# design 1

$ cat config.mk
export PLATFORM = sky130hd
export DESIGN_NAME = sram_array_ctrl
export DESIGN_NICKNAME = d
export VERILOG_FILES = /design/src/rtl/sram_ctrl_pkg.sv /design/src/rtl/sram_resp_fifo.sv /design/src/rtl/sram_array_ctrl.sv
export SDC_FILE = /design/constraint.sdc
export NUM_CORES = 1
export LEC_CHECK = 0
export CAP_MARGIN = 20
export CORE_AREA = 8 8 516 518
export CTS_CLUSTER_DIAMETER = 60
export DETAILED_ROUTE_END_ITERATION = 12
export DIE_AREA = 0 0 524 526
export PLACE_DENSITY = 0.3
export RECOVER_POWER = 100
export SLEW_MARGIN = 20
export SYNTH_ARGS = -nofsm -noshare
export SYNTH_HDL_FRONTEND = slang
export SYNTH_SLANG_ARGS = --single-unit
$ cat constraint.sdc
create_clock -name clock -period 10.4 [get_ports clock]
set_input_delay 2.08 -clock clock [delete_from_list [all_inputs] [get_ports clock]]
set_output_delay 2.08 -clock clock [all_outputs]
set_load 0.02 [all_outputs]
$ cat src/rtl/sram_ctrl_pkg.sv
// Shared definitions for the SRAM array controller.
// Holds the default array geometry and the controller state encoding.
package sram_ctrl_pkg;

  localparam int SETS_DEFAULT   = 128;
  localparam int WIDTH_DEFAULT  = 216;
  localparam int ADDR_W_DEFAULT = 7;

  typedef enum logic {
    INIT = 1'b0,
    RUN  = 1'b1
  } ctrl_state_t;

endpackage

$ cat src/rtl/sram_resp_fifo.sv
// In-order response FIFO holding read data until the consumer takes it.
// Ports:
//   i_clk, i_rst_n      clock, asynchronous active-low reset
//   i_push, i_push_data enqueue one entry
//   i_pop               dequeue the head entry
//   o_head              current head entry (valid when o_count != 0)
//   o_count             number of stored entries
module sram_resp_fifo #(
  parameter int WIDTH      = 216,
  parameter int RESP_DEPTH = 2,
  localparam int CNT_W     = $clog2(RESP_DEPTH + 1),
  localparam int PTR_W     = (RESP_DEPTH > 1) ? $clog2(RESP_DEPTH) : 1
) (
  input  logic             i_clk,
  input  logic             i_rst_n,
  input  logic             i_push,
  input  logic [WIDTH-1:0] i_push_data,
  input  logic             i_pop,
  output logic [WIDTH-1:0] o_head,
  output logic [CNT_W-1:0] o_count
);

  logic [WIDTH-1:0] r_mem [RESP_DEPTH];
  logic [PTR_W-1:0] r_wr_ptr;
  logic [PTR_W-1:0] r_rd_ptr;
  logic [CNT_W-1:0] r_count;
  logic             w_full;
  logic             w_pop;
  logic             w_push;

  // Pointer advance with wrap, so non-power-of-two depths work too.
  function automatic logic [PTR_W-1:0] ptr_inc(input logic [PTR_W-1:0] p);
    if (p == PTR_W'(RESP_DEPTH - 1)) begin
      ptr_inc = {PTR_W{1'b0}};
    end else begin
      ptr_inc = p + PTR_W'(1);
    end
  endfunction

  assign w_full  = (r_count == CNT_W'(RESP_DEPTH));
  assign w_pop   = i_pop & (r_count != {CNT_W{1'b0}});
  // A push into a full FIFO is only legal when the head leaves in the same cycle.
  assign w_push  = i_push & (~w_full | w_pop);
  assign o_head  = r_mem[r_rd_ptr];
  assign o_count = r_count;

  // Pointer and occupancy bookkeeping.
  always_ff @(posedge i_clk or negedge i_rst_n) begin
    if (!i_rst_n) begin
      r_wr_ptr <= {PTR_W{1'b0}};
      r_rd_ptr <= {PTR_W{1'b0}};
      r_count  <= {CNT_W{1'b0}};
    end else begin
      if (w_push) r_wr_ptr <= ptr_inc(r_wr_ptr);
      if (w_pop)  r_rd_ptr <= ptr_inc(r_rd_ptr);
      case ({w_push, w_pop})
        2'b10:   r_count <= r_count + CNT_W'(1);
        2'b01:   r_count <= r_count - CNT_W'(1);
        default: r_count <= r_count;
      endcase
    end
  end

  // Data storage; contents are meaningless while the entry is not counted.
  always_ff @(posedge i_clk) begin
    if (w_push) r_mem[r_wr_ptr] <= i_push_data;
  end

  sram_resp_fifo_chk #(.RESP_DEPTH(RESP_DEPTH)) u_chk (
    .i_clk   (i_clk),
    .i_rst_n (i_rst_n),
    .i_push  (i_push),
    .i_pop   (w_pop),
    .i_count (r_count)
  );

endmodule

// Protocol checker for the response FIFO: the credit scheme upstream must
// never push into a full FIFO without a simultaneous pop.
module sram_resp_fifo_chk #(
  parameter int RESP_DEPTH = 2,
  localparam int CNT_W     = $clog2(RESP_DEPTH + 1)
) (
  input logic             i_clk,
  input logic             i_rst_n,
  input logic             i_push,
  input logic             i_pop,
  input logic [CNT_W-1:0] i_count
);

  a_no_overflow: assert property (@(posedge i_clk) disable iff (!i_rst_n)
    !(i_push && !i_pop && (i_count == CNT_W'(RESP_DEPTH))));

endmodule

$ cat src/rtl/sram_array_ctrl.sv
// Access controller in front of a single-port, 1-cycle-latency, bit-masked SRAM.
// Arbitrates a write channel and a read channel into one macro op per cycle,
// buffers read data in a response FIFO, and zero-fills the array after reset.
// Ports:
//   clock, reset                     clock, asynchronous active-low reset
//   w_valid/w_ready/w_addr/w_data/w_mask   write request channel
//   r_valid/r_ready/r_addr           read request channel
//   resp_valid/resp_ready/resp_data  read response channel
//   init_done                        zero-fill finished (sticky)
//   sram_*                           macro RW0 port
module sram_array_ctrl
  import sram_ctrl_pkg::*;
#(
  parameter int SETS       = SETS_DEFAULT,
  parameter int WIDTH      = WIDTH_DEFAULT,
  parameter int ADDR_W     = ADDR_W_DEFAULT,
  parameter int INIT_EN    = 1,
  parameter int RESP_DEPTH = 2,
  localparam int CNT_W     = $clog2(RESP_DEPTH + 1)
) (
  input  logic              clock,
  input  logic              reset,
  input  logic              w_valid,
  output logic              w_ready,
  input  logic [ADDR_W-1:0] w_addr,
  input  logic [WIDTH-1:0]  w_data,
  input  logic [WIDTH-1:0]  w_mask,
  input  logic              r_valid,
  output logic              r_ready,
  input  logic [ADDR_W-1:0] r_addr,
  output logic              resp_valid,
  input  logic              resp_ready,
  output logic [WIDTH-1:0]  resp_data,
  output logic              init_done,
  output logic [ADDR_W-1:0] sram_addr,
  output logic              sram_en,
  output logic              sram_wmode,
  output logic [WIDTH-1:0]  sram_wmask,
  output logic [WIDTH-1:0]  sram_wdata,
  input  logic [WIDTH-1:0]  sram_rdata
);

  localparam ctrl_state_t RST_STATE = (INIT_EN != 0) ? INIT : RUN;

  ctrl_state_t       r_state;
  ctrl_state_t       w_state_nxt;
  logic [ADDR_W-1:0] r_init_cnt;
  logic              r_init_done;
  logic              r_prio_w;
  logic              r_inflight;

  logic [CNT_W-1:0]  w_fifo_count;
  logic [WIDTH-1:0]  w_fifo_head;
  logic              w_resp_valid;
  logic              w_pop;
  logic [CNT_W:0]    w_occ;
  logic              w_credit_ok;
  logic              w_w_elig;
  logic              w_r_elig;
  logic              w_w_ok;
  logic              w_r_ok;
  logic              w_grant_w;
  logic              w_grant_r;
  logic              w_cnt_last;

  assign w_resp_valid = (w_fifo_count != {CNT_W{1'b0}});
  assign w_pop        = w_resp_valid & resp_ready;
  // Outstanding reads after this cycle's pop; a read may issue only if it fits.
  assign w_occ        = {1'b0, w_fifo_count} + {{CNT_W{1'b0}}, r_inflight}
                      - {{CNT_W{1'b0}}, w_pop};
  assign w_credit_ok  = (w_occ < (CNT_W + 1)'(RESP_DEPTH));

  assign w_w_elig  = r_init_done & w_valid;
  assign w_r_elig  = r_init_done & r_valid & w_credit_ok;
  // Readiness: a channel loses only when the other is eligible and holds priority.
  assign w_w_ok    = r_init_done & (~w_r_elig | r_prio_w);
  assign w_r_ok    = r_init_done & w_credit_ok & (~w_valid | ~r_prio_w);
  assign w_grant_w = w_valid & w_w_ok;
  assign w_grant_r = r_valid & w_r_ok;
  assign w_cnt_last = (r_init_cnt == ADDR_W'(SETS - 1));

  assign resp_valid = w_resp_valid;
  assign resp_data  = w_resp_valid ? w_fifo_head : {WIDTH{1'b0}};
  assign init_done  = r_init_done;

  // Next-state logic: INIT walks the whole array once, then RUN forever.
  always_comb begin
    w_state_nxt = r_state;
    case (r_state)
      INIT:    w_state_nxt = w_cnt_last ? RUN : INIT;
      RUN:     w_state_nxt = RUN;
      default: w_state_nxt = RST_STATE;
    endcase
  end

  // Macro port and channel readiness; everything idles while reset is low.
  always_comb begin
    w_ready    = 1'b0;
    r_ready    = 1'b0;
    sram_en    = 1'b0;
    sram_wmode = 1'b0;
    sram_addr  = {ADDR_W{1'b0}};
    sram_wmask = {WIDTH{1'b0}};
    sram_wdata = {WIDTH{1'b0}};
    if (reset && (r_state == INIT)) begin
      sram_en    = 1'b1;
      sram_wmode = 1'b1;
      sram_addr  = r_init_cnt;
      sram_wmask = {WIDTH{1'b1}};
    end else if (reset && (r_state == RUN)) begin
      w_ready = w_w_ok;
      r_ready = w_r_ok;
      if (w_grant_w) begin
        sram_en    = 1'b1;
        sram_wmode = 1'b1;
        sram_addr  = w_addr;
        sram_wmask = w_mask;
        sram_wdata = w_data;
      end else if (w_grant_r) begin
        sram_en    = 1'b1;
        sram_wmode = 1'b0;
        sram_addr  = r_addr;
      end else begin
        sram_en = 1'b0;
      end
    end else begin
      sram_en = 1'b0;
    end
  end

  // Control state: FSM, init counter, arbitration priority, read pipeline flag.
  always_ff @(posedge clock or negedge reset) begin
    if (!reset) begin
      r_state     <= RST_STATE;
      r_init_cnt  <= {ADDR_W{1'b0}};
      r_init_done <= 1'b0;
      r_prio_w    <= 1'b1;
      r_inflight  <= 1'b0;
    end else begin
      r_state     <= w_state_nxt;
      if (r_state == INIT) r_init_cnt <= r_init_cnt + ADDR_W'(1);
      r_init_done <= r_init_done | (r_state == RUN) | ((r_state == INIT) & w_cnt_last);
      // Priority only rotates when both channels actually competed.
      if (w_w_elig && w_r_elig) r_prio_w <= ~r_prio_w;
      r_inflight  <= w_grant_r;
    end
  end

  // Macro read data is valid the cycle after the read op; capture it then.
  sram_resp_fifo #(.WIDTH(WIDTH), .RESP_DEPTH(RESP_DEPTH)) u_resp_fifo (
    .i_clk       (clock),
    .i_rst_n     (reset),
    .i_push      (r_inflight),
    .i_push_data (sram_rdata),
    .i_pop       (w_pop),
    .o_head      (w_fifo_head),
    .o_count     (w_fifo_count)
  );

endmodule

==> impl_metrics.tcl <==
# collected from the flow reports
set metrics [dict create \
    reg2reg_to "u_resp_fifo.r_mem[0][58]" \
    p_leak_nw 14.6 \
    synthCells 1514 \
    antenna_found_initial 312 \
    cp-end-kind "primary output" \
    maxCapViolations 11 \
    startpoint_type "input pin" \
    status "finished, violations left" \
    ff_count 447 \
    numSynthFlops 447 \
    diodes 46 \
    hold_end "r_init_cnt[2]" \
    crit_family "buffers and inverters" \
    period_used_share 0.894 \
    portBuffers 1327 \
    fp.dieH_um 526 \
    violations "capacitance limit, slew limit" \
    final_max_slew_viol_count 712 \
    synthXorXnorAreaFrac 0.00427 \
    fp_nets 2184 \
    critPathMaxStageDelay_ns 1.01 \
    logic_area_mm2 0.00648 \
]
[Yosys cell counts, types with 3 or more instances]
cell type and n:
a21o_1 217, a21oi_1 4, a222oi_1 3, a22oi_1 3, and2_1 217, buf_1 8
buf_2 13, buf_4 3, buf_6 23, clkbuf_1 57, clkbuf_2 18, dfrtp_1 14
edfxtp_1 432, inv_1 6, mux2i_1 216, nand2_1 14, nand3_1 5, nor2_1 224
nor2b_1 4, nor3_1 4, o21ai_0 3, xnor2_1 6, xor2_1 4
[power by group]
part           switching, mW  internal (mW)
clock network          0.810           1.04
logic                  0.236          0.287
registers                  0           1.97
total                   1.05           3.30
[sequential cells by signal, summed over array words and instances, names as in the netlist]
signal,count
u_resp_fifo.r_mem,432
init_done,1
r_init_cnt,7
r_prio_w,1
r_state,1
u_resp_fifo.r_wr_ptr,1
u_resp_fifo.r_rd_ptr,1
u_resp_fifo.o_count,2
r_inflight,1
[logic make-up after synthesis]
family / Yosys count
flops: 447
simple gates: 477
compound gates: 232
fa+ha+maj: 3
buf+inv: 128
xor+xnor: 10
mux: 217
**Design 1: cell placement**

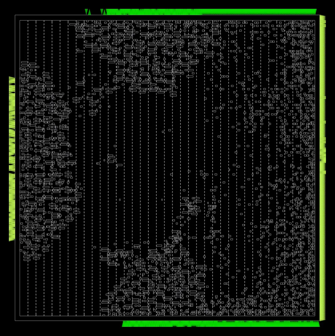
Layout fillers: 28800
final core utilization: 0.153
Final Non-Filler Cells: 6300
core area: 0.258 mm^2
Tap Count: 3402

**Design 1: placed cells, one color a class**

(1 px per um)
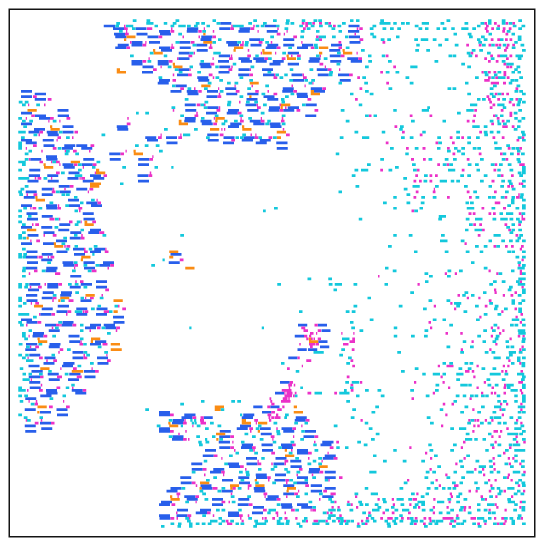
class	color	cells	share of their area
clock drivers and dummy loads	orange	105	5.0%
all other logic	magenta	945	19%
flops	blue	447	38%
other buffers and delay cells	cyan	1355	39%
Rows: 187
fin area: 0.0395 mm^2
Seq/total area: 0.338

**Design 1: sequential cells colored by netlist name**

(1 px per um) Other sequential cells in the stronger gray, the rest of the logic in the fainter gray.
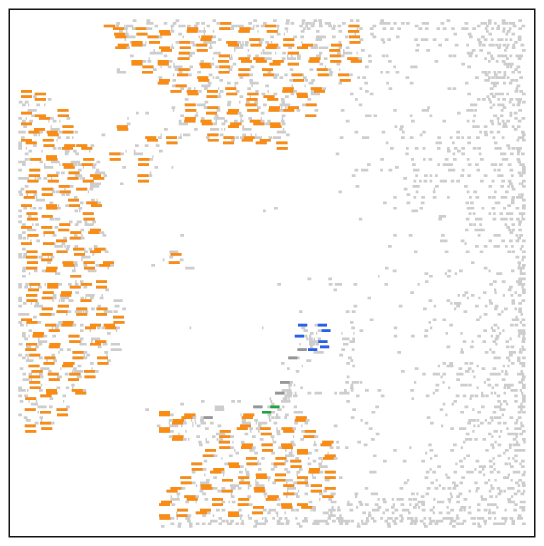
netlist name	color	sequential cells
`r_init_cnt`	blue	7
`u_resp_fifo.r_mem`	orange	432
`u_resp_fifo.o_count`	green	2
not colored	6
sequential cell area: 0.0133 mm^2
sequential power: 1.97 mW


# design 2

$ cat src/rtl/dvp_pkg.sv
`default_nettype none
// +----------------------------------------------------------------------------+
// | Module   : dvp_pkg                                                         |
// | Brief    : Shared states, pattern selectors and colour-bar tables for the  |
// |            DVP frame generator.                                            |
// | Revision : 1.0                                                             |
// +----------------------------------------------------------------------------+
package dvp_pkg;

    typedef logic [2:0] state_t;

    localparam state_t c_ST_IDLE   = 3'd0;
    localparam state_t c_ST_VSYNC  = 3'd1;
    localparam state_t c_ST_VBACK  = 3'd2;
    localparam state_t c_ST_ACTIVE = 3'd3;
    localparam state_t c_ST_HBLANK = 3'd4;
    localparam state_t c_ST_VFRONT = 3'd5;

    localparam logic [1:0] c_PAT_COUNTER = 2'd0;
    localparam logic [1:0] c_PAT_BARS    = 2'd1;
    localparam logic [1:0] c_PAT_RAMP    = 2'd2;

    // Index 0 is the leftmost bar (rightmost element of the concatenation).
    localparam logic [7:0][15:0] c_BAR_RGB565 = {
        16'h0000, 16'h001F, 16'hF800, 16'hF81F,
        16'h07E0, 16'h07FF, 16'hFFE0, 16'hFFFF
    };
    localparam logic [7:0][7:0] c_BAR_GRAY = {
        8'h00, 8'h20, 8'h60, 8'h80, 8'hA0, 8'hC0, 8'hE0, 8'hFF
    };

    function automatic int max2(input int a, input int b);
        return (a > b) ? a : b;
    endfunction

endpackage
`default_nettype wire

$ cat src/rtl/dvp_pattern_rom.sv
`default_nettype none
// +----------------------------------------------------------------------------+
// | Module   : dvp_pattern_rom                                                 |
// | Brief    : Combinational pixel-byte source: counter, colour bars or ramp.  |
// | Revision : 1.0                                                             |
// +----------------------------------------------------------------------------+
module dvp_pattern_rom
    import dvp_pkg::*;
#(
    parameter int IM_X       = 1280,
    parameter int COLOR_MODE = 2,
    parameter int X_W        = 12,
    parameter int B_W        = 1
) (
    input  logic [1:0]     i_pattern,
    input  logic [X_W-1:0] i_x,
    input  logic [B_W-1:0] i_b,
    input  logic [7:0]     i_counter,
    output logic [7:0]     o_data
);

    localparam int unsigned c_BAR_W = (IM_X >= 8) ? IM_X / 8 : 1;
    localparam bit          c_GRAY  = (COLOR_MODE == 1);

    logic [31:0] w_x_ext;
    logic [31:0] w_bar_raw;
    logic [2:0]  w_bar;
    logic [7:0]  w_v;
    logic [15:0] w_ramp565;
    logic [15:0] w_bar565;

    always_comb begin
        w_x_ext   = 32'(i_x);
        w_bar_raw = w_x_ext / c_BAR_W;
        // Pixels past the eighth full bar (IM_X not a multiple of 8) stay in bar 7.
        w_bar     = (w_bar_raw > 32'd7) ? 3'd7 : w_bar_raw[2:0];
        w_v       = w_x_ext[7:0];
        w_ramp565 = {w_v[7:3], w_v[7:2], w_v[7:3]};
        w_bar565  = c_BAR_RGB565[w_bar];
        o_data    = i_counter;
        case (i_pattern)
            c_PAT_BARS: o_data = c_GRAY ? c_BAR_GRAY[w_bar]
                               : ((i_b == '0) ? w_bar565[15:8] : w_bar565[7:0]);
            c_PAT_RAMP: o_data = c_GRAY ? w_v
                               : ((i_b == '0) ? w_ramp565[15:8] : w_ramp565[7:0]);
            default:    o_data = i_counter;
        endcase
    end

endmodule
`default_nettype wire

$ cat src/rtl/dvp_frame_gen.sv
`default_nettype none
// +----------------------------------------------------------------------------+
// | Module   : dvp_frame_gen                                                   |
// | Brief    : Camera-side DVP transmitter producing PCLK/VSYNC/HREF/data.     |
// | Revision : 1.0                                                             |
// +----------------------------------------------------------------------------+
module dvp_frame_gen
    import dvp_pkg::*;
#(
    parameter int IM_X       = 1280,
    parameter int IM_Y       = 720,
    parameter int COLOR_MODE = 2,
    parameter int H_BLANK    = 64,
    parameter int VS_LEN     = 16,
    parameter int V_BACK     = 32,
    parameter int V_FRONT    = 32
) (
    input  logic        clk,
    input  logic        rst_n,
    input  logic        enable,
    input  logic [1:0]  pattern,
    output logic        PCLK_cam,
    output logic        VSYNC_cam,
    output logic        HREF_cam,
    output logic [7:0]  data_cam,
    output logic        frame_done,
    output logic [15:0] frame_cnt
);

    localparam int c_CNT_MAX = max2(max2(VS_LEN, V_BACK), max2(H_BLANK, V_FRONT));
    localparam int c_CNT_W   = $clog2(c_CNT_MAX) + 1;
    localparam int c_X_W     = $clog2(IM_X) + 1;
    localparam int c_Y_W     = $clog2(IM_Y) + 1;
    localparam int c_B_W     = (COLOR_MODE > 1) ? $clog2(COLOR_MODE) : 1;

    localparam logic [c_CNT_W-1:0] c_VS_LAST = c_CNT_W'(VS_LEN - 1);
    localparam logic [c_CNT_W-1:0] c_VB_LAST = c_CNT_W'(V_BACK - 1);
    localparam logic [c_CNT_W-1:0] c_HB_LAST = c_CNT_W'(H_BLANK - 1);
    localparam logic [c_CNT_W-1:0] c_VF_LAST = c_CNT_W'(V_FRONT - 1);
    localparam logic [c_X_W-1:0]   c_X_LAST  = c_X_W'(IM_X - 1);
    localparam logic [c_Y_W-1:0]   c_Y_LAST  = c_Y_W'(IM_Y - 1);
    localparam logic [c_B_W-1:0]   c_B_LAST  = c_B_W'(COLOR_MODE - 1);

    state_t             r_state,      w_state_nxt;
    logic               r_pclk,       w_pclk_nxt;
    logic [c_CNT_W-1:0] r_cnt,        w_cnt_nxt;
    logic [c_X_W-1:0]   r_x,          w_x_nxt;
    logic [c_Y_W-1:0]   r_y,          w_y_nxt;
    logic [c_B_W-1:0]   r_b,          w_b_nxt;
    logic [7:0]         r_byte_cnt,   w_byte_cnt_nxt;
    logic [1:0]         r_pat,        w_pat_nxt;
    logic               r_vsync,      w_vsync_nxt;
    logic               r_href,       w_href_nxt;
    logic [7:0]         r_data,       w_data_nxt;
    logic               r_frame_done, w_frame_done_nxt;
    logic [15:0]        r_frame_cnt,  w_frame_cnt_nxt;
    logic               w_tick;
    logic [7:0]         w_rom_byte;

    dvp_pattern_rom #(
        .IM_X       (IM_X),
        .COLOR_MODE (COLOR_MODE),
        .X_W        (c_X_W),
        .B_W        (c_B_W)
    ) u_rom (
        .i_pattern  (r_pat),
        .i_x        (r_x),
        .i_b        (r_b),
        .i_counter  (r_byte_cnt),
        .o_data     (w_rom_byte)
    );

    // PCLK is high during a tick, so line outputs move together with its falling edge.
    assign w_tick = r_pclk;

    always_ff @(posedge clk) begin
        if (!rst_n) begin
            r_state      <= c_ST_IDLE;
            r_pclk       <= 1'b0;
            r_cnt        <= '0;
            r_x          <= '0;
            r_y          <= '0;
            r_b          <= '0;
            r_byte_cnt   <= '0;
            r_pat        <= '0;
            r_vsync      <= 1'b0;
            r_href       <= 1'b0;
            r_data       <= '0;
            r_frame_done <= 1'b0;
            r_frame_cnt  <= '0;
        end else begin
            r_state      <= w_state_nxt;
            r_pclk       <= w_pclk_nxt;
            r_cnt        <= w_cnt_nxt;
            r_x          <= w_x_nxt;
            r_y          <= w_y_nxt;
            r_b          <= w_b_nxt;
            r_byte_cnt   <= w_byte_cnt_nxt;
            r_pat        <= w_pat_nxt;
            r_vsync      <= w_vsync_nxt;
            r_href       <= w_href_nxt;
            r_data       <= w_data_nxt;
            r_frame_done <= w_frame_done_nxt;
            r_frame_cnt  <= w_frame_cnt_nxt;
        end
    end

    always_comb begin
        w_state_nxt      = r_state;
        w_pclk_nxt       = (r_state == c_ST_IDLE) ? 1'b0 : ~r_pclk;
        w_cnt_nxt        = r_cnt;
        w_x_nxt          = r_x;
        w_y_nxt          = r_y;
        w_b_nxt          = r_b;
        w_byte_cnt_nxt   = r_byte_cnt;
        w_pat_nxt        = r_pat;
        w_vsync_nxt      = r_vsync;
        w_href_nxt       = r_href;
        w_data_nxt       = r_data;
        w_frame_done_nxt = 1'b0;
        w_frame_cnt_nxt  = r_frame_cnt;
        case (r_state)
            c_ST_IDLE: begin
                if (enable) begin
                    w_state_nxt    = c_ST_VSYNC;
                    w_pat_nxt      = pattern;
                    w_cnt_nxt      = '0;
                    w_byte_cnt_nxt = '0;
                end
            end
            c_ST_VSYNC: begin
                if (w_tick) begin
                    w_vsync_nxt = 1'b1;
                    w_href_nxt  = 1'b0;
                    w_data_nxt  = '0;
                    if (r_cnt == c_VS_LAST) begin
                        w_state_nxt = c_ST_VBACK;
                        w_cnt_nxt   = '0;
                    end else begin
                        w_cnt_nxt = r_cnt + c_CNT_W'(1);
                    end
                end
            end
            c_ST_VBACK: begin
                if (w_tick) begin
                    w_vsync_nxt = 1'b0;
                    w_href_nxt  = 1'b0;
                    w_data_nxt  = '0;
                    if (r_cnt == c_VB_LAST) begin
                        w_state_nxt = c_ST_ACTIVE;
                        w_cnt_nxt   = '0;
                        w_x_nxt     = '0;
                        w_y_nxt     = '0;
                        w_b_nxt     = '0;
                    end else begin
                        w_cnt_nxt = r_cnt + c_CNT_W'(1);
                    end
                end
            end
            c_ST_ACTIVE: begin
                if (w_tick) begin
                    w_href_nxt     = 1'b1;
                    w_data_nxt     = w_rom_byte;
                    w_byte_cnt_nxt = r_byte_cnt + 8'd1;
                    if (r_b == c_B_LAST) begin
                        w_b_nxt = '0;
                        if (r_x == c_X_LAST) begin
                            w_x_nxt     = '0;
                            w_cnt_nxt   = '0;
                            w_state_nxt = c_ST_HBLANK;
                        end else begin
                            w_x_nxt = r_x + c_X_W'(1);
                        end
                    end else begin
                        w_b_nxt = r_b + c_B_W'(1);
                    end
                end
            end
            c_ST_HBLANK: begin
                if (w_tick) begin
                    w_href_nxt = 1'b0;
                    w_data_nxt = '0;
                    if (r_cnt == c_HB_LAST) begin
                        w_y_nxt     = r_y + c_Y_W'(1);
                        w_cnt_nxt   = '0;
                        w_state_nxt = (r_y == c_Y_LAST) ? c_ST_VFRONT : c_ST_ACTIVE;
                    end else begin
                        w_cnt_nxt = r_cnt + c_CNT_W'(1);
                    end
                end
            end
            c_ST_VFRONT: begin
                if (w_tick) begin
                    w_href_nxt = 1'b0;
                    w_data_nxt = '0;
                    if (r_cnt == c_VF_LAST) begin
                        w_frame_done_nxt = 1'b1;
                        w_frame_cnt_nxt  = r_frame_cnt + 16'd1;
                        w_cnt_nxt        = '0;
                        // PCLK falls on this same edge, so a return to IDLE parks it at 0.
                        if (enable) begin
                            w_state_nxt    = c_ST_VSYNC;
                            w_pat_nxt      = pattern;
                            w_byte_cnt_nxt = '0;
                        end else begin
                            w_state_nxt = c_ST_IDLE;
                        end
                    end else begin
                        w_cnt_nxt = r_cnt + c_CNT_W'(1);
                    end
                end
            end
            default: begin
                w_state_nxt = c_ST_IDLE;
            end
        endcase
    end

    assign PCLK_cam   = r_pclk;
    assign VSYNC_cam  = r_vsync;
    assign HREF_cam   = r_href;
    assign data_cam   = r_data;
    assign frame_done = r_frame_done;
    assign frame_cnt  = r_frame_cnt;

endmodule
`default_nettype wire

$ cat config.mk
export PLATFORM = sky130hd
export DESIGN_NAME = dvp_frame_gen
export DESIGN_NICKNAME = d
export VERILOG_FILES = /design/src/rtl/dvp_pkg.sv /design/src/rtl/dvp_pattern_rom.sv /design/src/rtl/dvp_frame_gen.sv
export SDC_FILE = /design/constraint.sdc
export NUM_CORES = 1
export LEC_CHECK = 0
export ABC_AREA = 1
export ABC_CLOCK_PERIOD_IN_PS = 7100
export CORE_UTILIZATION = 35
export DETAILED_ROUTE_END_ITERATION = 12
export PLACE_DENSITY_LB_ADDON = 0.25
export SETUP_SLACK_MARGIN = 0.5
export SLEW_MARGIN = 20
export SYNTH_ARGS = -nofsm -noshare
export SYNTH_HDL_FRONTEND = slang
export SYNTH_SLANG_ARGS = --single-unit
export TNS_END_PERCENT = 1
$ cat constraint.sdc
create_clock -name clk -period 7.1 [get_ports clk]
set_input_delay 1.065 -clock clk [delete_from_list [all_inputs] [get_ports clk]]
set_output_delay 1.065 -clock clk [all_outputs]
set_load 0.1 [all_outputs]
**Design 2: placed cells, one color a class**

(2 px per um)
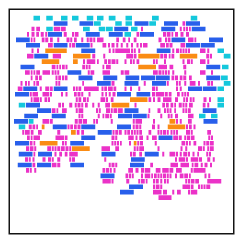
class	color	cells	share of their area
flops	blue	72	30%
other buffers and delay cells	cyan	33	6.8%
all other logic	magenta	527	56%
clock drivers and dummy loads	orange	16	6.7%
fin area: 0.00497 mm^2
Rows: 39
final core utilization: 0.430
core area: 0.0116 mm^2

==> impl_metrics.tcl <==
# collected from the flow reports
set metrics [dict create \
    vias 3842 \
    clock_tree.root_cell "clkbuf_16" \
    sh_seq_area 0.290 \
    cp.buffers_inverters 3 \
    yosysMostFrequentCell "nand2_1" \
    synth-simple-area-share 0.345 \
    clockBufferDepth 2 \
    clkbuf_count 9 \
    yosysWarnings 0 \
    violations "DRC" \
    inverters 96 \
    fin_nets 657 \
    layout_top_cell "nand2_1" \
    die_area_mm2 0.0124 \
    final_max_slew_viol_count 0 \
    layout-drive-gt1-share 0.127 \
    drc 3 \
    portBuffers 32 \
    startpoint_type "input pin" \
    busiest_layer "met2" \
    io_pins 33 \
    power.total_mw 1.22 \
    place_area_mm2 0.00465 \
    synthToLayoutAreaGrowth_pct 18.4 \
    cts_tree "built" \
    cts_setup_buffers 0 \
    p_leak_nw 1.97 \
    status "finished, violations left" \
]
-- registers in the layout, indices dropped and copies added, names as in the netlist --
register,cells
frame_done,1
PCLK_cam,1
r_byte_cnt,8
r_cnt,7
r_state,3
data_cam,8
frame_cnt,16
r_y,11
r_b,1
r_pat,2
r_x,12
VSYNC_cam,1
HREF_cam,1
-- routing by layer --
metal,routed length (um),part of all wire,up-vias
met5,0,0,-
met4,43,0.0047,0
met3,281,0.030,2
met2,4300,0.47,46
met1,4610,0.50,1710
li1,-,-,2084
-- final timing paths --
path                                   from     endpoint  slack, ns  depth (start not counted)
worst max register to register       r_x[9]  data_cam[2]       4.10                         21
worst min-delay path            data_cam[5]  data_cam[5]       0.46                          2
worst max-delay path                  rst_n       r_x[4]       3.76                          6
worst min register to register  data_cam[5]  data_cam[5]       0.46                          2
-- through the flow --
step                      setup WS, ns  cells  utilization
after floorplan                   3.91    610            -
after global placement            3.47    775        0.402
after detailed placement          3.30    775        0.402
after CTS                         3.66    791        0.430
after global routing              3.45    791        0.430
final                             3.76    791        0.430
-- tightest hold or removal path, cell delays in order (launching register included) --
cell,delay [ns]
dfxtp_1,0.31
nand2_1,0.06
a21oi_1,0.05

# design 3

**Design 3: I/O nets highlighted**

(8 px per um)
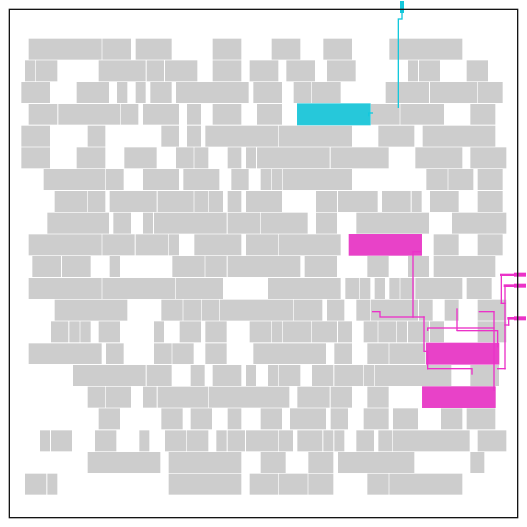
$ cat src/rtl/commutation_pkg.sv
`default_nettype none
// ============================================================================
//  Module      : commutation_pkg
//  Description : Shared types and default constants for the phase current
//                sense sequencer: sequencer state encoding, default ADC
//                data/channel widths and default sign/over-current thresholds.
//  Revision    : 1.0  initial release
// ============================================================================
package commutation_pkg;

    typedef enum logic [1:0] {
        c_WAIT_LOCK = 2'd0,
        c_ISSUE     = 2'd1,
        c_WAIT_RSP  = 2'd2
    } seq_state_t;

    localparam int c_DATA_W  = 12;
    localparam int c_CH_W    = 5;
    localparam int c_THR_HI  = 2080;
    localparam int c_THR_LO  = 2016;
    localparam int c_OC_HI   = 3900;
    localparam int c_OC_LO   = 195;
    localparam int c_TIMEOUT = 64;

endpackage
`default_nettype wire

$ cat src/rtl/sign_hysteresis.sv
`default_nettype none
// ============================================================================
//  Module      : sign_hysteresis
//  Description : Per-phase current sign with hysteresis and sticky
//                over-current detection, updated on each load strobe.
//  Ports       : clk       in   system clock
//                rst       in   asynchronous reset, active-low
//                i_load    in   accept i_data this cycle
//                i_data    in   ADC sample, unsigned
//                o_sign    out  hysteretic current sign
//                o_oc      out  sticky over-current flag
//  Revision    : 1.0  initial release
// ============================================================================
module sign_hysteresis
    import commutation_pkg::*;
#(
    parameter int DATA_W = c_DATA_W,
    parameter int THR_HI = c_THR_HI,
    parameter int THR_LO = c_THR_LO,
    parameter int OC_HI  = c_OC_HI,
    parameter int OC_LO  = c_OC_LO
) (
    input  logic              clk,
    input  logic              rst,
    input  logic              i_load,
    input  logic [DATA_W-1:0] i_data,
    output logic              o_sign,
    output logic              o_oc
);

    localparam logic [DATA_W-1:0] c_THR_HI_V = DATA_W'(THR_HI);
    localparam logic [DATA_W-1:0] c_THR_LO_V = DATA_W'(THR_LO);
    localparam logic [DATA_W-1:0] c_OC_HI_V  = DATA_W'(OC_HI);
    localparam logic [DATA_W-1:0] c_OC_LO_V  = DATA_W'(OC_LO);

    logic r_sign;
    logic r_oc;

    always_ff @(posedge clk or negedge rst) begin
        if (!rst) begin
            r_sign <= 1'b0;
            r_oc   <= 1'b0;
        end else if (i_load) begin
            // Samples inside the dead band leave the sign untouched.
            if (i_data > c_THR_HI_V)
                r_sign <= 1'b1;
            else if (i_data < c_THR_LO_V)
                r_sign <= 1'b0;
            if ((i_data >= c_OC_HI_V) || (i_data <= c_OC_LO_V))
                r_oc <= 1'b1;
        end
    end

    assign o_sign = r_sign;
    assign o_oc   = r_oc;

endmodule
`default_nettype wire

$ cat src/rtl/phase_sense_sequencer.sv
`default_nettype none
// ============================================================================
//  Module      : phase_sense_sequencer
//  Description : Round-robin ADC sequencer producing per-phase current sign
//                and sticky over-current / watchdog faults.
//  Ports       : clk, rst (async active-low), enable, adc_locked
//                cmd_valid/cmd_ready/cmd_channel/cmd_sop/cmd_eop  ADC command
//                rsp_valid/rsp_channel/rsp_data                   ADC response
//                current_sign, sign_valid, overcurrent  per-phase outputs
//                fault, timeout_err                     sticky fault lines
//  Revision    : 1.0  initial release
// ============================================================================
module phase_sense_sequencer
    import commutation_pkg::*;
#(
    parameter int N_CH    = 3,
    parameter int DATA_W  = c_DATA_W,
    parameter int CH_W    = c_CH_W,
    parameter int CH_BASE = 1,
    parameter int THR_HI  = c_THR_HI,
    parameter int THR_LO  = c_THR_LO,
    parameter int OC_HI   = c_OC_HI,
    parameter int OC_LO   = c_OC_LO,
    parameter int TIMEOUT = c_TIMEOUT
) (
    input  logic              clk,
    input  logic              rst,
    input  logic              enable,
    input  logic              adc_locked,
    output logic              cmd_valid,
    input  logic              cmd_ready,
    output logic [CH_W-1:0]   cmd_channel,
    output logic              cmd_sop,
    output logic              cmd_eop,
    input  logic              rsp_valid,
    input  logic [CH_W-1:0]   rsp_channel,
    input  logic [DATA_W-1:0] rsp_data,
    output logic [N_CH-1:0]   current_sign,
    output logic [N_CH-1:0]   sign_valid,
    output logic [N_CH-1:0]   overcurrent,
    output logic              fault,
    output logic              timeout_err
);

    localparam int c_IDX_W = (N_CH > 1) ? $clog2(N_CH) : 1;
    localparam int c_WD_W  = (TIMEOUT > 1) ? $clog2(TIMEOUT) : 1;
    localparam logic [c_IDX_W-1:0] c_IDX_LAST = c_IDX_W'(N_CH - 1);
    localparam logic [c_WD_W-1:0]  c_WD_LAST  = c_WD_W'(TIMEOUT - 1);

    seq_state_t          r_state;
    logic [c_IDX_W-1:0]  r_idx;
    logic [c_WD_W-1:0]   r_wd;
    logic                r_cmd_valid;
    logic [CH_W-1:0]     r_cmd_channel;
    logic [N_CH-1:0]     r_sign_valid;
    logic                r_fault;
    logic                r_timeout_err;

    logic                w_run;
    logic                w_match;
    logic [c_IDX_W-1:0]  w_idx_next;
    logic [CH_W-1:0]     w_chan_next;
    logic [N_CH-1:0]     w_load;
    logic [N_CH-1:0]     w_sign;
    logic [N_CH-1:0]     w_oc;

    assign w_run       = adc_locked & enable;
    // cmd_channel holds the outstanding channel through WAIT_RSP, so it is
    // the reference for response matching.
    assign w_match     = w_run && (r_state == c_WAIT_RSP) && rsp_valid &&
                         (rsp_channel == r_cmd_channel);
    assign w_idx_next  = (r_idx == c_IDX_LAST) ? '0 : r_idx + 1'b1;
    assign w_chan_next = CH_W'(CH_BASE) + CH_W'(w_idx_next);

    always_ff @(posedge clk or negedge rst) begin
        if (!rst) begin
            r_state       <= c_WAIT_LOCK;
            r_idx         <= '0;
            r_wd          <= '0;
            r_cmd_valid   <= 1'b0;
            r_cmd_channel <= '0;
            r_sign_valid  <= '0;
            r_fault       <= 1'b0;
            r_timeout_err <= 1'b0;
        end else begin
            r_fault <= |w_oc;
            if (!w_run) begin
                // Loss of lock/enable abandons any outstanding conversion.
                r_state      <= c_WAIT_LOCK;
                r_idx        <= '0;
                r_wd         <= '0;
                r_cmd_valid  <= 1'b0;
                r_sign_valid <= '0;
            end else begin
                case (r_state)
                    c_WAIT_LOCK: begin
                        r_state       <= c_ISSUE;
                        r_cmd_valid   <= 1'b1;
                        r_cmd_channel <= CH_W'(CH_BASE) + CH_W'(r_idx);
                    end
                    c_ISSUE: begin
                        if (cmd_ready) begin
                            r_state     <= c_WAIT_RSP;
                            r_cmd_valid <= 1'b0;
                            r_wd        <= '0;
                        end
                    end
                    c_WAIT_RSP: begin
                        // A match on the expiry cycle takes priority.
                        if (w_match) begin
                            r_sign_valid[r_idx] <= 1'b1;
                            r_idx         <= w_idx_next;
                            r_cmd_channel <= w_chan_next;
                            r_cmd_valid   <= 1'b1;
                            r_state       <= c_ISSUE;
                        end else if (r_wd == c_WD_LAST) begin
                            r_timeout_err       <= 1'b1;
                            r_sign_valid[r_idx] <= 1'b0;
                            r_idx         <= w_idx_next;
                            r_cmd_channel <= w_chan_next;
                            r_cmd_valid   <= 1'b1;
                            r_state       <= c_ISSUE;
                        end else begin
                            r_wd <= r_wd + 1'b1;
                        end
                    end
                    default: begin
                        r_state     <= c_WAIT_LOCK;
                        r_cmd_valid <= 1'b0;
                    end
                endcase
            end
        end
    end

    for (genvar i = 0; i < N_CH; i++) begin : g_phase
        assign w_load[i] = w_match && (r_idx == c_IDX_W'(i));

        sign_hysteresis #(
            .DATA_W (DATA_W),
            .THR_HI (THR_HI),
            .THR_LO (THR_LO),
            .OC_HI  (OC_HI),
            .OC_LO  (OC_LO)
        ) u_sign (
            .clk    (clk),
            .rst    (rst),
            .i_load (w_load[i]),
            .i_data (rsp_data),
            .o_sign (w_sign[i]),
            .o_oc   (w_oc[i])
        );
    end

    assign cmd_valid    = r_cmd_valid;
    assign cmd_channel  = r_cmd_channel;
    assign cmd_sop      = 1'b1;
    assign cmd_eop      = 1'b1;
    assign current_sign = w_sign;
    assign sign_valid   = r_sign_valid;
    assign overcurrent  = w_oc;
    assign fault        = r_fault;
    assign timeout_err  = r_timeout_err;

endmodule
`default_nettype wire

$ cat config.mk
export PLATFORM = sky130hd
export DESIGN_NAME = phase_sense_sequencer
export DESIGN_NICKNAME = d
export VERILOG_FILES = /design/src/rtl/commutation_pkg.sv /design/src/rtl/sign_hysteresis.sv /design/src/rtl/phase_sense_sequencer.sv
export SDC_FILE = /design/constraint.sdc
export NUM_CORES = 1
export LEC_CHECK = 0
export CORE_UTILIZATION = 44
export CTS_BUF_LIST = sky130_fd_sc_hd__clkbuf_16
export DETAILED_ROUTE_END_ITERATION = 12
export GPL_TIMING_DRIVEN = 0
export PLACE_DENSITY_LB_ADDON = 0.08
export SLEW_MARGIN = 20
export SYNTH_ARGS = -nofsm -noshare
export SYNTH_HDL_FRONTEND = slang
export SYNTH_HIERARCHICAL = 1
export SYNTH_SLANG_ARGS = --single-unit
$ cat constraint.sdc
create_clock -name clk -period 1.8 [get_ports clk]
set_clock_uncertainty 0.2 [all_clocks]
set_input_delay 0.36 -clock clk [delete_from_list [all_inputs] [get_ports clk]]
set_output_delay 0.36 -clock clk [all_outputs]
set_load 0.01 [all_outputs]
==> impl_metrics.tcl <==
# collected from the flow reports
set metrics [dict create \
    crit_arrival_ns 1.87 \
    diodes 0 \
    ys.flop_type "dfrtp_1" \
    synth_cell_types 53 \
    final_util 0.737 \
    grt_pass1_vias 1605 \
    setup_ws_ns -0.143 \
    setup_violations 12 \
    ant_nets 0 \
    clock-sinks 25 \
    vias_per_cell 5.74 \
    fin_nets 255 \
    worstPathMaxFanout 5 \
    async_reset_ff_frac 1.00 \
    status "finished, violations left" \
    final_layout_top_logic_cells "buf_4, clkdlybuf4s50_1, dfrtp_1" \
    layout-drive-gt1-share 0.384 \
    power.total_mw 1.29 \
    die_area_mm2 0.00401 \
    critPathMaxStageDelay_ns 0.43 \
    first_iter_violations 56 \
    cp-end-kind "flip-flop" \
    hold_end "timeout_err" \
    grt_max_degree 26 \
    adder_share 0.0151 \
    violations "setup timing" \
    clock_area_frac 0.0313 \
]
Notes on 'I/O nets highlighted' of design 3 above:
port	color	bits	direction	edge	end cells	wire
`fault`	cyan	1	output	top	1	13.0 um
`sign_valid`	magenta	3	output	right	3	79.5 um
IO Port Bufs: 37
I/O pin cnt: 42

==> per-stage QoR <==
step / setup slack (ns) / instance area [um^2] / setup TNS [ns]
finish: -0.143 / 2560 / -1.07
global route: -0.230 / 2560 / -1.92
CTS: -0.194 / 2400 / -1.29
detailed placement: -0.842 / 2110 / -12.72
global placement: -0.710 / 2110 / -15.66
floorplan: -0.142 / 1690 / -0.639
==> layer usage <==
metal  up-vias  GRT usage  wire length (um)
met1       769      0.278              1950
met5         -          0                 0
met3         6     0.0254               164
met4         0     0.0511                34
li1        761          -                 -
met2        43      0.435              2360
==> where the power goes <==
group | internal, mW | switching [mW] | total (mW) | leakage [nW]
sequential | 0.567 | 0.00551 | 0.573 | 0.318
combinational | 0.101 | 0.111 | 0.212 | 0.683
clock | 0.300 | 0.203 | 0.503 | 0.0409
total | 0.968 | 0.320 | 1.29 | 1.04
==> what timing repair did <==
| item | 4_1_cts | 5_1_grt |
|---|---|---|
| hold buffers | 1 | 0 |
| gates resized | 34 | 25 |
| pin swaps | 12 | 13 |
| setup endpoints to repair | 23 | 22 |
| endpoints found under the hold margin | 25 | 0 |
| buffers inserted | 13 | 10 |

# design 4

**Design 4: sequential cells colored by netlist name**

(2 px per um) Other sequential cells in the stronger gray, the rest of the logic in the fainter gray.
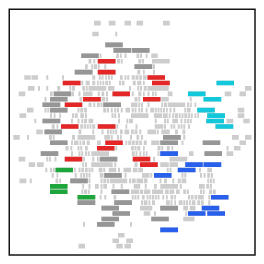
**Design 4: cell placement**

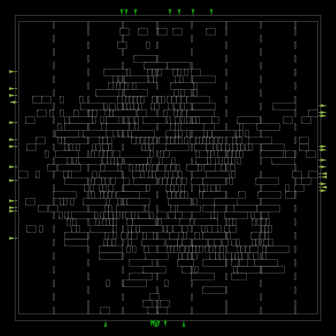
**Design 4: routed clock nets over the placement**

(2 px per um)
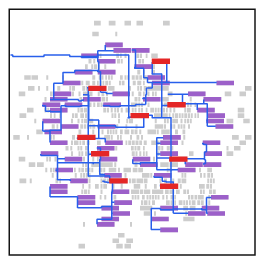
[src/rtl/seven_seg_scan_ctrl_pkg.sv]
// seven_seg_pkg: shared state type, digit count and segment codes for the scan controller
package seven_seg_pkg;
  localparam int NDIG = 4;
  typedef enum logic [1:0] {IDLE, ON, BLANK} state_t;
  localparam logic [6:0] SEG_0    = 7'b0111111;
  localparam logic [6:0] SEG_1    = 7'b0000110;
  localparam logic [6:0] SEG_2    = 7'b1011011;
  localparam logic [6:0] SEG_3    = 7'b1001111;
  localparam logic [6:0] SEG_4    = 7'b1100110;
  localparam logic [6:0] SEG_5    = 7'b1101101;
  localparam logic [6:0] SEG_6    = 7'b1111101;
  localparam logic [6:0] SEG_7    = 7'b0000111;
  localparam logic [6:0] SEG_8    = 7'b1111111;
  localparam logic [6:0] SEG_9    = 7'b1100111;
  localparam logic [6:0] SEG_DASH = 7'b1000000;
  localparam logic [6:0] SEG_OFF  = 7'b0000000;
endpackage

[src/rtl/seven_seg_scan_ctrl_seg_encode.sv]
// seg_encode: BCD digit to {g,f,e,d,c,b,a}; non-decimal codes render as a dash
module seg_encode
  import seven_seg_pkg::*;
(
  input  logic [3:0] bcd,
  output logic [6:0] seg
);
  // pure lookup, every code covered
  always_comb begin
    case (bcd)
      4'd0: seg = SEG_0;
      4'd1: seg = SEG_1;
      4'd2: seg = SEG_2;
      4'd3: seg = SEG_3;
      4'd4: seg = SEG_4;
      4'd5: seg = SEG_5;
      4'd6: seg = SEG_6;
      4'd7: seg = SEG_7;
      4'd8: seg = SEG_8;
      4'd9: seg = SEG_9;
      default: seg = SEG_DASH;
    endcase
  end
endmodule

[src/rtl/seven_seg_scan_ctrl.sv]
// seven_seg_scan_ctrl: 4-digit multiplexed display scanner with blanking gap and frame-aligned loads
module seven_seg_scan_ctrl
  import seven_seg_pkg::*;
#(
  parameter int ON_CYC    = 1000,
  parameter int BLANK_CYC = 50
) (
  input  logic            clk,
  input  logic            rst,
  input  logic            en,
  input  logic            lz_en,
  input  logic            load_valid,
  output logic            load_ready,
  input  logic [15:0]     load_bcd,
  input  logic [NDIG-1:0] load_dp,
  output logic [6:0]      seg,
  output logic            seg_dp,
  output logic [NDIG-1:0] dig_en,
  output logic            frame_done
);
  localparam int MX = ON_CYC > BLANK_CYC ? (ON_CYC > 2 ? ON_CYC : 2) : (BLANK_CYC > 2 ? BLANK_CYC : 2);
  localparam int CW = $clog2(MX);
  localparam logic [CW-1:0] ON_LAST = CW'(ON_CYC - 1);
  localparam logic [CW-1:0] BL_LAST = CW'(BLANK_CYC > 0 ? BLANK_CYC - 1 : 0);
  state_t state, nstate;
  logic [1:0] k, nk;
  logic [CW-1:0] cnt, ncnt;
  logic [15:0] act, nact, pend, npend;
  logic [NDIG-1:0] act_dp, nact_dp, pend_dp, npend_dp;
  logic pfull, npfull, xfer, on_end, bl_end, bound, lz;
  logic [3:0] digit;
  logic [6:0] enc;
  assign load_ready = !pfull;
  assign xfer = load_valid && load_ready;
  assign on_end = state == ON && cnt == ON_LAST;
  assign bl_end = state == BLANK && cnt == BL_LAST;
  assign bound = en && k == 2'd3 && (bl_end || (on_end && BLANK_CYC == 0));
  // scan sequencing: IDLE -> ON(k) -> [BLANK(k)] -> ON(k+1) ..., en low always returns to IDLE
  always_comb begin
    nstate = state;
    nk = k;
    ncnt = cnt + 1'b1;
    if (!en) begin
      nstate = IDLE;
      nk = '0;
      ncnt = '0;
    end else if (state == IDLE) begin
      nstate = ON;
      nk = '0;
      ncnt = '0;
    end else if (on_end) begin
      nstate = BLANK_CYC == 0 ? ON : BLANK;
      nk = BLANK_CYC == 0 ? k + 1'b1 : k;
      ncnt = '0;
    end else if (bl_end) begin
      nstate = ON;
      nk = k + 1'b1;
      ncnt = '0;
    end
  end
  // loads land in active when idle, leaving, or on the frame boundary; otherwise they wait in pending
  always_comb begin
    nact = act;
    nact_dp = act_dp;
    npend = pend;
    npend_dp = pend_dp;
    npfull = pfull;
    if (xfer && (state == IDLE || !en || bound)) begin
      nact = load_bcd;
      nact_dp = load_dp;
    end else if (pfull && (!en || bound)) begin
      nact = pend;
      nact_dp = pend_dp;
      npfull = 1'b0;
    end else if (xfer) begin
      npend = load_bcd;
      npend_dp = load_dp;
      npfull = 1'b1;
    end
  end
  assign digit = nact[{nk, 2'b00} +: 4];
  assign lz = lz_en && nk != 2'd0 && (nact >> {nk, 2'b00}) == 16'd0;
  seg_encode u_enc (.bcd(digit), .seg(enc));
  // state, counter and data registers
  always_ff @(posedge clk or posedge rst) begin
    if (rst) begin
      state <= IDLE;
      k <= '0;
      cnt <= '0;
      act <= '0;
      act_dp <= '0;
      pend <= '0;
      pend_dp <= '0;
      pfull <= 1'b0;
    end else begin
      state <= nstate;
      k <= nk;
      cnt <= ncnt;
      act <= nact;
      act_dp <= nact_dp;
      pend <= npend;
      pend_dp <= npend_dp;
      pfull <= npfull;
    end
  end
  // display pins follow the next state so they switch on the same edge as the FSM
  always_ff @(posedge clk or posedge rst) begin
    if (rst) begin
      seg <= SEG_OFF;
      seg_dp <= 1'b0;
      dig_en <= '0;
      frame_done <= 1'b0;
    end else begin
      seg <= nstate == ON && !lz ? enc : SEG_OFF;
      seg_dp <= nstate == ON && nact_dp[nk];
      dig_en <= nstate == ON ? 4'b0001 << nk : 4'b0000;
      frame_done <= bound;
    end
  end
endmodule
[config.mk]
export PLATFORM = sky130hd
export DESIGN_NAME = seven_seg_scan_ctrl
export DESIGN_NICKNAME = d
export VERILOG_FILES = /design/src/rtl/seven_seg_scan_ctrl_pkg.sv /design/src/rtl/seven_seg_scan_ctrl_seg_encode.sv /design/src/rtl/seven_seg_scan_ctrl.sv
export SDC_FILE = /design/constraint.sdc
export NUM_CORES = 1
export LEC_CHECK = 0
export ABC_AREA = 1
export ABC_CLOCK_PERIOD_IN_PS = 4500
export CORE_UTILIZATION = 25
export CTS_CLUSTER_DIAMETER = 120
export DETAILED_ROUTE_END_ITERATION = 6
export HOLD_SLACK_MARGIN = 0.1
export SKIP_CTS_REPAIR_TIMING = 1
export SLEW_MARGIN = 20
export SYNTH_ARGS = -nofsm -noshare
export SYNTH_HDL_FRONTEND = slang
export SYNTH_SLANG_ARGS = --single-unit
[constraint.sdc]
create_clock -name clk -period 4.5 [get_ports clk]
set_clock_uncertainty 0.2 [all_clocks]
set_input_delay 0.45 -clock clk [delete_from_list [all_inputs] [get_ports clk]]
set_output_delay 0.45 -clock clk [all_outputs]
set_load 0.005 [all_outputs]
==> impl_metrics.tcl <==
# collected from the flow reports
set metrics [dict create \
    crit_arrival_ns 3.45 \
    grt_first_pass_wirelength_um 14900 \
    synthCells 467 \
    largest_class "flip-flops and latches" \
    cp-end-kind "flip-flop" \
    design_area_mm2 0.00449 \
    netlist_area_mm2 0.00361 \
    avgSynthCellArea_um2 7.73 \
    compound_area_frac 0.0534 \
    ant_nets 0 \
    rsz0062_at_grt "false" \
    clock_area_frac 0.0710 \
    grt_pass1_vias 3102 \
    layout_top_cell "nand2_1" \
    muxShareOfSynthArea 0 \
    status "completed" \
]
About 'sequential cells colored by netlist name' of design 4:
netlist name	color	sequential cells
`seg`	cyan	7
`cnt`	blue	10
`act`	red	16
`pend_dp`	green	4
sequential power: 896 uW
Seq/total area: 0.379
final core utilization: 0.321

About 'cell placement' of design 4:
Rows: 43
Layout fillers: 1492
Seq cells: 68
core area: 0.0140 mm^2

About 'routed clock nets over the placement' of design 4:
[cells driving clock nets] red | count: 9
[clock wires] blue | length: 978 um
[flip-flops] purple | count: 68
routed clock nets	10
Clock power frac: 0.304
Clk Latency, worst-skew pair: 0.33 ns
clock group power: 756 uW

worst max-delay path: stages (launching register included):
cell and delay (ns):
dfrtp_1 0.39, inv_1 0.07, ha_1 0.15, inv_1 0.05, nor2_1 0.09, nand2_1 0.07
nor2_2 0.17, nand3_2 0.14, nand2_4 0.21, nand2_4 0.21, inv_2 0.15, nand2_1 0.07
a31oi_1 0.18, a22o_1 0.15, inv_1 0.04, nand2_1 0.10, inv_1 0.09, ha_1 0.22
nand2_1 0.07, nor2_1 0.04, nand2_1 0.06, nor2_1 0.04, nand2_1 0.05, nor2_1 0.03
nand2_1 0.07, nand2_2 0.09, nor2_1 0.13
Yosys cell counts (5+ instances only):
cell / number / area, um^2
nand3_1: 53 / 265
a21oi_1: 7 / 35.0
inv_2: 6 / 22.5
nor3_1: 6 / 30.0
inv_1: 57 / 214
dfrtp_1: 68 / 1700
o21ai_0: 17 / 85.1
nand2_2: 8 / 50.1
ha_1: 8 / 100
nand3b_1: 5 / 37.5
nor2_1: 45 / 169
nand2_1: 140 / 526
per-layer routing:
metal  global-route usage  wire length, um
met1                0.171             4170
met5                    0                0
met3               0.0309              491
met2                0.199             3770
met4               0.0572              196

# design 5

**Design 5: routed clock nets over the placement**

(4 px per um)
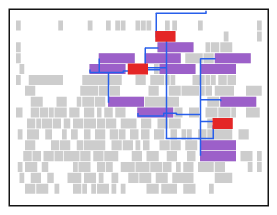
<file path="src/rtl/sisc_ctrl_pkg.sv">
// sisc_ctrl_pkg -- shared constants for the SISC multi-cycle controller.
//   state_e      : controller state encoding
//   OPC_*        : opcode values (NOOP..HLT)
//   AM_IMM       : mm field value selecting the immediate addressing form
//   ALU_*        : alu_op function codes
package sisc_ctrl_pkg;

    typedef enum logic [3:0] {
        ST_START0  = 4'd0,
        ST_START1  = 4'd1,
        ST_FETCH   = 4'd2,
        ST_DECODE  = 4'd3,
        ST_EXECUTE = 4'd4,
        ST_MEM     = 4'd5,
        ST_WB      = 4'd6,
        ST_WB2     = 4'd7,
        ST_HALT    = 4'd8,
        ST_FAULT   = 4'd9
    } state_e;

    localparam int unsigned OPC_NOOP = 0;
    localparam int unsigned OPC_LOD  = 1;
    localparam int unsigned OPC_STR  = 2;
    localparam int unsigned OPC_SWP  = 3;
    localparam int unsigned OPC_BRA  = 4;
    localparam int unsigned OPC_BRR  = 5;
    localparam int unsigned OPC_BNE  = 6;
    localparam int unsigned OPC_BNR  = 7;
    localparam int unsigned OPC_ALU  = 8;
    localparam int unsigned OPC_HLT  = 15;

    localparam int unsigned AM_IMM = 8;

    localparam logic [1:0] ALU_REG  = 2'b00;  // ALU_OP, register form
    localparam logic [1:0] ALU_IMM  = 2'b01;  // ALU_OP, immediate form
    localparam logic [1:0] ALU_MREG = 2'b10;  // memory op, register form (also idle value)
    localparam logic [1:0] ALU_MIMM = 2'b11;  // memory op, immediate form

endpackage

</file>
<file path="src/rtl/sisc_br_cond.sv">
// sisc_br_cond -- combinational branch-condition evaluation.
//   opcode_i : IR opcode field
//   mm_i     : IR condition mask
//   stat_i   : status register
//   is_br_o  : opcode is one of BRA/BRR/BNE/BNR
//   taken_o  : branch condition satisfied
//   br_sel_o : 1 = absolute target (BRA/BNE), 0 = relative (BRR/BNR)
module sisc_br_cond
    import sisc_ctrl_pkg::*;
#(
    parameter int OP_W = 4,
    parameter int CC_W = 4
) (
    input  logic [OP_W-1:0] opcode_i,
    input  logic [CC_W-1:0] mm_i,
    input  logic [CC_W-1:0] stat_i,
    output logic            is_br_o,
    output logic            taken_o,
    output logic            br_sel_o
);

    logic op_bra, op_brr, op_bne, op_bnr, hit;

    assign op_bra = (opcode_i == OP_W'(OPC_BRA));
    assign op_brr = (opcode_i == OP_W'(OPC_BRR));
    assign op_bne = (opcode_i == OP_W'(OPC_BNE));
    assign op_bnr = (opcode_i == OP_W'(OPC_BNR));

    // A zero mask never hits, so BRA/BRR fall through and BNE/BNR always jump.
    assign hit = |(stat_i & mm_i);

    assign is_br_o  = op_bra | op_brr | op_bne | op_bnr;
    assign taken_o  = ((op_bra | op_brr) & hit) | ((op_bne | op_bnr) & ~hit);
    assign br_sel_o = op_bra | op_bne;

endmodule

</file>
<file path="src/rtl/sisc_ctrl_mc.sv">
// sisc_ctrl_mc -- multi-cycle control FSM for the SISC datapath.
// Optional feature macro: SISC_CTRL_PERF_EN (retired / stall counters).
//   clk, rst_f        : clock (rising edge), async active-low reset
//   opcode, mm, stat  : IR opcode, IR mode/mask field, status register
//   mem_ack           : data-memory completion
//   rf_we..br_sel     : register-file / PC / IR / mux controls
//   mm_sel            : memory address from ALU (0) or PC (1)
//   alu_op            : ALU function
//   dm_we, mem_req    : data-memory write and request
//   halted, fault     : HALT reached, memory timeout occurred (sticky)
//   retired, stall_cnt: saturating perf counters (0 when feature is off)
module sisc_ctrl_mc
    import sisc_ctrl_pkg::*;
#(
    parameter int OP_W    = 4,
    parameter int CC_W    = 4,
    parameter int ALUOP_W = 2,
    parameter int MEM_TO  = 15,
    parameter int TO_W    = 8
) (
    input  logic               clk,
    input  logic               rst_f,
    input  logic [OP_W-1:0]    opcode,
    input  logic [CC_W-1:0]    mm,
    input  logic [CC_W-1:0]    stat,
    input  logic               mem_ack,
    output logic               rf_we,
    output logic               wb_sel,
    output logic               rb_sel,
    output logic               pc_sel,
    output logic               pc_write,
    output logic               pc_rst,
    output logic               ir_load,
    output logic               br_sel,
    output logic               mm_sel,
    output logic [ALUOP_W-1:0] alu_op,
    output logic               dm_we,
    output logic               mem_req,
    output logic               halted,
    output logic               fault,
    output logic [15:0]        retired,
    output logic [15:0]        stall_cnt
);

    state_e            state_q, state_d;
    logic [TO_W-1:0]   wait_q, wait_d;
    logic              is_br, br_taken, br_abs;
    logic              op_lod, op_str, op_swp, op_alu, op_mem, op_imm;

    assign op_lod = (opcode == OP_W'(OPC_LOD));
    assign op_str = (opcode == OP_W'(OPC_STR));
    assign op_swp = (opcode == OP_W'(OPC_SWP));
    assign op_alu = (opcode == OP_W'(OPC_ALU));
    assign op_mem = op_lod | op_str | op_swp;
    assign op_imm = (mm == CC_W'(AM_IMM));

    sisc_br_cond #(.OP_W(OP_W), .CC_W(CC_W)) u_br_cond (
        .opcode_i (opcode),
        .mm_i     (mm),
        .stat_i   (stat),
        .is_br_o  (is_br),
        .taken_o  (br_taken),
        .br_sel_o (br_abs)
    );

    always_ff @(posedge clk or negedge rst_f) begin
        if (!rst_f) begin
            state_q <= ST_START0;
            wait_q  <= '0;
        end else begin
            state_q <= state_d;
            wait_q  <= wait_d;
        end
    end

    always_comb begin
        state_d  = state_q;
        wait_d   = '0;          // anything outside MEM clears it, so each MEM entry starts at 0
        rf_we    = 1'b0;
        wb_sel   = 1'b0;
        rb_sel   = 1'b0;
        pc_sel   = 1'b0;
        pc_write = 1'b0;
        pc_rst   = 1'b0;
        ir_load  = 1'b0;
        br_sel   = 1'b0;
        mm_sel   = 1'b0;
        alu_op   = ALUOP_W'(ALU_MREG);
        dm_we    = 1'b0;
        mem_req  = 1'b0;
        halted   = 1'b0;
        fault    = 1'b0;
        case (state_q)
            ST_START0: begin
                pc_rst  = 1'b1;
                state_d = ST_START1;
            end
            ST_START1: begin
                pc_rst  = 1'b1;
                state_d = ST_FETCH;
            end
            ST_FETCH: begin
                ir_load  = 1'b1;
                pc_write = 1'b1;
                mm_sel   = 1'b1;
                state_d  = ST_DECODE;
            end
            ST_DECODE: begin
                if (opcode == OP_W'(OPC_HLT)) begin
                    state_d = ST_HALT;
                end else if (is_br) begin
                    br_sel   = br_abs;
                    pc_write = br_taken;
                    pc_sel   = br_taken;
                    state_d  = ST_FETCH;
                end else if (opcode == OP_W'(OPC_NOOP)) begin
                    state_d = ST_FETCH;
                end else begin
                    state_d = ST_EXECUTE;
                end
            end
            ST_EXECUTE: begin
                if (op_alu) begin
                    alu_op  = op_imm ? ALUOP_W'(ALU_IMM) : ALUOP_W'(ALU_REG);
                    state_d = ST_WB;
                end else if (op_mem) begin
                    alu_op  = op_imm ? ALUOP_W'(ALU_MIMM) : ALUOP_W'(ALU_MREG);
                    state_d = ST_MEM;
                end else begin
                    state_d = ST_FETCH;     // opcodes 9..14 behave as NOOP
                end
            end
            ST_MEM: begin
                mem_req = 1'b1;
                dm_we   = op_str;
                if (mem_ack) begin
                    state_d = op_str ? ST_FETCH : ST_WB;
                end else if (wait_q == TO_W'(MEM_TO - 1)) begin
                    // this is the MEM_TO-th cycle without an ack
                    state_d = ST_FAULT;
                end else begin
                    wait_d = wait_q + 1'b1;
                end
            end
            ST_WB: begin
                rf_we   = 1'b1;
                wb_sel  = op_lod | op_swp;
                state_d = op_swp ? ST_WB2 : ST_FETCH;
            end
            ST_WB2: begin
                rf_we   = 1'b1;
                rb_sel  = 1'b1;
                state_d = ST_FETCH;
            end
            ST_HALT:  halted = 1'b1;
            ST_FAULT: fault  = 1'b1;
            default:  state_d = ST_START0;
        endcase
    end

`ifdef SISC_CTRL_PERF_EN
    logic [15:0] retired_q, stall_q;
    logic        retire_ev, stall_ev;

    // MEM only returns to FETCH for STR, so no opcode qualifier is needed here.
    assign retire_ev = (state_d == ST_FETCH) &&
                       (state_q inside {ST_DECODE, ST_WB, ST_WB2, ST_MEM});
    assign stall_ev  = (state_q == ST_MEM) && !mem_ack;

    always_ff @(posedge clk or negedge rst_f) begin
        if (!rst_f) begin
            retired_q <= '0;
            stall_q   <= '0;
        end else begin
            if (retire_ev && retired_q != 16'hFFFF) retired_q <= retired_q + 16'd1;
            if (stall_ev  && stall_q   != 16'hFFFF) stall_q   <= stall_q + 16'd1;
        end
    end

    assign retired   = retired_q;
    assign stall_cnt = stall_q;
`else
    assign retired   = 16'h0;
    assign stall_cnt = 16'h0;
`endif

endmodule

</file>
<file path="config.mk">
export PLATFORM = sky130hd
export DESIGN_NAME = sisc_ctrl_mc
export DESIGN_NICKNAME = d
export VERILOG_FILES = /design/src/rtl/sisc_ctrl_pkg.sv /design/src/rtl/sisc_br_cond.sv /design/src/rtl/sisc_ctrl_mc.sv
export SDC_FILE = /design/constraint.sdc
export NUM_CORES = 1
export LEC_CHECK = 0
export ABC_AREA = 0
export CAP_MARGIN = 20
export CORE_ASPECT_RATIO = 0.75
export CORE_UTILIZATION = 39
export DETAILED_ROUTE_END_ITERATION = 16
export MAX_ROUTING_LAYER = met4
export PLACE_DENSITY = 0.81
export SYNTH_ARGS = -nofsm -noshare
export SYNTH_HDL_FRONTEND = slang
export SYNTH_SLANG_ARGS = --single-unit
</file>
<file path="constraint.sdc">
create_clock -name clk -period 2.21 [get_ports clk]
set_clock_uncertainty 0.2 [all_clocks]
set_input_delay 0.442 -clock clk [delete_from_list [all_inputs] [get_ports clk]]
set_output_delay 0.442 -clock clk [all_outputs]
set_load 0.02 [all_outputs]
</file>
==> impl_metrics.tcl <==
# collected from the flow reports
set metrics [dict create \
    fp_util 0.424 \
    cp-end-kind "primary output" \
    layoutNonFillerInstCount 222 \
    io_pins 62 \
    vias_per_cell 4.73 \
    violations "setup timing" \
    setup_ws_ns -0.0798 \
    clkbuf_count 3 \
    setup_violations 3 \
    nonClkBufAreaFrac 0.278 \
    largest_class "logic gates" \
    dp_hpwl_um 2420 \
    yosys_cells 134 \
    clock_area_frac 0.0262 \
    ant_nets 0 \
    power.density_mw_per_mm2 770 \
    status "finished, violations left" \
    vias 1049 \
    synthToLayoutAreaGrowth_pct 38.7 \
    fin_crit_ns 2.29 \
    relSlewSlack 0.641 \
    ir_drop_uv 479 \
    netlist_area_mm2 0.00114 \
    grt-ovfl-total 0 \
    openroad.warnings 29 \
    edf_count 0 \
]
## Picture notes: 'routed clock nets over the placement' of design 5
[flip-flops] purple | count: 12
[clock wires] blue | length: 166 um
[cells driving clock nets] red | count: 3
routed clock nets	4
Clock power frac: 0.162
Clk Latency, worst-skew pair: 0.24 ns
clock group power: 197 uW

[per-stage QoR]
step | total power [mW] | setup slack (ns) | util
final | 1.21 | -0.0798 | 0.588
after global routing | 1.30 | -0.139 | 0.588
after CTS | 1.21 | -0.0674 | 0.589
after detailed placement | 0.996 | -0.759 | 0.566
after global placement | 0.978 | -0.637 | 0.566
after floorplan | 0.717 | 0.0238 | -
[cell families after synthesis]
group | share of synthesized area
AND-OR/OR-AND | 0.140
XOR/XNOR | 0.0616
adder cells (fa/ha/maj) | 0.0220
buffers and inverters | 0.249
flip-flops | 0.264
other | 0.00330
AND/OR/NAND/NOR | 0.261
[critical path: cells and delay by family (launching register included)]
family	cells	cell delay, ns
AOI/OAI and AO/OA	1	0.14
and+or+nand+nor	3	0.70
DFF	1	0.42
buffers and inverters	1	0.15
[report_power, final]
group          internal (mW)  switching (mW)  leakage (nW)  total (mW)
Clock                  0.120          0.0769        0.0216       0.197
Combinational          0.344           0.393         0.622       0.737
Sequential             0.250          0.0299         0.162       0.280
[timing repair]
action,CTS,global route
pin swaps,6,5
setup endpoints to repair,15,10
gates resized,66,10
buffers inserted,0,2
hold buffers,0,0
[flip-flops by register name (all words and copies together), names as in the netlist]
signal and cells:
wait_q 8, state_q 4

# design 6

**Design 6: placed cells, one color a class**

(3 px per um)
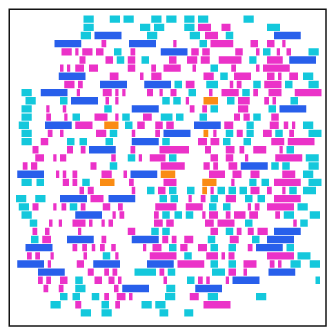
**Design 6: routed clock nets over the placement**

(3 px per um)
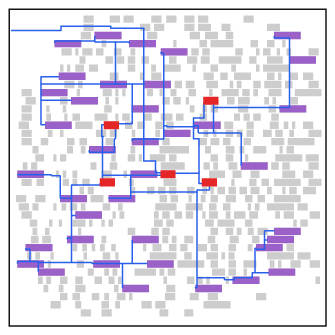
File: src/rtl/mac_accumulator_if.sv
// Handshake bundle between the multiplier side, the MAC back end and the
// result consumer.
//
// Handshake rules, for both the product stream and the result:
//   A transfer happens on a rising clock edge where valid and ready are both
//   high. The producer holds valid and its data stable until that edge. The
//   consumer may raise or lower ready at any time. Ready never depends on
//   valid in the same cycle.
interface mac_accumulator_if #(
   parameter int ACC_W = 24,
   parameter int LEN_W = 8
);
   logic             start;
   logic [LEN_W-1:0] length;
   logic             in_valid;
   logic             in_ready;
   logic [15:0]      product;
   logic             out_valid;
   logic             out_ready;
   logic [ACC_W-1:0] acc_out;
   logic             overflow;
   logic             busy;

   // Side that issues runs, supplies products and takes results.
   modport master (
      output start, length, in_valid, product, out_ready,
      input  in_ready, out_valid, acc_out, overflow, busy
   );

   // The accumulator itself.
   modport slave (
      input  start, length, in_valid, product, out_ready,
      output in_ready, out_valid, acc_out, overflow, busy
   );
endinterface

File: src/rtl/mac_accumulator.sv
// Sums a programmed run of 16-bit unsigned products into an ACC_W-bit
// accumulator. The sum and a sticky overflow flag are then offered on an
// output handshake. Every output is a flop or a copy of the state register.
module mac_accumulator #(
   parameter int ACC_W = 24,
   parameter int LEN_W = 8
) (
   input  logic             clk,
   input  logic             rst_n,
   mac_accumulator_if.slave bus,
   output logic [1:0]       fsm_state
);

   typedef enum logic [1:0] {
      IDLE  = 2'd0,
      ACCUM = 2'd1,
      DONE  = 2'd2
   } state_t;

   state_t           state;
   logic [LEN_W-1:0] remaining;
   logic [ACC_W-1:0] acc;
   logic             ovf;
   logic             in_ready_q;
   logic             out_valid_q;
   logic             busy_q;
   logic [ACC_W:0]   sum_ext;
   logic             beat;

   // One bit wider than the accumulator so the top bit is the carry out.
   assign sum_ext = {1'b0, acc} + (ACC_W+1)'(bus.product);
   assign beat    = bus.in_valid && in_ready_q;

   // Sequencing, accumulation and registered handshake outputs.
   // The handshake flags are updated together with the state transition, so
   // each flag always matches the state it belongs to.
   always_ff @(posedge clk or negedge rst_n) begin
      if (!rst_n) begin
         state       <= IDLE;
         remaining   <= '0;
         acc         <= '0;
         ovf         <= 1'b0;
         in_ready_q  <= 1'b0;
         out_valid_q <= 1'b0;
         busy_q      <= 1'b0;
      end else begin
         case (state)
            IDLE: begin
               if (bus.start) begin
                  acc    <= '0;
                  ovf    <= 1'b0;
                  busy_q <= 1'b1;
                  if (bus.length != '0) begin
                     remaining  <= bus.length;
                     in_ready_q <= 1'b1;
                     state      <= ACCUM;
                  end else begin
                     out_valid_q <= 1'b1;
                     state       <= DONE;
                  end
               end
            end
            ACCUM: begin
               if (beat) begin
                  acc       <= sum_ext[ACC_W-1:0];
                  ovf       <= ovf | sum_ext[ACC_W];
                  remaining <= remaining - LEN_W'(1);
                  if (remaining == LEN_W'(1)) begin
                     in_ready_q  <= 1'b0;
                     out_valid_q <= 1'b1;
                     state       <= DONE;
                  end
               end
            end
            DONE: begin
               if (bus.out_ready) begin
                  out_valid_q <= 1'b0;
                  busy_q      <= 1'b0;
                  state       <= IDLE;
               end
            end
            default: begin
               in_ready_q  <= 1'b0;
               out_valid_q <= 1'b0;
               busy_q      <= 1'b0;
               state       <= IDLE;
            end
         endcase
      end
   end

   assign bus.in_ready  = in_ready_q;
   assign bus.out_valid = out_valid_q;
   assign bus.busy      = busy_q;
   assign bus.acc_out   = acc;
   assign bus.overflow  = ovf;
   assign fsm_state     = state;

endmodule

File: src/flat_wrapper.sv
// flat-port wrapper written by rule: the top's interface ports become plain ports
module mac_accumulator_flat 
#(
   parameter int ACC_W = 24,
   parameter int LEN_W = 8
)
  (clk, rst_n, fsm_state, bus_start, bus_length, bus_in_valid, bus_product, bus_out_ready, bus_in_ready, bus_out_valid, bus_acc_out, bus_overflow, bus_busy);
  mac_accumulator_if #(.ACC_W(ACC_W), .LEN_W(LEN_W)) bus_i ();
  input  logic clk;
  input  logic rst_n;
  output logic [1:0] fsm_state;
  input wire logic [$bits(bus_i.start)-1:0] bus_start;
  input wire logic [$bits(bus_i.length)-1:0] bus_length;
  input wire logic [$bits(bus_i.in_valid)-1:0] bus_in_valid;
  input wire logic [$bits(bus_i.product)-1:0] bus_product;
  input wire logic [$bits(bus_i.out_ready)-1:0] bus_out_ready;
  output wire logic [$bits(bus_i.in_ready)-1:0] bus_in_ready;
  output wire logic [$bits(bus_i.out_valid)-1:0] bus_out_valid;
  output wire logic [$bits(bus_i.acc_out)-1:0] bus_acc_out;
  output wire logic [$bits(bus_i.overflow)-1:0] bus_overflow;
  output wire logic [$bits(bus_i.busy)-1:0] bus_busy;
  assign bus_i.start = bus_start;
  assign bus_i.length = bus_length;
  assign bus_i.in_valid = bus_in_valid;
  assign bus_i.product = bus_product;
  assign bus_i.out_ready = bus_out_ready;
  assign bus_in_ready = bus_i.in_ready;
  assign bus_out_valid = bus_i.out_valid;
  assign bus_acc_out = bus_i.acc_out;
  assign bus_overflow = bus_i.overflow;
  assign bus_busy = bus_i.busy;
  mac_accumulator #(.ACC_W(ACC_W), .LEN_W(LEN_W)) u_core (.clk(clk), .rst_n(rst_n), .bus(bus_i), .fsm_state(fsm_state));
endmodule
File: config.mk
export PLATFORM = sky130hd
export DESIGN_NAME = mac_accumulator_flat
export DESIGN_NICKNAME = d
export VERILOG_FILES = /design/src/rtl/mac_accumulator_if.sv /design/src/rtl/mac_accumulator.sv /design/src/flat_wrapper.sv
export SDC_FILE = /design/constraint.sdc
export NUM_CORES = 1
export LEC_CHECK = 0
export CELL_PAD_IN_SITES_DETAIL_PLACEMENT = 1
export CELL_PAD_IN_SITES_GLOBAL_PLACEMENT = 2
export CORE_UTILIZATION = 25
export CTS_CLUSTER_SIZE = 16
export DETAILED_ROUTE_END_ITERATION = 6
export PLACE_DENSITY_LB_ADDON = 0.12
export SYNTH_ARGS = -nofsm -noshare
export SYNTH_HDL_FRONTEND = slang
export SYNTH_SLANG_ARGS = --single-unit
File: constraint.sdc
create_clock -name clk -period 2.2 [get_ports clk]
set_input_delay 0.44 -clock clk [delete_from_list [all_inputs] [get_ports clk]]
set_output_delay 0.44 -clock clk [all_outputs]
set_load 0.01 [all_outputs]
==> impl_metrics.tcl <==
# collected from the flow reports
set metrics [dict create \
    rsz0062_at_grt "true" \
    portBuffers 58 \
    sh_seq_area 0.211 \
    setup_ws_ns -0.0805 \
    die_area_mm2 0.0110 \
    violations "setup timing" \
    largest_class "logic gates" \
    diodes 0 \
    fp.dieH_um 105 \
    async_reset_ff_frac 1.00 \
    io_pins 59 \
    cp.buffers_inverters 1 \
    p_int_mw 2.99 \
    place_area_mm2 0.00402 \
    fp_util 0.257 \
    r2r-start "u_core.bus.acc_out[0]" \
    setup_violations 6 \
    ant_nets 0 \
    yosysTopAreaCell "dfrtp_1" \
    synth.top_cell.area_share 0.358 \
    p_leak_nw 2.03 \
    hold_viol_final 0 \
    fin_crit_ns 2.28 \
    crit_type "reg2reg" \
    yosysWarnings 0 \
    fmax_mhz 438 \
    status "finished, violations left" \
]
## Picture notes: 'placed cells, one color a class' of design 6
class	color	cells	share of their area
all other logic	magenta	258	46%
flops	blue	38	22%
clock drivers and dummy loads	orange	7	1.8%
other buffers and delay cells	cyan	152	30%
fin area: 0.00451 mm^2
final core utilization: 0.437
Rows: 37
core area: 0.0103 mm^2

## Picture notes: 'routed clock nets over the placement' of design 6
[cells driving clock nets] red | count: 5
[flip-flops] purple | count: 38
[clock wires] blue | length: 749 um
flops lie	widely spread
routed clock nets	6
Clk Latency, worst-skew pair: 0.30 ns
Clock power frac: 0.095
clock group power: 499 uW
clk_skew: 0.00711 ns

kinds of logic (layout without fill, tap and decap cells):
| logic type | count (synthesis) | count (layout) | synth area share |
|---|---|---|---|
| muxes | 4 | 4 | 0.0151 |
| buffers and inverters | 16 | 165 | 0.0236 |
| AOI/OAI and AO/OA | 113 | 113 | 0.279 |
| xor gates and xnor gates | 10 | 10 | 0.0330 |
| DFF | 38 | 38 | 0.358 |
| adders and majority gates | 19 | 19 | 0.0924 |
| and+or+nand+nor | 106 | 106 | 0.198 |
worst paths after layout:
path / end / slack [ns]
setup reg to reg: u_core.bus.acc_out[10] / -0.08
hold / removal: u_core.bus.acc_out[10] / 0.14
setup / recovery: u_core.bus.acc_out[10] / -0.08
min in group clk: u_core.bus.acc_out[5] / 0.52
max in group asynchronous: u_core.remaining[7] / 1.54
hold reg to reg: u_core.bus.acc_out[5] / 0.52
metal layers:
| layer | vias to the layer above | part of all wire |
|---|---|---|
| met5 | - | 0 |
| met1 | 1417 | 0.45 |
| met3 | 10 | 0.024 |
| met2 | 41 | 0.51 |
| met4 | 0 | 0.014 |
| li1 | 1438 | - |

# design 7

**Design 7: I/O nets highlighted**

(6 px per um)
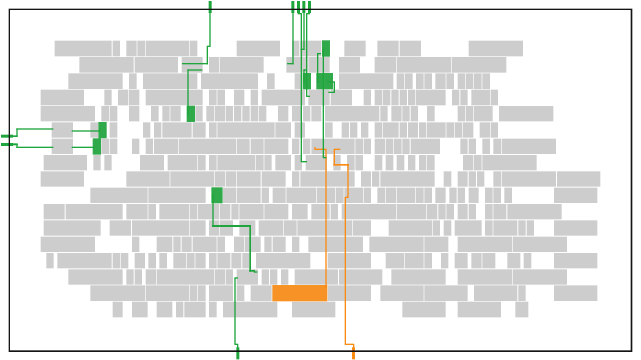
**Design 7: sequential cells colored by netlist name**

(4 px per um) Other sequential cells in the stronger gray, the rest of the logic in the fainter gray.
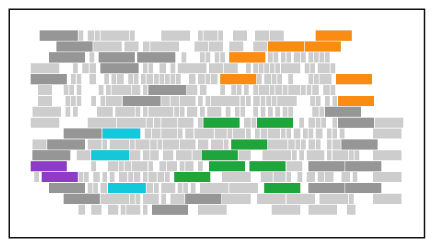
**Design 7: routed clock nets over the placement**

(4 px per um)
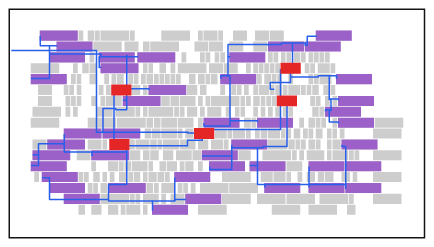
### src/rtl/spi_reg_ctrl.sv
// spi_reg_ctrl
// Transaction sequencer between the byte-level SPI slave and a small register
// bus. Each chip-select-low period is one frame: a command byte {R/W, addr}
// followed by data bytes. Writes strobe o_reg_wr per data byte; reads strobe
// o_reg_rd and preload o_tx_data for the next MISO byte slot. The address
// optionally auto-increments (wrapping modulo 2^ADDR_W).
//
// Ports:
//   i_clk, i_rst_n      system clock, asynchronous active-low reset
//   i_cs_n              raw SPI chip select (asynchronous, synchronized here)
//   i_rx_done/i_rx_data byte-received pulse and byte from the SPI slave
//   o_tx_data           byte the slave shifts out on the next byte slot
//   o_reg_addr          register bus address
//   o_reg_wr/o_reg_wdata  one-cycle write strobe and its data
//   o_reg_rd/i_reg_rdata  one-cycle read strobe; data returns one cycle later
//   o_busy              high while a frame is active
//   o_txn_done          one-cycle pulse at the end of a frame that had a command
module spi_reg_ctrl #(
    parameter int unsigned ADDR_W   = 7,
    parameter bit          AUTO_INC = 1'b1,
    parameter logic [7:0]  IDLE_TX  = 8'h8F
) (
    input  logic              i_clk,
    input  logic              i_rst_n,
    input  logic              i_cs_n,
    input  logic              i_rx_done,
    input  logic [7:0]        i_rx_data,
    output logic [7:0]        o_tx_data,
    output logic [ADDR_W-1:0] o_reg_addr,
    output logic              o_reg_wr,
    output logic [7:0]        o_reg_wdata,
    output logic              o_reg_rd,
    input  logic [7:0]        i_reg_rdata,
    output logic              o_busy,
    output logic              o_txn_done
);

    typedef enum logic [2:0] {
        IDLE,
        CMD,
        WR_DATA,
        RD_ISSUE,
        RD_CAPT,
        RD_DATA
    } state_t;

    localparam logic [ADDR_W-1:0] ADDR_STEP = AUTO_INC ? ADDR_W'(1) : '0;

    state_t            state;
    logic [ADDR_W-1:0] addr;

    logic       cs_meta;
    logic       cs_s;
    logic       cs_d;
    logic [1:0] sync_vld;
    logic       armed;
    logic       cs_fall;
    logic       cs_rise;

    assign cs_fall = cs_d & ~cs_s;
    assign cs_rise = ~cs_d & cs_s;

    // Chip-select synchronizer and edge detector. The sync flops reset high,
    // so if CS is already low when reset releases, the shift-in would look
    // like a falling edge. 'armed' only sets once a genuinely sampled high
    // CS has been seen, so a frame already running at reset release is
    // ignored until CS goes high and low again.
    always_ff @(posedge i_clk or negedge i_rst_n) begin
        if (!i_rst_n) begin
            cs_meta  <= 1'b1;
            cs_s     <= 1'b1;
            cs_d     <= 1'b1;
            sync_vld <= '0;
            armed    <= 1'b0;
        end else begin
            cs_meta  <= i_cs_n;
            cs_s     <= cs_meta;
            cs_d     <= cs_s;
            sync_vld <= {sync_vld[0], 1'b1};
            if (sync_vld[1] && cs_s) begin
                armed <= 1'b1;
            end
        end
    end

    always_ff @(posedge i_clk or negedge i_rst_n) begin
        if (!i_rst_n) begin
            state       <= IDLE;
            addr        <= '0;
            o_tx_data   <= IDLE_TX;
            o_reg_addr  <= '0;
            o_reg_wr    <= 1'b0;
            o_reg_wdata <= '0;
            o_reg_rd    <= 1'b0;
            o_busy      <= 1'b0;
            o_txn_done  <= 1'b0;
        end else begin
            o_reg_wr   <= 1'b0;
            o_reg_rd   <= 1'b0;
            o_txn_done <= 1'b0;

            // Frame end takes priority over any byte arriving in the same
            // cycle; a pending read capture is dropped with it.
            if (state != IDLE && cs_rise) begin
                state      <= IDLE;
                o_tx_data  <= IDLE_TX;
                o_busy     <= 1'b0;
                o_txn_done <= (state != CMD);
            end else begin
                case (state)
                    IDLE: begin
                        o_tx_data <= IDLE_TX;
                        if (cs_fall && armed) begin
                            state  <= CMD;
                            o_busy <= 1'b1;
                        end
                    end
                    CMD: begin
                        if (i_rx_done) begin
                            addr <= i_rx_data[ADDR_W-1:0];
                            if (i_rx_data[7]) begin
                                // Strobe issued on entry so RD_ISSUE is the
                                // strobe cycle.
                                state      <= RD_ISSUE;
                                o_reg_rd   <= 1'b1;
                                o_reg_addr <= i_rx_data[ADDR_W-1:0];
                            end else begin
                                state     <= WR_DATA;
                                o_tx_data <= i_rx_data;
                            end
                        end
                    end
                    WR_DATA: begin
                        if (i_rx_done) begin
                            o_reg_wr    <= 1'b1;
                            o_reg_wdata <= i_rx_data;
                            o_reg_addr  <= addr;
                            addr        <= addr + ADDR_STEP;
                            o_tx_data   <= i_rx_data;
                        end
                    end
                    RD_ISSUE: begin
                        state <= RD_CAPT;
                    end
                    RD_CAPT: begin
                        o_tx_data <= i_reg_rdata;
                        addr      <= addr + ADDR_STEP;
                        state     <= RD_DATA;
                    end
                    RD_DATA: begin
                        if (i_rx_done) begin
                            state      <= RD_ISSUE;
                            o_reg_rd   <= 1'b1;
                            o_reg_addr <= addr;
                        end
                    end
                    default: begin
                        state <= IDLE;
                    end
                endcase
            end
        end
    end

endmodule

### config.mk
export PLATFORM = sky130hd
export DESIGN_NAME = spi_reg_ctrl
export DESIGN_NICKNAME = d
export VERILOG_FILES = /design/src/rtl/spi_reg_ctrl.sv
export SDC_FILE = /design/constraint.sdc
export NUM_CORES = 1
export LEC_CHECK = 0
export ABC_AREA = 1
export CORE_ASPECT_RATIO = 0.5
export CORE_MARGIN = 5
export CORE_UTILIZATION = 51
export CTS_CLUSTER_DIAMETER = 120
export DETAILED_ROUTE_END_ITERATION = 6
export GPL_ROUTABILITY_DRIVEN = 0
export HOLD_SLACK_MARGIN = 0.08
export PLACE_DENSITY = 0.79
export SYNTH_ARGS = -nofsm -noshare
export SYNTH_HDL_FRONTEND = slang
export SYNTH_SLANG_ARGS = --single-unit
### constraint.sdc
create_clock -name i_clk -period 1.66 [get_ports i_clk]
set_clock_uncertainty 0.15 [all_clocks]
set_input_delay 0.249 -clock i_clk [delete_from_list [all_inputs] [get_ports i_clk]]
set_output_delay 0.249 -clock i_clk [all_outputs]
set_load 0.1 [all_outputs]
==> impl_metrics.tcl <==
# collected from the flow reports
set metrics [dict create \
    use_met3 0.0571 \
    avgSynthCellArea_um2 7.81 \
    async_reset_ff_frac 1.00 \
    status "completed" \
    routed.top_layer "met4" \
    vias_per_cell 4.95 \
    cts_made_buffers 5 \
    ant_nets 0 \
    taps 57 \
    numSynthFlops 43 \
    wl_met1_um 2320 \
    setup_ws_ns 0.0227 \
    drc 0 \
    post_cts_resized 1 \
    dp_slack_ns -0.0219 \
    tightest_slew_ns 0.536 \
    comb_cells 208 \
    core_area_mm2 0.00432 \
    grt_max_degree 44 \
]
## Picture notes: 'I/O nets highlighted' of design 7
port	color	bits	direction	edge	end cells	wire
`i_reg_rdata`	green	8	input	5 top, 2 left, 1 bottom	8	168 um
`o_reg_wr`	orange	1	output	bottom	1	63.5 um
I/O pin cnt: 47
IO Port Bufs: 46

## Picture notes: 'sequential cells colored by netlist name' of design 7
netlist name	color	sequential cells
`sync_vld`	purple	2
`addr`	orange	7
`o_reg_wdata`	green	8
`state`	cyan	3
sequential cell area: 0.00109 mm^2
final core utilization: 0.755
Seq/total area: 0.334

## Picture notes: 'routed clock nets over the placement' of design 7
[flip-flops] purple | count: 43
[clock wires] blue | length: 542 um
[cells driving clock nets] red | count: 5
routed clock nets	6
Clk Latency, worst-skew pair: 0.29 ns

[worst max-delay path: stages, from the launching register on]
cell     delay [ns]
dfrtp_2        0.46
nor2_4         0.17
nand2_2        0.10
inv_2          0.09
nor2_4         0.05
nor2_4         0.15
nand2_2        0.10
buf_6          0.15
nand2_1        0.07
nand2_1        0.05
[layout by cell type, fill, tap and decap left out, types with 7 or more instances in the layout]
cell / synthesis / routed
nand3_1: 18 / 18
nand2_2: 7 / 11
buf_4: 0 / 9
inv_2: 8 / 7
buf_12: 0 / 28
inv_1: 23 / 23
nor2_1: 12 / 11
clkdlybuf4s50_1: 0 / 18
dfrtp_1: 35 / 32
dfstp_2: 8 / 8
clkbuf_8: 0 / 7
o21ai_2: 7 / 7
nand2_1: 123 / 116
o21ai_0: 11 / 10
nand2_4: 5 / 8
[logic make-up after synthesis]
group | synth area share
AND-OR/OR-AND | 0.0787
XOR/XNOR | 0.0118
adder cells (fa/ha/maj) | 0.00562
buffers and inverters | 0.0618
flip-flops | 0.488
other | 0.00168
AND/OR/NAND/NOR | 0.353

# design 8

**Design 8: sequential cells colored by netlist name**

(3 px per um) Other sequential cells in the stronger gray, the rest of the logic in the fainter gray.
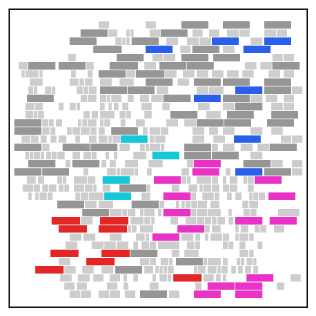
**Design 8: routed clock nets over the placement**

(3 px per um)
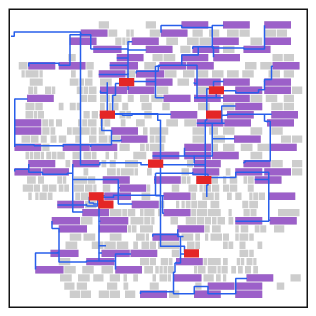
### src/rtl/kt_pkg.sv
// Shared types and constants for the UART command wrapper and its serial engine.
// Holds the command-assembly state enum, the serial FSM enums and the default bit period.
package kt_pkg;

  localparam int BAUD_DIV_DEFAULT = 5208;
  localparam int FRAME_LAST_BIT   = 9;

  typedef enum logic {
    WAIT_HI = 1'b0,
    WAIT_LO = 1'b1
  } asm_state_t;

  typedef enum logic {
    RX_IDLE = 1'b0,
    RX_BUSY = 1'b1
  } rx_state_t;

  typedef enum logic {
    TX_IDLE = 1'b0,
    TX_BUSY = 1'b1
  } tx_state_t;

  // 8N1 frame as sent on the wire, LSB first: start(0), D0..D7, stop(1).
  function automatic logic [9:0] frameBits(input logic [7:0] data);
    return {1'b1, data, 1'b0};
  endfunction

endpackage

### src/rtl/uart.sv
// Bit-level 8N1 serial engine: synchronized receiver delivering rx_rdy/rx_data pulses
// and an independent transmitter started by trmt and reporting tx_done.
module uart
  import kt_pkg::*;
#(
  parameter int BAUD_DIV = BAUD_DIV_DEFAULT
) (
  input  logic       clk,
  input  logic       rst_n,
  input  logic       RX,
  input  logic       trmt,
  input  logic [7:0] tx_data,
  output logic       TX,
  output logic       tx_done,
  output logic       rx_rdy,
  output logic [7:0] rx_data
);

  // The edge is seen one clock after sync2 falls, so the half-bit load is two short.
  localparam logic [15:0] HALF_LOAD = 16'(BAUD_DIV / 2 - 2);
  localparam logic [15:0] FULL_LOAD = 16'(BAUD_DIV - 1);
  localparam logic [3:0]  LAST_BIT  = 4'(FRAME_LAST_BIT);

  logic        r_rxSync1;
  logic        r_rxSync2;
  logic        r_rxPrev;
  rx_state_t   r_rxState;
  rx_state_t   w_rxNext;
  logic [15:0] r_rxCnt;
  logic [3:0]  r_rxBitIdx;
  logic [7:0]  r_rxShift;
  logic        r_rxRdy;
  logic [7:0]  r_rxData;
  logic        w_rxFall;
  logic        w_rxTick;
  logic        w_rxStartBad;
  logic        w_rxStopTick;

  tx_state_t   r_txState;
  tx_state_t   w_txNext;
  logic [9:0]  r_txShift;
  logic [15:0] r_txCnt;
  logic [3:0]  r_txBitIdx;
  logic        r_txDone;
  logic        w_txBitEnd;

  // Sync flops preset high so reset release never looks like a start edge.
  always_ff @(posedge clk or negedge rst_n) begin
    if (!rst_n) begin
      r_rxSync1 <= 1'b1;
      r_rxSync2 <= 1'b1;
      r_rxPrev  <= 1'b1;
    end else begin
      r_rxSync1 <= RX;
      r_rxSync2 <= r_rxSync1;
      r_rxPrev  <= r_rxSync2;
    end
  end

  assign w_rxFall     = r_rxPrev & ~r_rxSync2;
  assign w_rxTick     = (r_rxState == RX_BUSY) && (r_rxCnt == 16'd0);
  assign w_rxStartBad = w_rxTick && (r_rxBitIdx == 4'd0) && r_rxSync2;
  assign w_rxStopTick = w_rxTick && (r_rxBitIdx == LAST_BIT);

  always_ff @(posedge clk or negedge rst_n) begin
    if (!rst_n) r_rxState <= RX_IDLE;
    else        r_rxState <= w_rxNext;
  end

  always_comb begin
    w_rxNext = r_rxState;
    case (r_rxState)
      RX_IDLE: if (w_rxFall) w_rxNext = RX_BUSY;
      RX_BUSY: if (w_rxStartBad || w_rxStopTick) w_rxNext = RX_IDLE;
      default: w_rxNext = RX_IDLE;
    endcase
  end

  always_ff @(posedge clk or negedge rst_n) begin
    if (!rst_n) begin
      r_rxCnt    <= 16'd0;
      r_rxBitIdx <= 4'd0;
      r_rxShift  <= 8'd0;
      r_rxRdy    <= 1'b0;
      r_rxData   <= 8'd0;
    end else begin
      r_rxRdy <= 1'b0;
      if (r_rxState == RX_IDLE) begin
        if (w_rxFall) begin
          r_rxCnt    <= HALF_LOAD;
          r_rxBitIdx <= 4'd0;
        end
      end else if (w_rxTick) begin
        r_rxCnt    <= FULL_LOAD;
        r_rxBitIdx <= r_rxBitIdx + 4'd1;
        if ((r_rxBitIdx != 4'd0) && (r_rxBitIdx != LAST_BIT))
          r_rxShift <= {r_rxSync2, r_rxShift[7:1]};
        if (w_rxStopTick && r_rxSync2) begin
          r_rxRdy  <= 1'b1;
          r_rxData <= r_rxShift;
        end
      end else begin
        r_rxCnt <= r_rxCnt - 16'd1;
      end
    end
  end

  assign rx_rdy  = r_rxRdy;
  assign rx_data = r_rxData;

  assign w_txBitEnd = (r_txState == TX_BUSY) && (r_txCnt == FULL_LOAD);

  always_ff @(posedge clk or negedge rst_n) begin
    if (!rst_n) r_txState <= TX_IDLE;
    else        r_txState <= w_txNext;
  end

  always_comb begin
    w_txNext = r_txState;
    case (r_txState)
      TX_IDLE: if (trmt) w_txNext = TX_BUSY;
      TX_BUSY: if (w_txBitEnd && (r_txBitIdx == LAST_BIT)) w_txNext = TX_IDLE;
      default: w_txNext = TX_IDLE;
    endcase
  end

  // trmt is only looked at while idle, so a request mid-frame simply falls away.
  always_ff @(posedge clk or negedge rst_n) begin
    if (!rst_n) begin
      r_txShift  <= 10'h3FF;
      r_txCnt    <= 16'd0;
      r_txBitIdx <= 4'd0;
      r_txDone   <= 1'b0;
    end else if (r_txState == TX_IDLE) begin
      if (trmt) begin
        r_txShift  <= frameBits(tx_data);
        r_txCnt    <= 16'd0;
        r_txBitIdx <= 4'd0;
        r_txDone   <= 1'b0;
      end
    end else if (w_txBitEnd) begin
      r_txCnt <= 16'd0;
      if (r_txBitIdx == LAST_BIT) begin
        r_txDone <= 1'b1;
      end else begin
        r_txShift  <= {1'b1, r_txShift[9:1]};
        r_txBitIdx <= r_txBitIdx + 4'd1;
      end
    end else begin
      r_txCnt <= r_txCnt + 16'd1;
    end
  end

  assign TX      = (r_txState == TX_BUSY) ? r_txShift[0] : 1'b1;
  assign tx_done = r_txDone;

endmodule

### src/rtl/uart_wrapper.sv
// Command front end: pairs received bytes into a 16-bit command with a ready flag,
// and forwards response bytes to the serial transmitter.
module uart_wrapper
  import kt_pkg::*;
#(
  parameter int BAUD_DIV = BAUD_DIV_DEFAULT
) (
  input  logic        clk,
  input  logic        rst_n,
  input  logic        RX,
  output logic        TX,
  output logic [15:0] cmd,
  output logic        cmd_rdy,
  input  logic        clr_cmd_rdy,
  input  logic        trmt,
  input  logic [7:0]  resp,
  output logic        tx_done
);

  logic       w_rxRdy;
  logic [7:0] w_rxData;
  asm_state_t r_state;
  asm_state_t w_nextState;
  logic [7:0]  r_highByte;
  logic [15:0] r_cmd;
  logic        r_cmdRdy;

  uart #(
    .BAUD_DIV(BAUD_DIV)
  ) u_uart (
    .clk     (clk),
    .rst_n   (rst_n),
    .RX      (RX),
    .trmt    (trmt),
    .tx_data (resp),
    .TX      (TX),
    .tx_done (tx_done),
    .rx_rdy  (w_rxRdy),
    .rx_data (w_rxData)
  );

  always_ff @(posedge clk or negedge rst_n) begin
    if (!rst_n) r_state <= WAIT_HI;
    else        r_state <= w_nextState;
  end

  always_comb begin
    w_nextState = r_state;
    if (w_rxRdy) begin
      case (r_state)
        WAIT_HI: w_nextState = WAIT_LO;
        WAIT_LO: w_nextState = WAIT_HI;
        default: w_nextState = WAIT_HI;
      endcase
    end
  end

  // A set from a completed pair overrides a simultaneous acknowledge.
  always_ff @(posedge clk or negedge rst_n) begin
    if (!rst_n) begin
      r_highByte <= 8'd0;
      r_cmd      <= 16'd0;
      r_cmdRdy   <= 1'b0;
    end else begin
      if (clr_cmd_rdy) r_cmdRdy <= 1'b0;
      if (w_rxRdy) begin
        if (r_state == WAIT_HI) begin
          r_highByte <= w_rxData;
          r_cmdRdy   <= 1'b0;
        end else begin
          r_cmd    <= {r_highByte, w_rxData};
          r_cmdRdy <= 1'b1;
        end
      end
    end
  end

  assign cmd     = r_cmd;
  assign cmd_rdy = r_cmdRdy;

endmodule

### config.mk
export PLATFORM = sky130hd
export DESIGN_NAME = uart_wrapper
export DESIGN_NICKNAME = d
export VERILOG_FILES = /design/src/rtl/kt_pkg.sv /design/src/rtl/uart.sv /design/src/rtl/uart_wrapper.sv
export SDC_FILE = /design/constraint.sdc
export NUM_CORES = 1
export LEC_CHECK = 0
export ABC_CLOCK_PERIOD_IN_PS = 2900
export CORE_UTILIZATION = 50
export DETAILED_ROUTE_END_ITERATION = 8
export GPL_ROUTABILITY_DRIVEN = 0
export HOLD_SLACK_MARGIN = 0.15
export PLACE_DENSITY = 0.69
export SLEW_MARGIN = 20
export SYNTH_ARGS = -nofsm -noshare
export SYNTH_HDL_FRONTEND = slang
export SYNTH_SLANG_ARGS = --single-unit
### constraint.sdc
create_clock -name clk -period 2.9 [get_ports clk]
set_clock_uncertainty 0.2 [all_clocks]
set_input_delay 0.58 -clock clk [delete_from_list [all_inputs] [get_ports clk]]
set_output_delay 0.58 -clock clk [all_outputs]
set_load 0.05 [all_outputs]
==> impl_metrics.tcl <==
# collected from the flow reports
set metrics [dict create \
    status "completed" \
    fin_crit_ns 2.72 \
    portBuffers 31 \
    p_leak_nw 2.39 \
    wl_um 9200 \
    reg2reg_to "u_uart.r_txShift[6]" \
    p_int_mw 2.32 \
    wire_per_inst_um 16.2 \
    cts_tree "built" \
    dp_slack_ns 0.190 \
    comb_cells 288 \
    adder_share 0.0214 \
    muxShareOfSynthArea 0.140 \
    ys_chip_area_mm2 0.00469 \
    crit_type "reg2reg" \
    openroad.warnings 30 \
    taps 108 \
    crit_start "u_uart.r_txCnt[11]" \
    fp_util 0.527 \
    setup_tns_ns 0 \
    synthToLayoutAreaGrowth_pct 15.2 \
    grt-ovfl-total 0 \
    hold_viol_final 0 \
    synthXorXnorAreaFrac 0.00187 \
    synth-simple-area-share 0.157 \
]
Notes on 'sequential cells colored by netlist name' of design 8 above:
netlist name	color	sequential cells
`u_uart.r_txCnt`	magenta	16
`u_uart.r_txShift`	red	9
`u_uart.r_rxBitIdx`	cyan	4
`r_highByte`	blue	8
sequential cell area: 0.00247 mm^2
final core utilization: 0.607
sequential power: 1.86 mW

Notes on 'routed clock nets over the placement' of design 8 above:
[flip-flops] purple | count: 98
[cells driving clock nets] red | count: 9
[clock wires] blue | length: 1110 um
routed clock nets	10
flops lie	widely spread
clock group power: 873 uW
Clock power frac: 0.244
Clk Latency, worst-skew pair: 0.37 ns

==> layer usage <==
layer	global-route usage	vias up	routed length (um)
met5	0	-	0
met4	0.0677	0	97
met3	0.0397	8	356
met2	0.329	82	4460
met1	0.280	1706	4290
li1	-	1634	-
==> placed cells by master, fill, tap and decap left out, types with 3 or more instances in the layout <==
| cell type | n |
|---|---|
| a31oi_1 | 13 |
| o31ai_1 | 6 |
| nand2b_1 | 3 |
| ha_1 | 8 |
| or4_1 | 5 |
| dfstp_2 | 12 |
| o41ai_1 | 3 |
| or2_2 | 3 |
| and3_1 | 4 |
| nor3_1 | 9 |
| nand4_1 | 8 |
| o21ai_0 | 15 |
| buf_4 | 15 |
| and2_1 | 4 |
| or3_1 | 7 |
| dfrtp_1 | 86 |
| o211ai_1 | 6 |
| nand2_1 | 32 |
| inv_8 | 5 |
| mux2i_1 | 5 |
| a21oi_1 | 16 |
| nor4_1 | 4 |
| mux2_2 | 53 |
| clkbuf_8 | 9 |
| a21o_1 | 5 |
| clkdlybuf4s50_1 | 30 |
| nand3_1 | 20 |
| nor2_1 | 15 |
| a41oi_1 | 5 |
| inv_1 | 11 |

# design 9

`src/rtl/dac_setpoint_ramp.sv`:
```
// Setpoint slew limiter ahead of the DAC8563 serializer: accepts clamped target
// codes over valid/ready and walks DATA toward them by a bounded step per tick.
module dac_setpoint_ramp #(
    parameter int unsigned CLK_FREQ   = 50_000_000,
    parameter int unsigned UPDATE_HZ  = 10_000,
    parameter logic [15:0] CODE_MIN   = 16'h0000,
    parameter logic [15:0] CODE_MAX   = 16'hFFFF,
    parameter logic [15:0] RESET_CODE = 16'h8000
) (
    input  logic        SYS_CLK,
    input  logic        RST,
    input  logic        SET_VALID,
    output logic        SET_READY,
    input  logic [15:0] SET_CODE,
    input  logic [15:0] SET_STEP,
    input  logic        HOLD,
    output logic [15:0] DATA,
    output logic        BUSY,
    output logic        DONE
);

    localparam int unsigned CODE_W   = 16;
    localparam int unsigned TICK_DIV = CLK_FREQ / UPDATE_HZ;
    localparam int unsigned CNT_W    = (TICK_DIV > 1) ? $clog2(TICK_DIV) : 1;

    typedef enum logic {
        IDLE = 1'b0,
        RAMP = 1'b1
    } state_t;

    state_t            state_q, state_d;
    logic [CODE_W-1:0] data_q, data_d;
    logic [CODE_W-1:0] target_q, target_d;
    logic [CODE_W-1:0] step_q, step_d;
    logic [CNT_W-1:0]  cnt_q, cnt_d;
    logic              busy_q, busy_d;
    logic              done_q, done_d;
    logic              ready_q, ready_d;

    logic              tick_c;
    logic              accept_c;
    logic              up_c;
    logic              last_step_c;
    logic [CODE_W:0]   diff_c;
    logic [CODE_W-1:0] clamped_c;

    function automatic logic [CODE_W-1:0] clamp_code(input logic [CODE_W-1:0] code);
        if (code < CODE_MIN) begin
            return CODE_MIN;
        end
        if (code > CODE_MAX) begin
            return CODE_MAX;
        end
        return code;
    endfunction

    // Tick strobe, handshake and ramp distance, all derived from registered state.
    always_comb begin
        tick_c      = (cnt_q == CNT_W'(TICK_DIV - 1));
        accept_c    = SET_VALID & ready_q;
        clamped_c   = clamp_code(SET_CODE);
        up_c        = (target_q > data_q);
        diff_c      = up_c ? ({1'b0, target_q} - {1'b0, data_q})
                           : ({1'b0, data_q} - {1'b0, target_q});
        last_step_c = (step_q == {CODE_W{1'b0}}) || (diff_c <= {1'b0, step_q});
    end

    // Next-state and datapath; a new target takes priority over a coincident tick.
    always_comb begin
        state_d  = state_q;
        data_d   = data_q;
        target_d = target_q;
        step_d   = step_q;
        done_d   = 1'b0;
        ready_d  = 1'b1;
        cnt_d    = tick_c ? {CNT_W{1'b0}} : (cnt_q + CNT_W'(1));

        if (accept_c) begin
            target_d = clamped_c;
            step_d   = SET_STEP;
            if (clamped_c != data_q) begin
                state_d = RAMP;
            end else begin
                state_d = IDLE;
                done_d  = 1'b1;
            end
        end else if ((state_q == RAMP) && tick_c && !HOLD) begin
            if (last_step_c) begin
                data_d  = target_q;
                state_d = IDLE;
                done_d  = 1'b1;
            end else if (up_c) begin
                data_d = data_q + step_q;
            end else begin
                data_d = data_q - step_q;
            end
        end

        busy_d = (state_d == RAMP);
    end

    always_ff @(posedge SYS_CLK) begin
        if (RST) begin
            state_q  <= IDLE;
            data_q   <= RESET_CODE;
            target_q <= RESET_CODE;
            step_q   <= {CODE_W{1'b0}};
            cnt_q    <= {CNT_W{1'b0}};
            busy_q   <= 1'b0;
            done_q   <= 1'b0;
            ready_q  <= 1'b0;
        end else begin
            state_q  <= state_d;
            data_q   <= data_d;
            target_q <= target_d;
            step_q   <= step_d;
            cnt_q    <= cnt_d;
            busy_q   <= busy_d;
            done_q   <= done_d;
            ready_q  <= ready_d;
        end
    end

    assign DATA      = data_q;
    assign BUSY      = busy_q;
    assign DONE      = done_q;
    assign SET_READY = ready_q;

endmodule

```
`config.mk`:
```
export PLATFORM = sky130hd
export DESIGN_NAME = dac_setpoint_ramp
export DESIGN_NICKNAME = d
export VERILOG_FILES = /design/src/rtl/dac_setpoint_ramp.sv
export SDC_FILE = /design/constraint.sdc
export NUM_CORES = 1
export LEC_CHECK = 0
export CORE_MARGIN = 5
export CORE_UTILIZATION = 59
export CTS_BUF_LIST = sky130_fd_sc_hd__clkbuf_4 sky130_fd_sc_hd__clkbuf_8 sky130_fd_sc_hd__clkbuf_16
export DETAILED_ROUTE_END_ITERATION = 10
export GPL_TIMING_DRIVEN = 0
export PLACE_DENSITY = 0.8
export REMOVE_ABC_BUFFERS = 1
export SLEW_MARGIN = 20
export SYNTH_ARGS = -nofsm -noshare
export SYNTH_HDL_FRONTEND = slang
export SYNTH_SLANG_ARGS = --single-unit
```
`constraint.sdc`:
```
create_clock -name SYS_CLK -period 5.7 [get_ports SYS_CLK]
set_input_delay 1.14 -clock SYS_CLK [delete_from_list [all_inputs] [get_ports SYS_CLK]]
set_output_delay 1.14 -clock SYS_CLK [all_outputs]
set_load 0.01 [all_outputs]
```
**Design 9: cell placement**

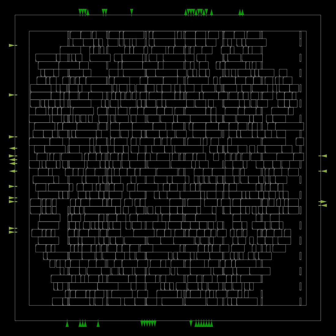
Rows: 36
final core utilization: 0.694
Seq cells: 64
Tap Count: 133
Layout fillers: 796

**Design 9: I/O nets highlighted**

(4 px per um)
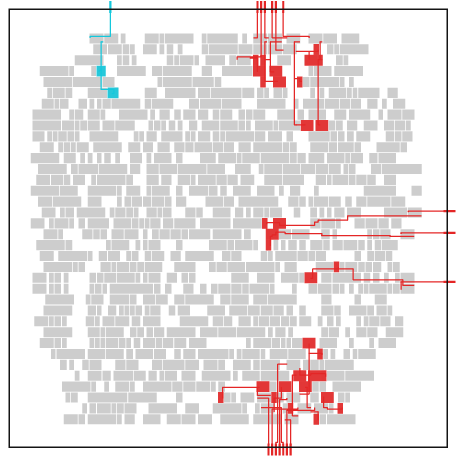
port	color	bits	direction	edge	end cells	wire
`SET_CODE`	red	16	input	7 bottom, 6 top, 3 right	32	495 um
`SET_VALID`	cyan	1	input	top	2	30.0 um
IO Port Bufs: 54
I/O pin cnt: 55

==> impl_metrics.tcl <==
# collected from the flow reports
set metrics [dict create \
    status "completed" \
    comb_area_frac 0.618 \
    worstPathMaxFanout 28 \
    place_area_mm2 0.00642 \
    avgSynthCellArea_um2 7.87 \
    yosysWarnings 0 \
    synthToLayoutAreaGrowth_pct 16.0 \
    rr_worst_depth 20 \
    power.total_mw 1.68 \
    netlist_area_mm2 0.00580 \
    grt_max_degree 37 \
    power.density_mw_per_mm2 249 \
    crit_path_end "DATA[0]" \
    muxShareOfSynthArea 0.0186 \
    fin_nets 881 \
    setup_ws_ns 0.239 \
    wire_per_inst_um 18.5 \
    clock_area_frac 0.0300 \
    ys_chip_area_mm2 0.00580 \
    crit_start "DATA[10]" \
    h-tree-depth 3 \
]
==> cell usage after synthesis, types with 3 or more instances <==
library cell / instances
mux2i_1: 7
o21ai_0: 34
a221o_1: 3
o21bai_1: 6
o31ai_1: 8
nor2b_1: 4
nor2_1: 39
nor3_1: 15
ha_1: 65
o211a_1: 3
inv_1: 65
xnor2_1: 36
xor2_1: 30
a31oi_1: 3
nand3_1: 16
a21o_1: 22
o211ai_1: 7
nand4_1: 10
and2_1: 3
buf_6: 3
o21a_1: 6
a311oi_2: 7
nand2_1: 89
a21oi_1: 72
or4_1: 3
clkbuf_1: 21
nor4_1: 5
buf_2: 4
o2111ai_1: 3
buf_1: 5
a211oi_1: 17
fa_1: 3
a2111oi_0: 3
and3_1: 6
or3_1: 3
a311oi_1: 4
dfxtp_1: 64
==> per-layer routing <==
metal	GRT usage	wire length (um)
met1	0.371	7090
met5	0	0
met2	0.481	7940
met4	0.117	510
met3	0.0503	1350
==> power by group <==
group	internal, mW	switching (mW)	total, mW
Sequential	0.460	0.0131	0.473
Combinational	0.339	0.451	0.789
Clock	0.218	0.196	0.414

# design 10

**Design 10: I/O nets highlighted**

(4 px per um)
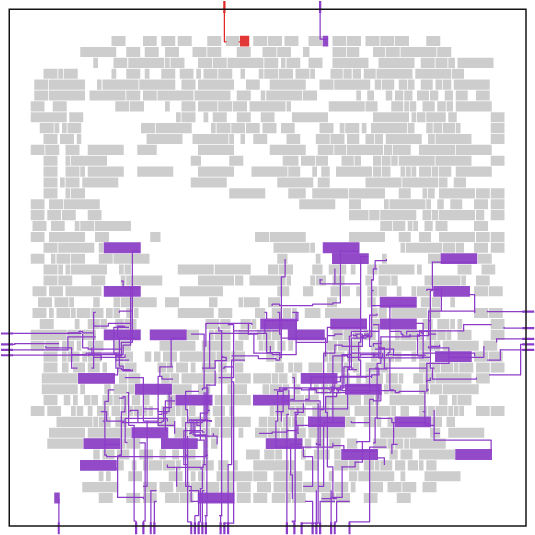
**Design 10: sequential cells colored by netlist name**

(2 px per um) Other cells in gray.
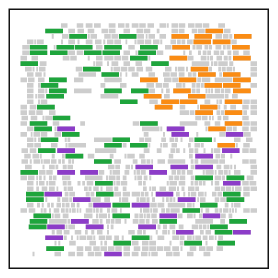
## src/rtl/fetch_stage_pkg.sv

```systemverilog
// Shared pipeline definitions for the front-end stages: default widths, reset
// constants, the IF/ID bundle layout and the per-edge fetch mode.
`timescale 1ns/1ps
package fetch_stage_pkg;

    localparam int          PC_WIDTH  = 32;
    localparam logic [31:0] RESET_PC  = 32'h0000_0000;
    localparam logic [31:0] NOP_INSTR = 32'h0000_0000;
    localparam int          CNT_WIDTH = 32;

    typedef struct packed {
        logic [PC_WIDTH-1:0] pc;
        logic [31:0]         instr;
        logic                valid;
    } if_id_t;

    // Priority of the per-edge action: flush beats stall beats run.
    typedef enum logic [1:0] {
        MODE_RUN   = 2'd0,
        MODE_STALL = 2'd1,
        MODE_FLUSH = 2'd2
    } fetch_mode_e;

endpackage

```

## src/rtl/fetch_stage_if_id_reg.sv

```systemverilog
// Generic pipeline register with freeze and flush. The flush value and the
// reset value are the same bubble, so a flushed stage looks freshly reset.
`timescale 1ns/1ps
module if_id_reg #(
    parameter int           W         = 65,
    parameter logic [W-1:0] CLEAR_VAL = '0
) (
    input  logic         clk,
    input  logic         rst,
    input  logic         freeze,
    input  logic         flush,
    input  logic [W-1:0] d,
    output logic [W-1:0] q
);

    always_ff @(posedge clk or posedge rst) begin
        if (rst) begin
            q <= CLEAR_VAL;
        end else if (flush) begin
            q <= CLEAR_VAL;
        end else if (!freeze) begin
            q <= d;
        end
    end

endmodule

```

## src/rtl/fetch_stage.sv

```systemverilog
// Instruction-fetch stage: program counter, combinational instruction-memory
// address, IF/ID register for decode, and a count of valid fetches.
`timescale 1ns/1ps
module fetch_stage
    import fetch_stage_pkg::*;
#(
    parameter int                  PC_WIDTH  = fetch_stage_pkg::PC_WIDTH,
    parameter logic [PC_WIDTH-1:0] RESET_PC  = fetch_stage_pkg::RESET_PC[PC_WIDTH-1:0],
    parameter logic [31:0]         NOP_INSTR = fetch_stage_pkg::NOP_INSTR,
    parameter int                  CNT_WIDTH = fetch_stage_pkg::CNT_WIDTH
) (
    input  logic                 clk,
    input  logic                 rst,
    input  logic                 freeze,
    input  logic                 branch_taken,
    input  logic [PC_WIDTH-1:0]  branch_addr,
    output logic [PC_WIDTH-1:0]  inst_addr,
    input  logic [31:0]          inst_data,
    output logic [PC_WIDTH-1:0]  PC_out,
    output logic [31:0]          Instruction,
    output logic                 valid_out,
    output logic [CNT_WIDTH-1:0] fetch_count
);

    localparam int             IF_W     = PC_WIDTH + 33;
    localparam logic [IF_W-1:0] IF_CLEAR = {{PC_WIDTH{1'b0}}, NOP_INSTR, 1'b0};

    logic [PC_WIDTH-1:0]  pc_reg;
    logic [PC_WIDTH-1:0]  pc_next;
    logic [PC_WIDTH-1:0]  branch_target;
    logic [CNT_WIDTH-1:0] fetch_count_reg;
    fetch_mode_e          mode;
    logic [IF_W-1:0]      if_id_d;
    logic [IF_W-1:0]      if_id_q;

    assign pc_next       = pc_reg + PC_WIDTH'(4);
    assign branch_target = branch_addr & ~PC_WIDTH'(3);

    always_comb begin
        mode = MODE_RUN;
        if (branch_taken) begin
            mode = MODE_FLUSH;
        end else if (freeze) begin
            mode = MODE_STALL;
        end
    end

    always_ff @(posedge clk or posedge rst) begin
        if (rst) begin
            pc_reg          <= RESET_PC;
            fetch_count_reg <= '0;
        end else begin
            case (mode)
                MODE_FLUSH: pc_reg <= branch_target;
                MODE_RUN: begin
                    pc_reg          <= pc_next;
                    fetch_count_reg <= fetch_count_reg + CNT_WIDTH'(1);
                end
                default: ;
            endcase
        end
    end

    // PC_out carries the sequential successor of the fetched instruction.
    assign if_id_d = {pc_next, inst_data, 1'b1};

    if_id_reg #(
        .W         (IF_W),
        .CLEAR_VAL (IF_CLEAR)
    ) u_if_id (
        .clk    (clk),
        .rst    (rst),
        .freeze (mode == MODE_STALL),
        .flush  (mode == MODE_FLUSH),
        .d      (if_id_d),
        .q      (if_id_q)
    );

    assign inst_addr                         = pc_reg;
    assign {PC_out, Instruction, valid_out}  = if_id_q;
    assign fetch_count                       = fetch_count_reg;

endmodule

```

## config.mk

```make
export PLATFORM = sky130hd
export DESIGN_NAME = fetch_stage
export DESIGN_NICKNAME = d
export VERILOG_FILES = /design/src/rtl/fetch_stage_pkg.sv /design/src/rtl/fetch_stage_if_id_reg.sv /design/src/rtl/fetch_stage.sv
export SDC_FILE = /design/constraint.sdc
export NUM_CORES = 1
export LEC_CHECK = 0
export CORE_MARGIN = 5
export CORE_UTILIZATION = 45
export CTS_CLUSTER_SIZE = 40
export DETAILED_ROUTE_END_ITERATION = 16
export PLACE_DENSITY = 0.79
export SYNTH_ARGS = -nofsm -noshare
export SYNTH_HDL_FRONTEND = slang
export SYNTH_SLANG_ARGS = --single-unit
export TNS_END_PERCENT = 100
```

## constraint.sdc

```tcl
create_clock -name clk -period 4.9 [get_ports clk]
set_clock_uncertainty 0.05 [all_clocks]
set_input_delay 1.225 -clock clk [delete_from_list [all_inputs] [get_ports clk]]
set_output_delay 1.225 -clock clk [all_outputs]
set_load 0.01 [all_outputs]
```

==> impl_metrics.tcl <==
# collected from the flow reports
set metrics [dict create \
    hold_end "fetch_count[31]" \
    wl_um 18100 \
    dp_hpwl_um 12800 \
    clockBufferDepth 2 \
    first_pass_iters 5 \
    ff_count 126 \
    layout-drive-gt1-share 0.0620 \
    status "completed" \
    grt_pass1_vias 5679 \
    synthToLayoutAreaGrowth_pct 39.7 \
    first_iter_violations 498 \
    fp.dieH_um 129 \
    area_leaders "dfrtp_1, mux2i_1, xnor2_1, nor2_1, nand2_1" \
    ant_nets 0 \
    crit_path_end "u_if_id.q[63]" \
    clock_area_frac 0.0643 \
    synth.top_cell.area_share 0.496 \
    place_area_mm2 0.00831 \
    numSynthFlops 126 \
]
## Picture notes: 'I/O nets highlighted' of design 10
port	color	bits	direction	edge	end cells	wire
`rst`	red	1	input	top	1	8.60 um
`inst_addr`	purple	32	output	22 bottom, 5 right, 4 left, 1 top	32	2530 um
IO Port Bufs: 192
I/O pin cnt: 197

## Picture notes: 'sequential cells colored by netlist name' of design 10
netlist name	color	sequential cells
`fetch_count`	orange	32
`inst_addr`	purple	30
`u_if_id.q`	green	64
sequential cell area: 0.00315 mm^2
final core utilization: 0.640
Seq/total area: 0.355
sequential power: 1.23 mW

cells in the mapped netlist, types with 17 or more instances:
master / count
dfrtp_1: 126
nor2_1: 81
nand2_1: 49
xnor2_1: 36
mux2i_1: 33
o21ai_0: 27
nand3_1: 25
clkbuf_1: 24
nand4_1: 22
xor2_1: 19
nor4_1: 17
through the flow:
stage / power [mW] / utilization / setup WS, ns / hold slack, ns
after floorplan: 1.46 / - / 0.269 / 0.457
after global placement: 1.73 / 0.598 / 1.48 / 0.412
after detailed placement: 1.75 / 0.598 / 1.46 / 0.412
after CTS: 2.96 / 0.640 / 1.88 / 0.424
after global routing: 3.06 / 0.640 / 1.67 / 0.458
final: 2.94 / 0.640 / 1.83 / 0.423
per-layer routing:
| layer | track usage | wire (um) | up-vias |
|---|---|---|---|
| met1 | 0.284 | 7280 | 2771 |
| met5 | 0 | 0 | - |
| met2 | 0.359 | 9120 | 225 |
| li1 | - | - | 2659 |
| met4 | 0.0871 | 349 | 0 |
| met3 | 0.0585 | 1330 | 28 |
power breakdown:
| group | switching [mW] | internal (mW) |
|---|---|---|
| clock | 0.435 | 0.771 |
| combinational | 0.229 | 0.272 |
| sequential | 0.110 | 1.12 |
| total | 0.774 | 2.17 |

# design 11

==> src/rtl/pm_phase_pkg.sv <==
// Shared types and helpers for the PLL phase-step responder.
//   state_e    : handshake FSM states
//   phase_step : one-unit phase move, modulo or saturating at the period bounds
package pm_phase_pkg;

    typedef enum logic [2:0] {
        IDLE    = 3'd0,
        ARM     = 3'd1,
        BUSY    = 3'd2,
        APPLY   = 3'd3,
        RELEASE = 3'd4
    } state_e;

    // Step cur by +/-1 within 0..period-1; wrap selects modulo vs saturate at the ends.
    function automatic int unsigned phase_step(input int unsigned cur,
                                               input logic        up,
                                               input int unsigned period,
                                               input logic        wrap);
        if (up) begin
            if (cur >= period - 1) return wrap ? 0 : period - 1;
            return cur + 1;
        end
        if (cur == 0) return wrap ? period - 1 : 0;
        return cur - 1;
    endfunction

endpackage

==> src/rtl/pm_phase_nco.sv <==
// Period counter and phase-offset comparator producing the shifted square wave.
//   clk100  : system clock
//   reset   : asynchronous, active-high
//   phase   : offset in clk100 cycles, 0..PERIOD-1
//   clk_out : registered square wave, PERIOD cycles, high for the first half
module pm_phase_nco
    import pm_phase_pkg::*;
#(
    parameter int unsigned PERIOD  = 8,
    parameter int unsigned PHASE_W = 8
) (
    input  logic               clk100,
    input  logic               reset,
    input  logic [PHASE_W-1:0] phase,
    output logic               clk_out
);

    // One extra bit so cnt + PERIOD cannot overflow when PERIOD == 2**PHASE_W.
    localparam int unsigned EW = PHASE_W + 1;

    logic [PHASE_W-1:0] cnt_q, cnt_d;
    logic               clk_out_q, clk_out_d;
    logic [EW-1:0]      diff;

    // Free-running counter and (cnt - phase) mod PERIOD compare.
    always_comb begin
        cnt_d = (cnt_q == PHASE_W'(PERIOD - 1)) ? '0 : cnt_q + PHASE_W'(1);
        if (cnt_q >= phase) begin
            diff = EW'(cnt_q) - EW'(phase);
        end else begin
            diff = EW'(cnt_q) + EW'(PERIOD) - EW'(phase);
        end
        clk_out_d = (diff < EW'(PERIOD / 2));
    end

    always_ff @(posedge clk100 or posedge reset) begin
        if (reset) begin
            cnt_q     <= '0;
            clk_out_q <= 1'b0;
        end else begin
            cnt_q     <= cnt_d;
            clk_out_q <= clk_out_d;
        end
    end

    assign clk_out = clk_out_q;

endmodule

==> src/rtl/pm_phase_responder.sv <==
// Responder end of the PLL dynamic phase-step handshake, built in fabric.
// Holds a phase offset, moves it one unit per phasestep handshake and drives a
// square wave of PERIOD cycles delayed by that offset.
//   clk100, reset       : clock, asynchronous active-high reset
//   phasestep           : level request, held until phasedone falls
//   phaseupdown         : 1 = phase+1, 0 = phase-1 (sampled with phasestep)
//   phasecounterselect  : only TARGET_SEL moves the phase (sampled with phasestep)
//   phasedone           : 1 = ready, 0 = step in progress
//   phase               : current offset, 0..PERIOD-1
//   clk_out             : shifted square wave
// Build option: PM_PHASE_WRAP_EN defined -> phase steps modulo PERIOD,
// otherwise it saturates at 0 and PERIOD-1.
module pm_phase_responder
    import pm_phase_pkg::*;
#(
    parameter int unsigned PERIOD      = 8,
    parameter int unsigned PHASE_W     = 8,
    parameter int unsigned TARGET_SEL  = 3,
    parameter int unsigned BUSY_CYCLES = 4
) (
    input  logic               clk100,
    input  logic               reset,
    input  logic               phasestep,
    input  logic               phaseupdown,
    input  logic [2:0]         phasecounterselect,
    output logic               phasedone,
    output logic [PHASE_W-1:0] phase,
    output logic               clk_out
);

`ifdef PM_PHASE_WRAP_EN
    localparam logic WRAP = 1'b1;
`else
    localparam logic WRAP = 1'b0;
`endif

    localparam int unsigned BCW = (BUSY_CYCLES > 1) ? $clog2(BUSY_CYCLES) : 1;

    state_e             state_q, state_d;
    logic [BCW-1:0]     bcnt_q, bcnt_d;
    logic               up_q, up_d;
    logic [2:0]         sel_q, sel_d;
    logic [PHASE_W-1:0] phase_q, phase_d;
    logic               phasedone_q, phasedone_d;

    // Handshake next-state; phasedone is derived from the next state so it
    // stays aligned with the registered state.
    always_comb begin
        state_d = state_q;
        bcnt_d  = bcnt_q;
        up_d    = up_q;
        sel_d   = sel_q;
        phase_d = phase_q;
        case (state_q)
            IDLE: begin
                if (phasestep) begin
                    up_d    = phaseupdown;
                    sel_d   = phasecounterselect;
                    state_d = ARM;
                end
            end
            ARM: begin
                bcnt_d  = BCW'(BUSY_CYCLES - 1);
                state_d = BUSY;
            end
            BUSY: begin
                if (bcnt_q == '0) state_d = APPLY;
                else              bcnt_d  = bcnt_q - BCW'(1);
            end
            APPLY: begin
                if (sel_q == 3'(TARGET_SEL)) begin
                    phase_d = PHASE_W'(phase_step(32'(phase_q), up_q, PERIOD, WRAP));
                end
                state_d = RELEASE;
            end
            RELEASE: begin
                // Requester must drop phasestep before another step is taken.
                if (!phasestep) state_d = IDLE;
            end
            default: state_d = IDLE;
        endcase
        phasedone_d = !((state_d == BUSY) || (state_d == APPLY));
    end

    always_ff @(posedge clk100 or posedge reset) begin
        if (reset) begin
            state_q     <= IDLE;
            bcnt_q      <= '0;
            up_q        <= 1'b0;
            sel_q       <= '0;
            phase_q     <= '0;
            phasedone_q <= 1'b1;
        end else begin
            state_q     <= state_d;
            bcnt_q      <= bcnt_d;
            up_q        <= up_d;
            sel_q       <= sel_d;
            phase_q     <= phase_d;
            phasedone_q <= phasedone_d;
        end
    end

    pm_phase_nco #(
        .PERIOD  (PERIOD),
        .PHASE_W (PHASE_W)
    ) u_nco (
        .clk100  (clk100),
        .reset   (reset),
        .phase   (phase_q),
        .clk_out (clk_out)
    );

    assign phasedone = phasedone_q;
    assign phase     = phase_q;

endmodule
==> config.mk <==
export PLATFORM = sky130hd
export DESIGN_NAME = pm_phase_responder
export DESIGN_NICKNAME = d
export VERILOG_FILES = /design/src/rtl/pm_phase_pkg.sv /design/src/rtl/pm_phase_nco.sv /design/src/rtl/pm_phase_responder.sv
export SDC_FILE = /design/constraint.sdc
export NUM_CORES = 1
export LEC_CHECK = 0
export CAP_MARGIN = 30
export CORE_MARGIN = 3
export CORE_UTILIZATION = 45
export DETAILED_ROUTE_END_ITERATION = 16
export GPL_TIMING_DRIVEN = 0
export PLACE_DENSITY_LB_ADDON = 0.3
export REMOVE_ABC_BUFFERS = 1
export SYNTH_ARGS = -nofsm -noshare
export SYNTH_HDL_FRONTEND = slang
export SYNTH_SLANG_ARGS = --single-unit
==> constraint.sdc <==
create_clock -name clk100 -period 5.2 [get_ports clk100]
set_input_delay 0.78 -clock clk100 [delete_from_list [all_inputs] [get_ports clk100]]
set_output_delay 0.78 -clock clk100 [all_outputs]
set_load 0.01 [all_outputs]
**Design 11: routed clock nets over the placement**

(4 px per um)
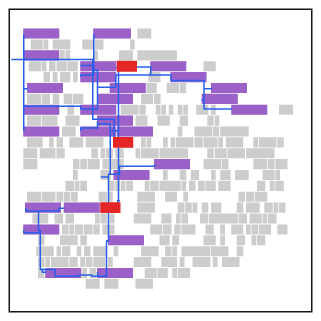
[clock wires] blue | length: 334 um
[cells driving clock nets] red | count: 3
[flip-flops] purple | count: 27
routed clock nets	4
Clk Latency, worst-skew pair: 0.28 ns
clock group power: 123 uW
clk_skew: 0.00389 ns
Clock power frac: 0.089

**Design 11: sequential cells colored by netlist name**

(4 px per um) Other sequential cells in the stronger gray, the rest of the logic in the fainter gray.
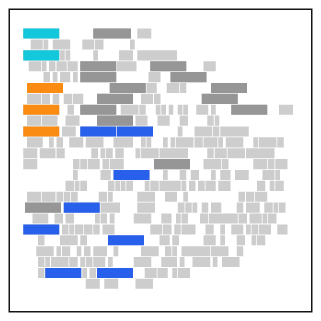
netlist name	color	sequential cells
`phase`	blue	8
`sel_q`	orange	3
`bcnt_q`	cyan	2
not colored	14
final core utilization: 0.542
sequential cell area: 677 um^2
sequential power: 369 uW
Seq/total area: 0.277

==> impl_metrics.tcl <==
# collected from the flow reports
set metrics [dict create \
    wl_met2_um 2120 \
    power.total_mw 1.39 \
    adder_share 0.168 \
    portBuffers 16 \
    status "completed" \
    clkbuf_count 3 \
    largest_class "logic gates" \
    clock_area_frac 0.0200 \
    comb_cells 186 \
    yosysSeqAreaShare 0.314 \
    numSynthFlops 27 \
    reg2reg_slack_ns 2.47 \
    maxCapViolations 0 \
    use_met3 0.0240 \
    compound_area_frac 0.189 \
    cts_made_buffers 3 \
    nonClkBufAreaFrac 0.0790 \
]
[critical path, delay by kind of cell, from the launching register on]
family | cells | cell delay (ns)
flip-flops | 1 | 0.47
AND-OR/OR-AND | 4 | 0.75
buffers and inverters | 2 | 0.24
adder cells (fa/ha/maj) | 2 | 0.89
AND/OR/NAND/NOR | 2 | 0.27
[through the flow]
stage / instances / hold slack, ns
after detailed placement: 309 / 0.483
final: 313 / 0.492
after floorplan: 239 / 0.454
after global routing: 313 / 0.517
after global placement: 307 / 0.478
after CTS: 313 / 0.496
[layout by cell type, fill, tap and decap left out, types with 2 or more instances in the layout]
cell type         n
nand2b_1         10
clkdlybuf4s50_1  16
o21ai_0          14
nand3_1          11
nor2_1           13
o21ai_1           6
nand4_1           2
mux2_2            4
a21oi_1          12
nor4_1            2
dfrtp_1          26
xnor2_1           6
nor3_1            6
a22o_1            3
and3_1            5
or3_1             3
a41oi_1           2
xor2_1            4
o22a_1            2
fa_1              5
a21o_1            3
nand2_1          20
ha_1             21
o21a_1            2
inv_1            26
a211oi_1          3
clkbuf_8          3


## Gallery

Routed clock nets over the placement.
shot_01.png
(1 px per um)
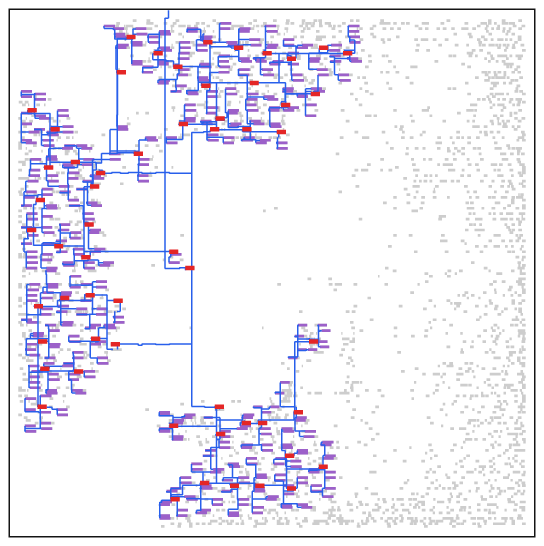
shot_02.png
(2 px per um)
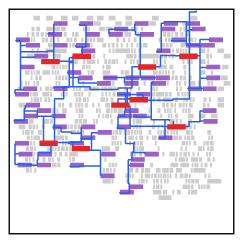
shot_03.png
(4 px per um)
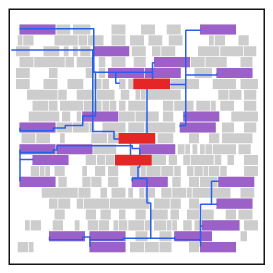
shot_04.png
(2 px per um)
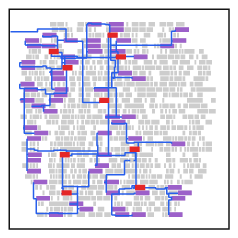
shot_05.png
(2 px per um)
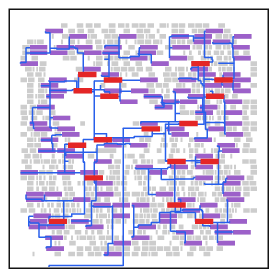
- smallest die: shot_03.png
| picture | from |
|---|---|
| shot_03.png | design 3 |
| shot_04.png | design 9 |
| shot_01.png | design 1 |
| shot_05.png | design 10 |
| shot_02.png | design 2 |


## Gallery

Sequential cells colored by netlist name.
image #1
(2 px per um) Other sequential cells in the stronger gray, the rest of the logic in the fainter gray.
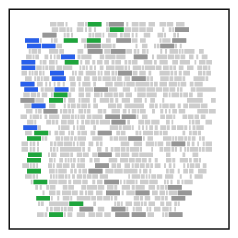
image #2
(4 px per um) Other cells in gray.
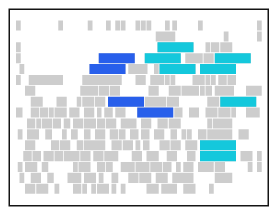
image #3
(2 px per um) Other sequential cells in the stronger gray, the rest of the logic in the fainter gray.
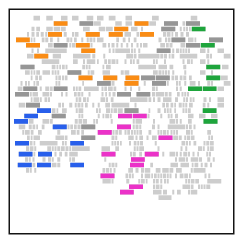
image #4
(3 px per um) Other sequential cells in the stronger gray, the rest of the logic in the fainter gray.
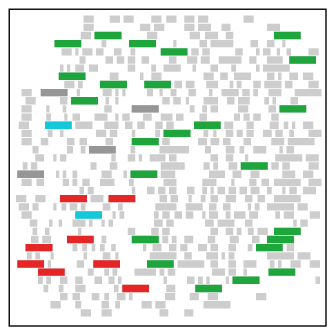
image #5
(4 px per um) Other sequential cells in the stronger gray, the rest of the logic in the fainter gray.
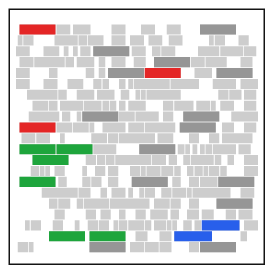
- design 6 = image #4
- design 3 = image #5
- design 9 = image #1
- design 2 = image #3
- design 5 = image #2
The one with the smallest die is image #2.

Power is estimated from default activity; no workload was simulated.
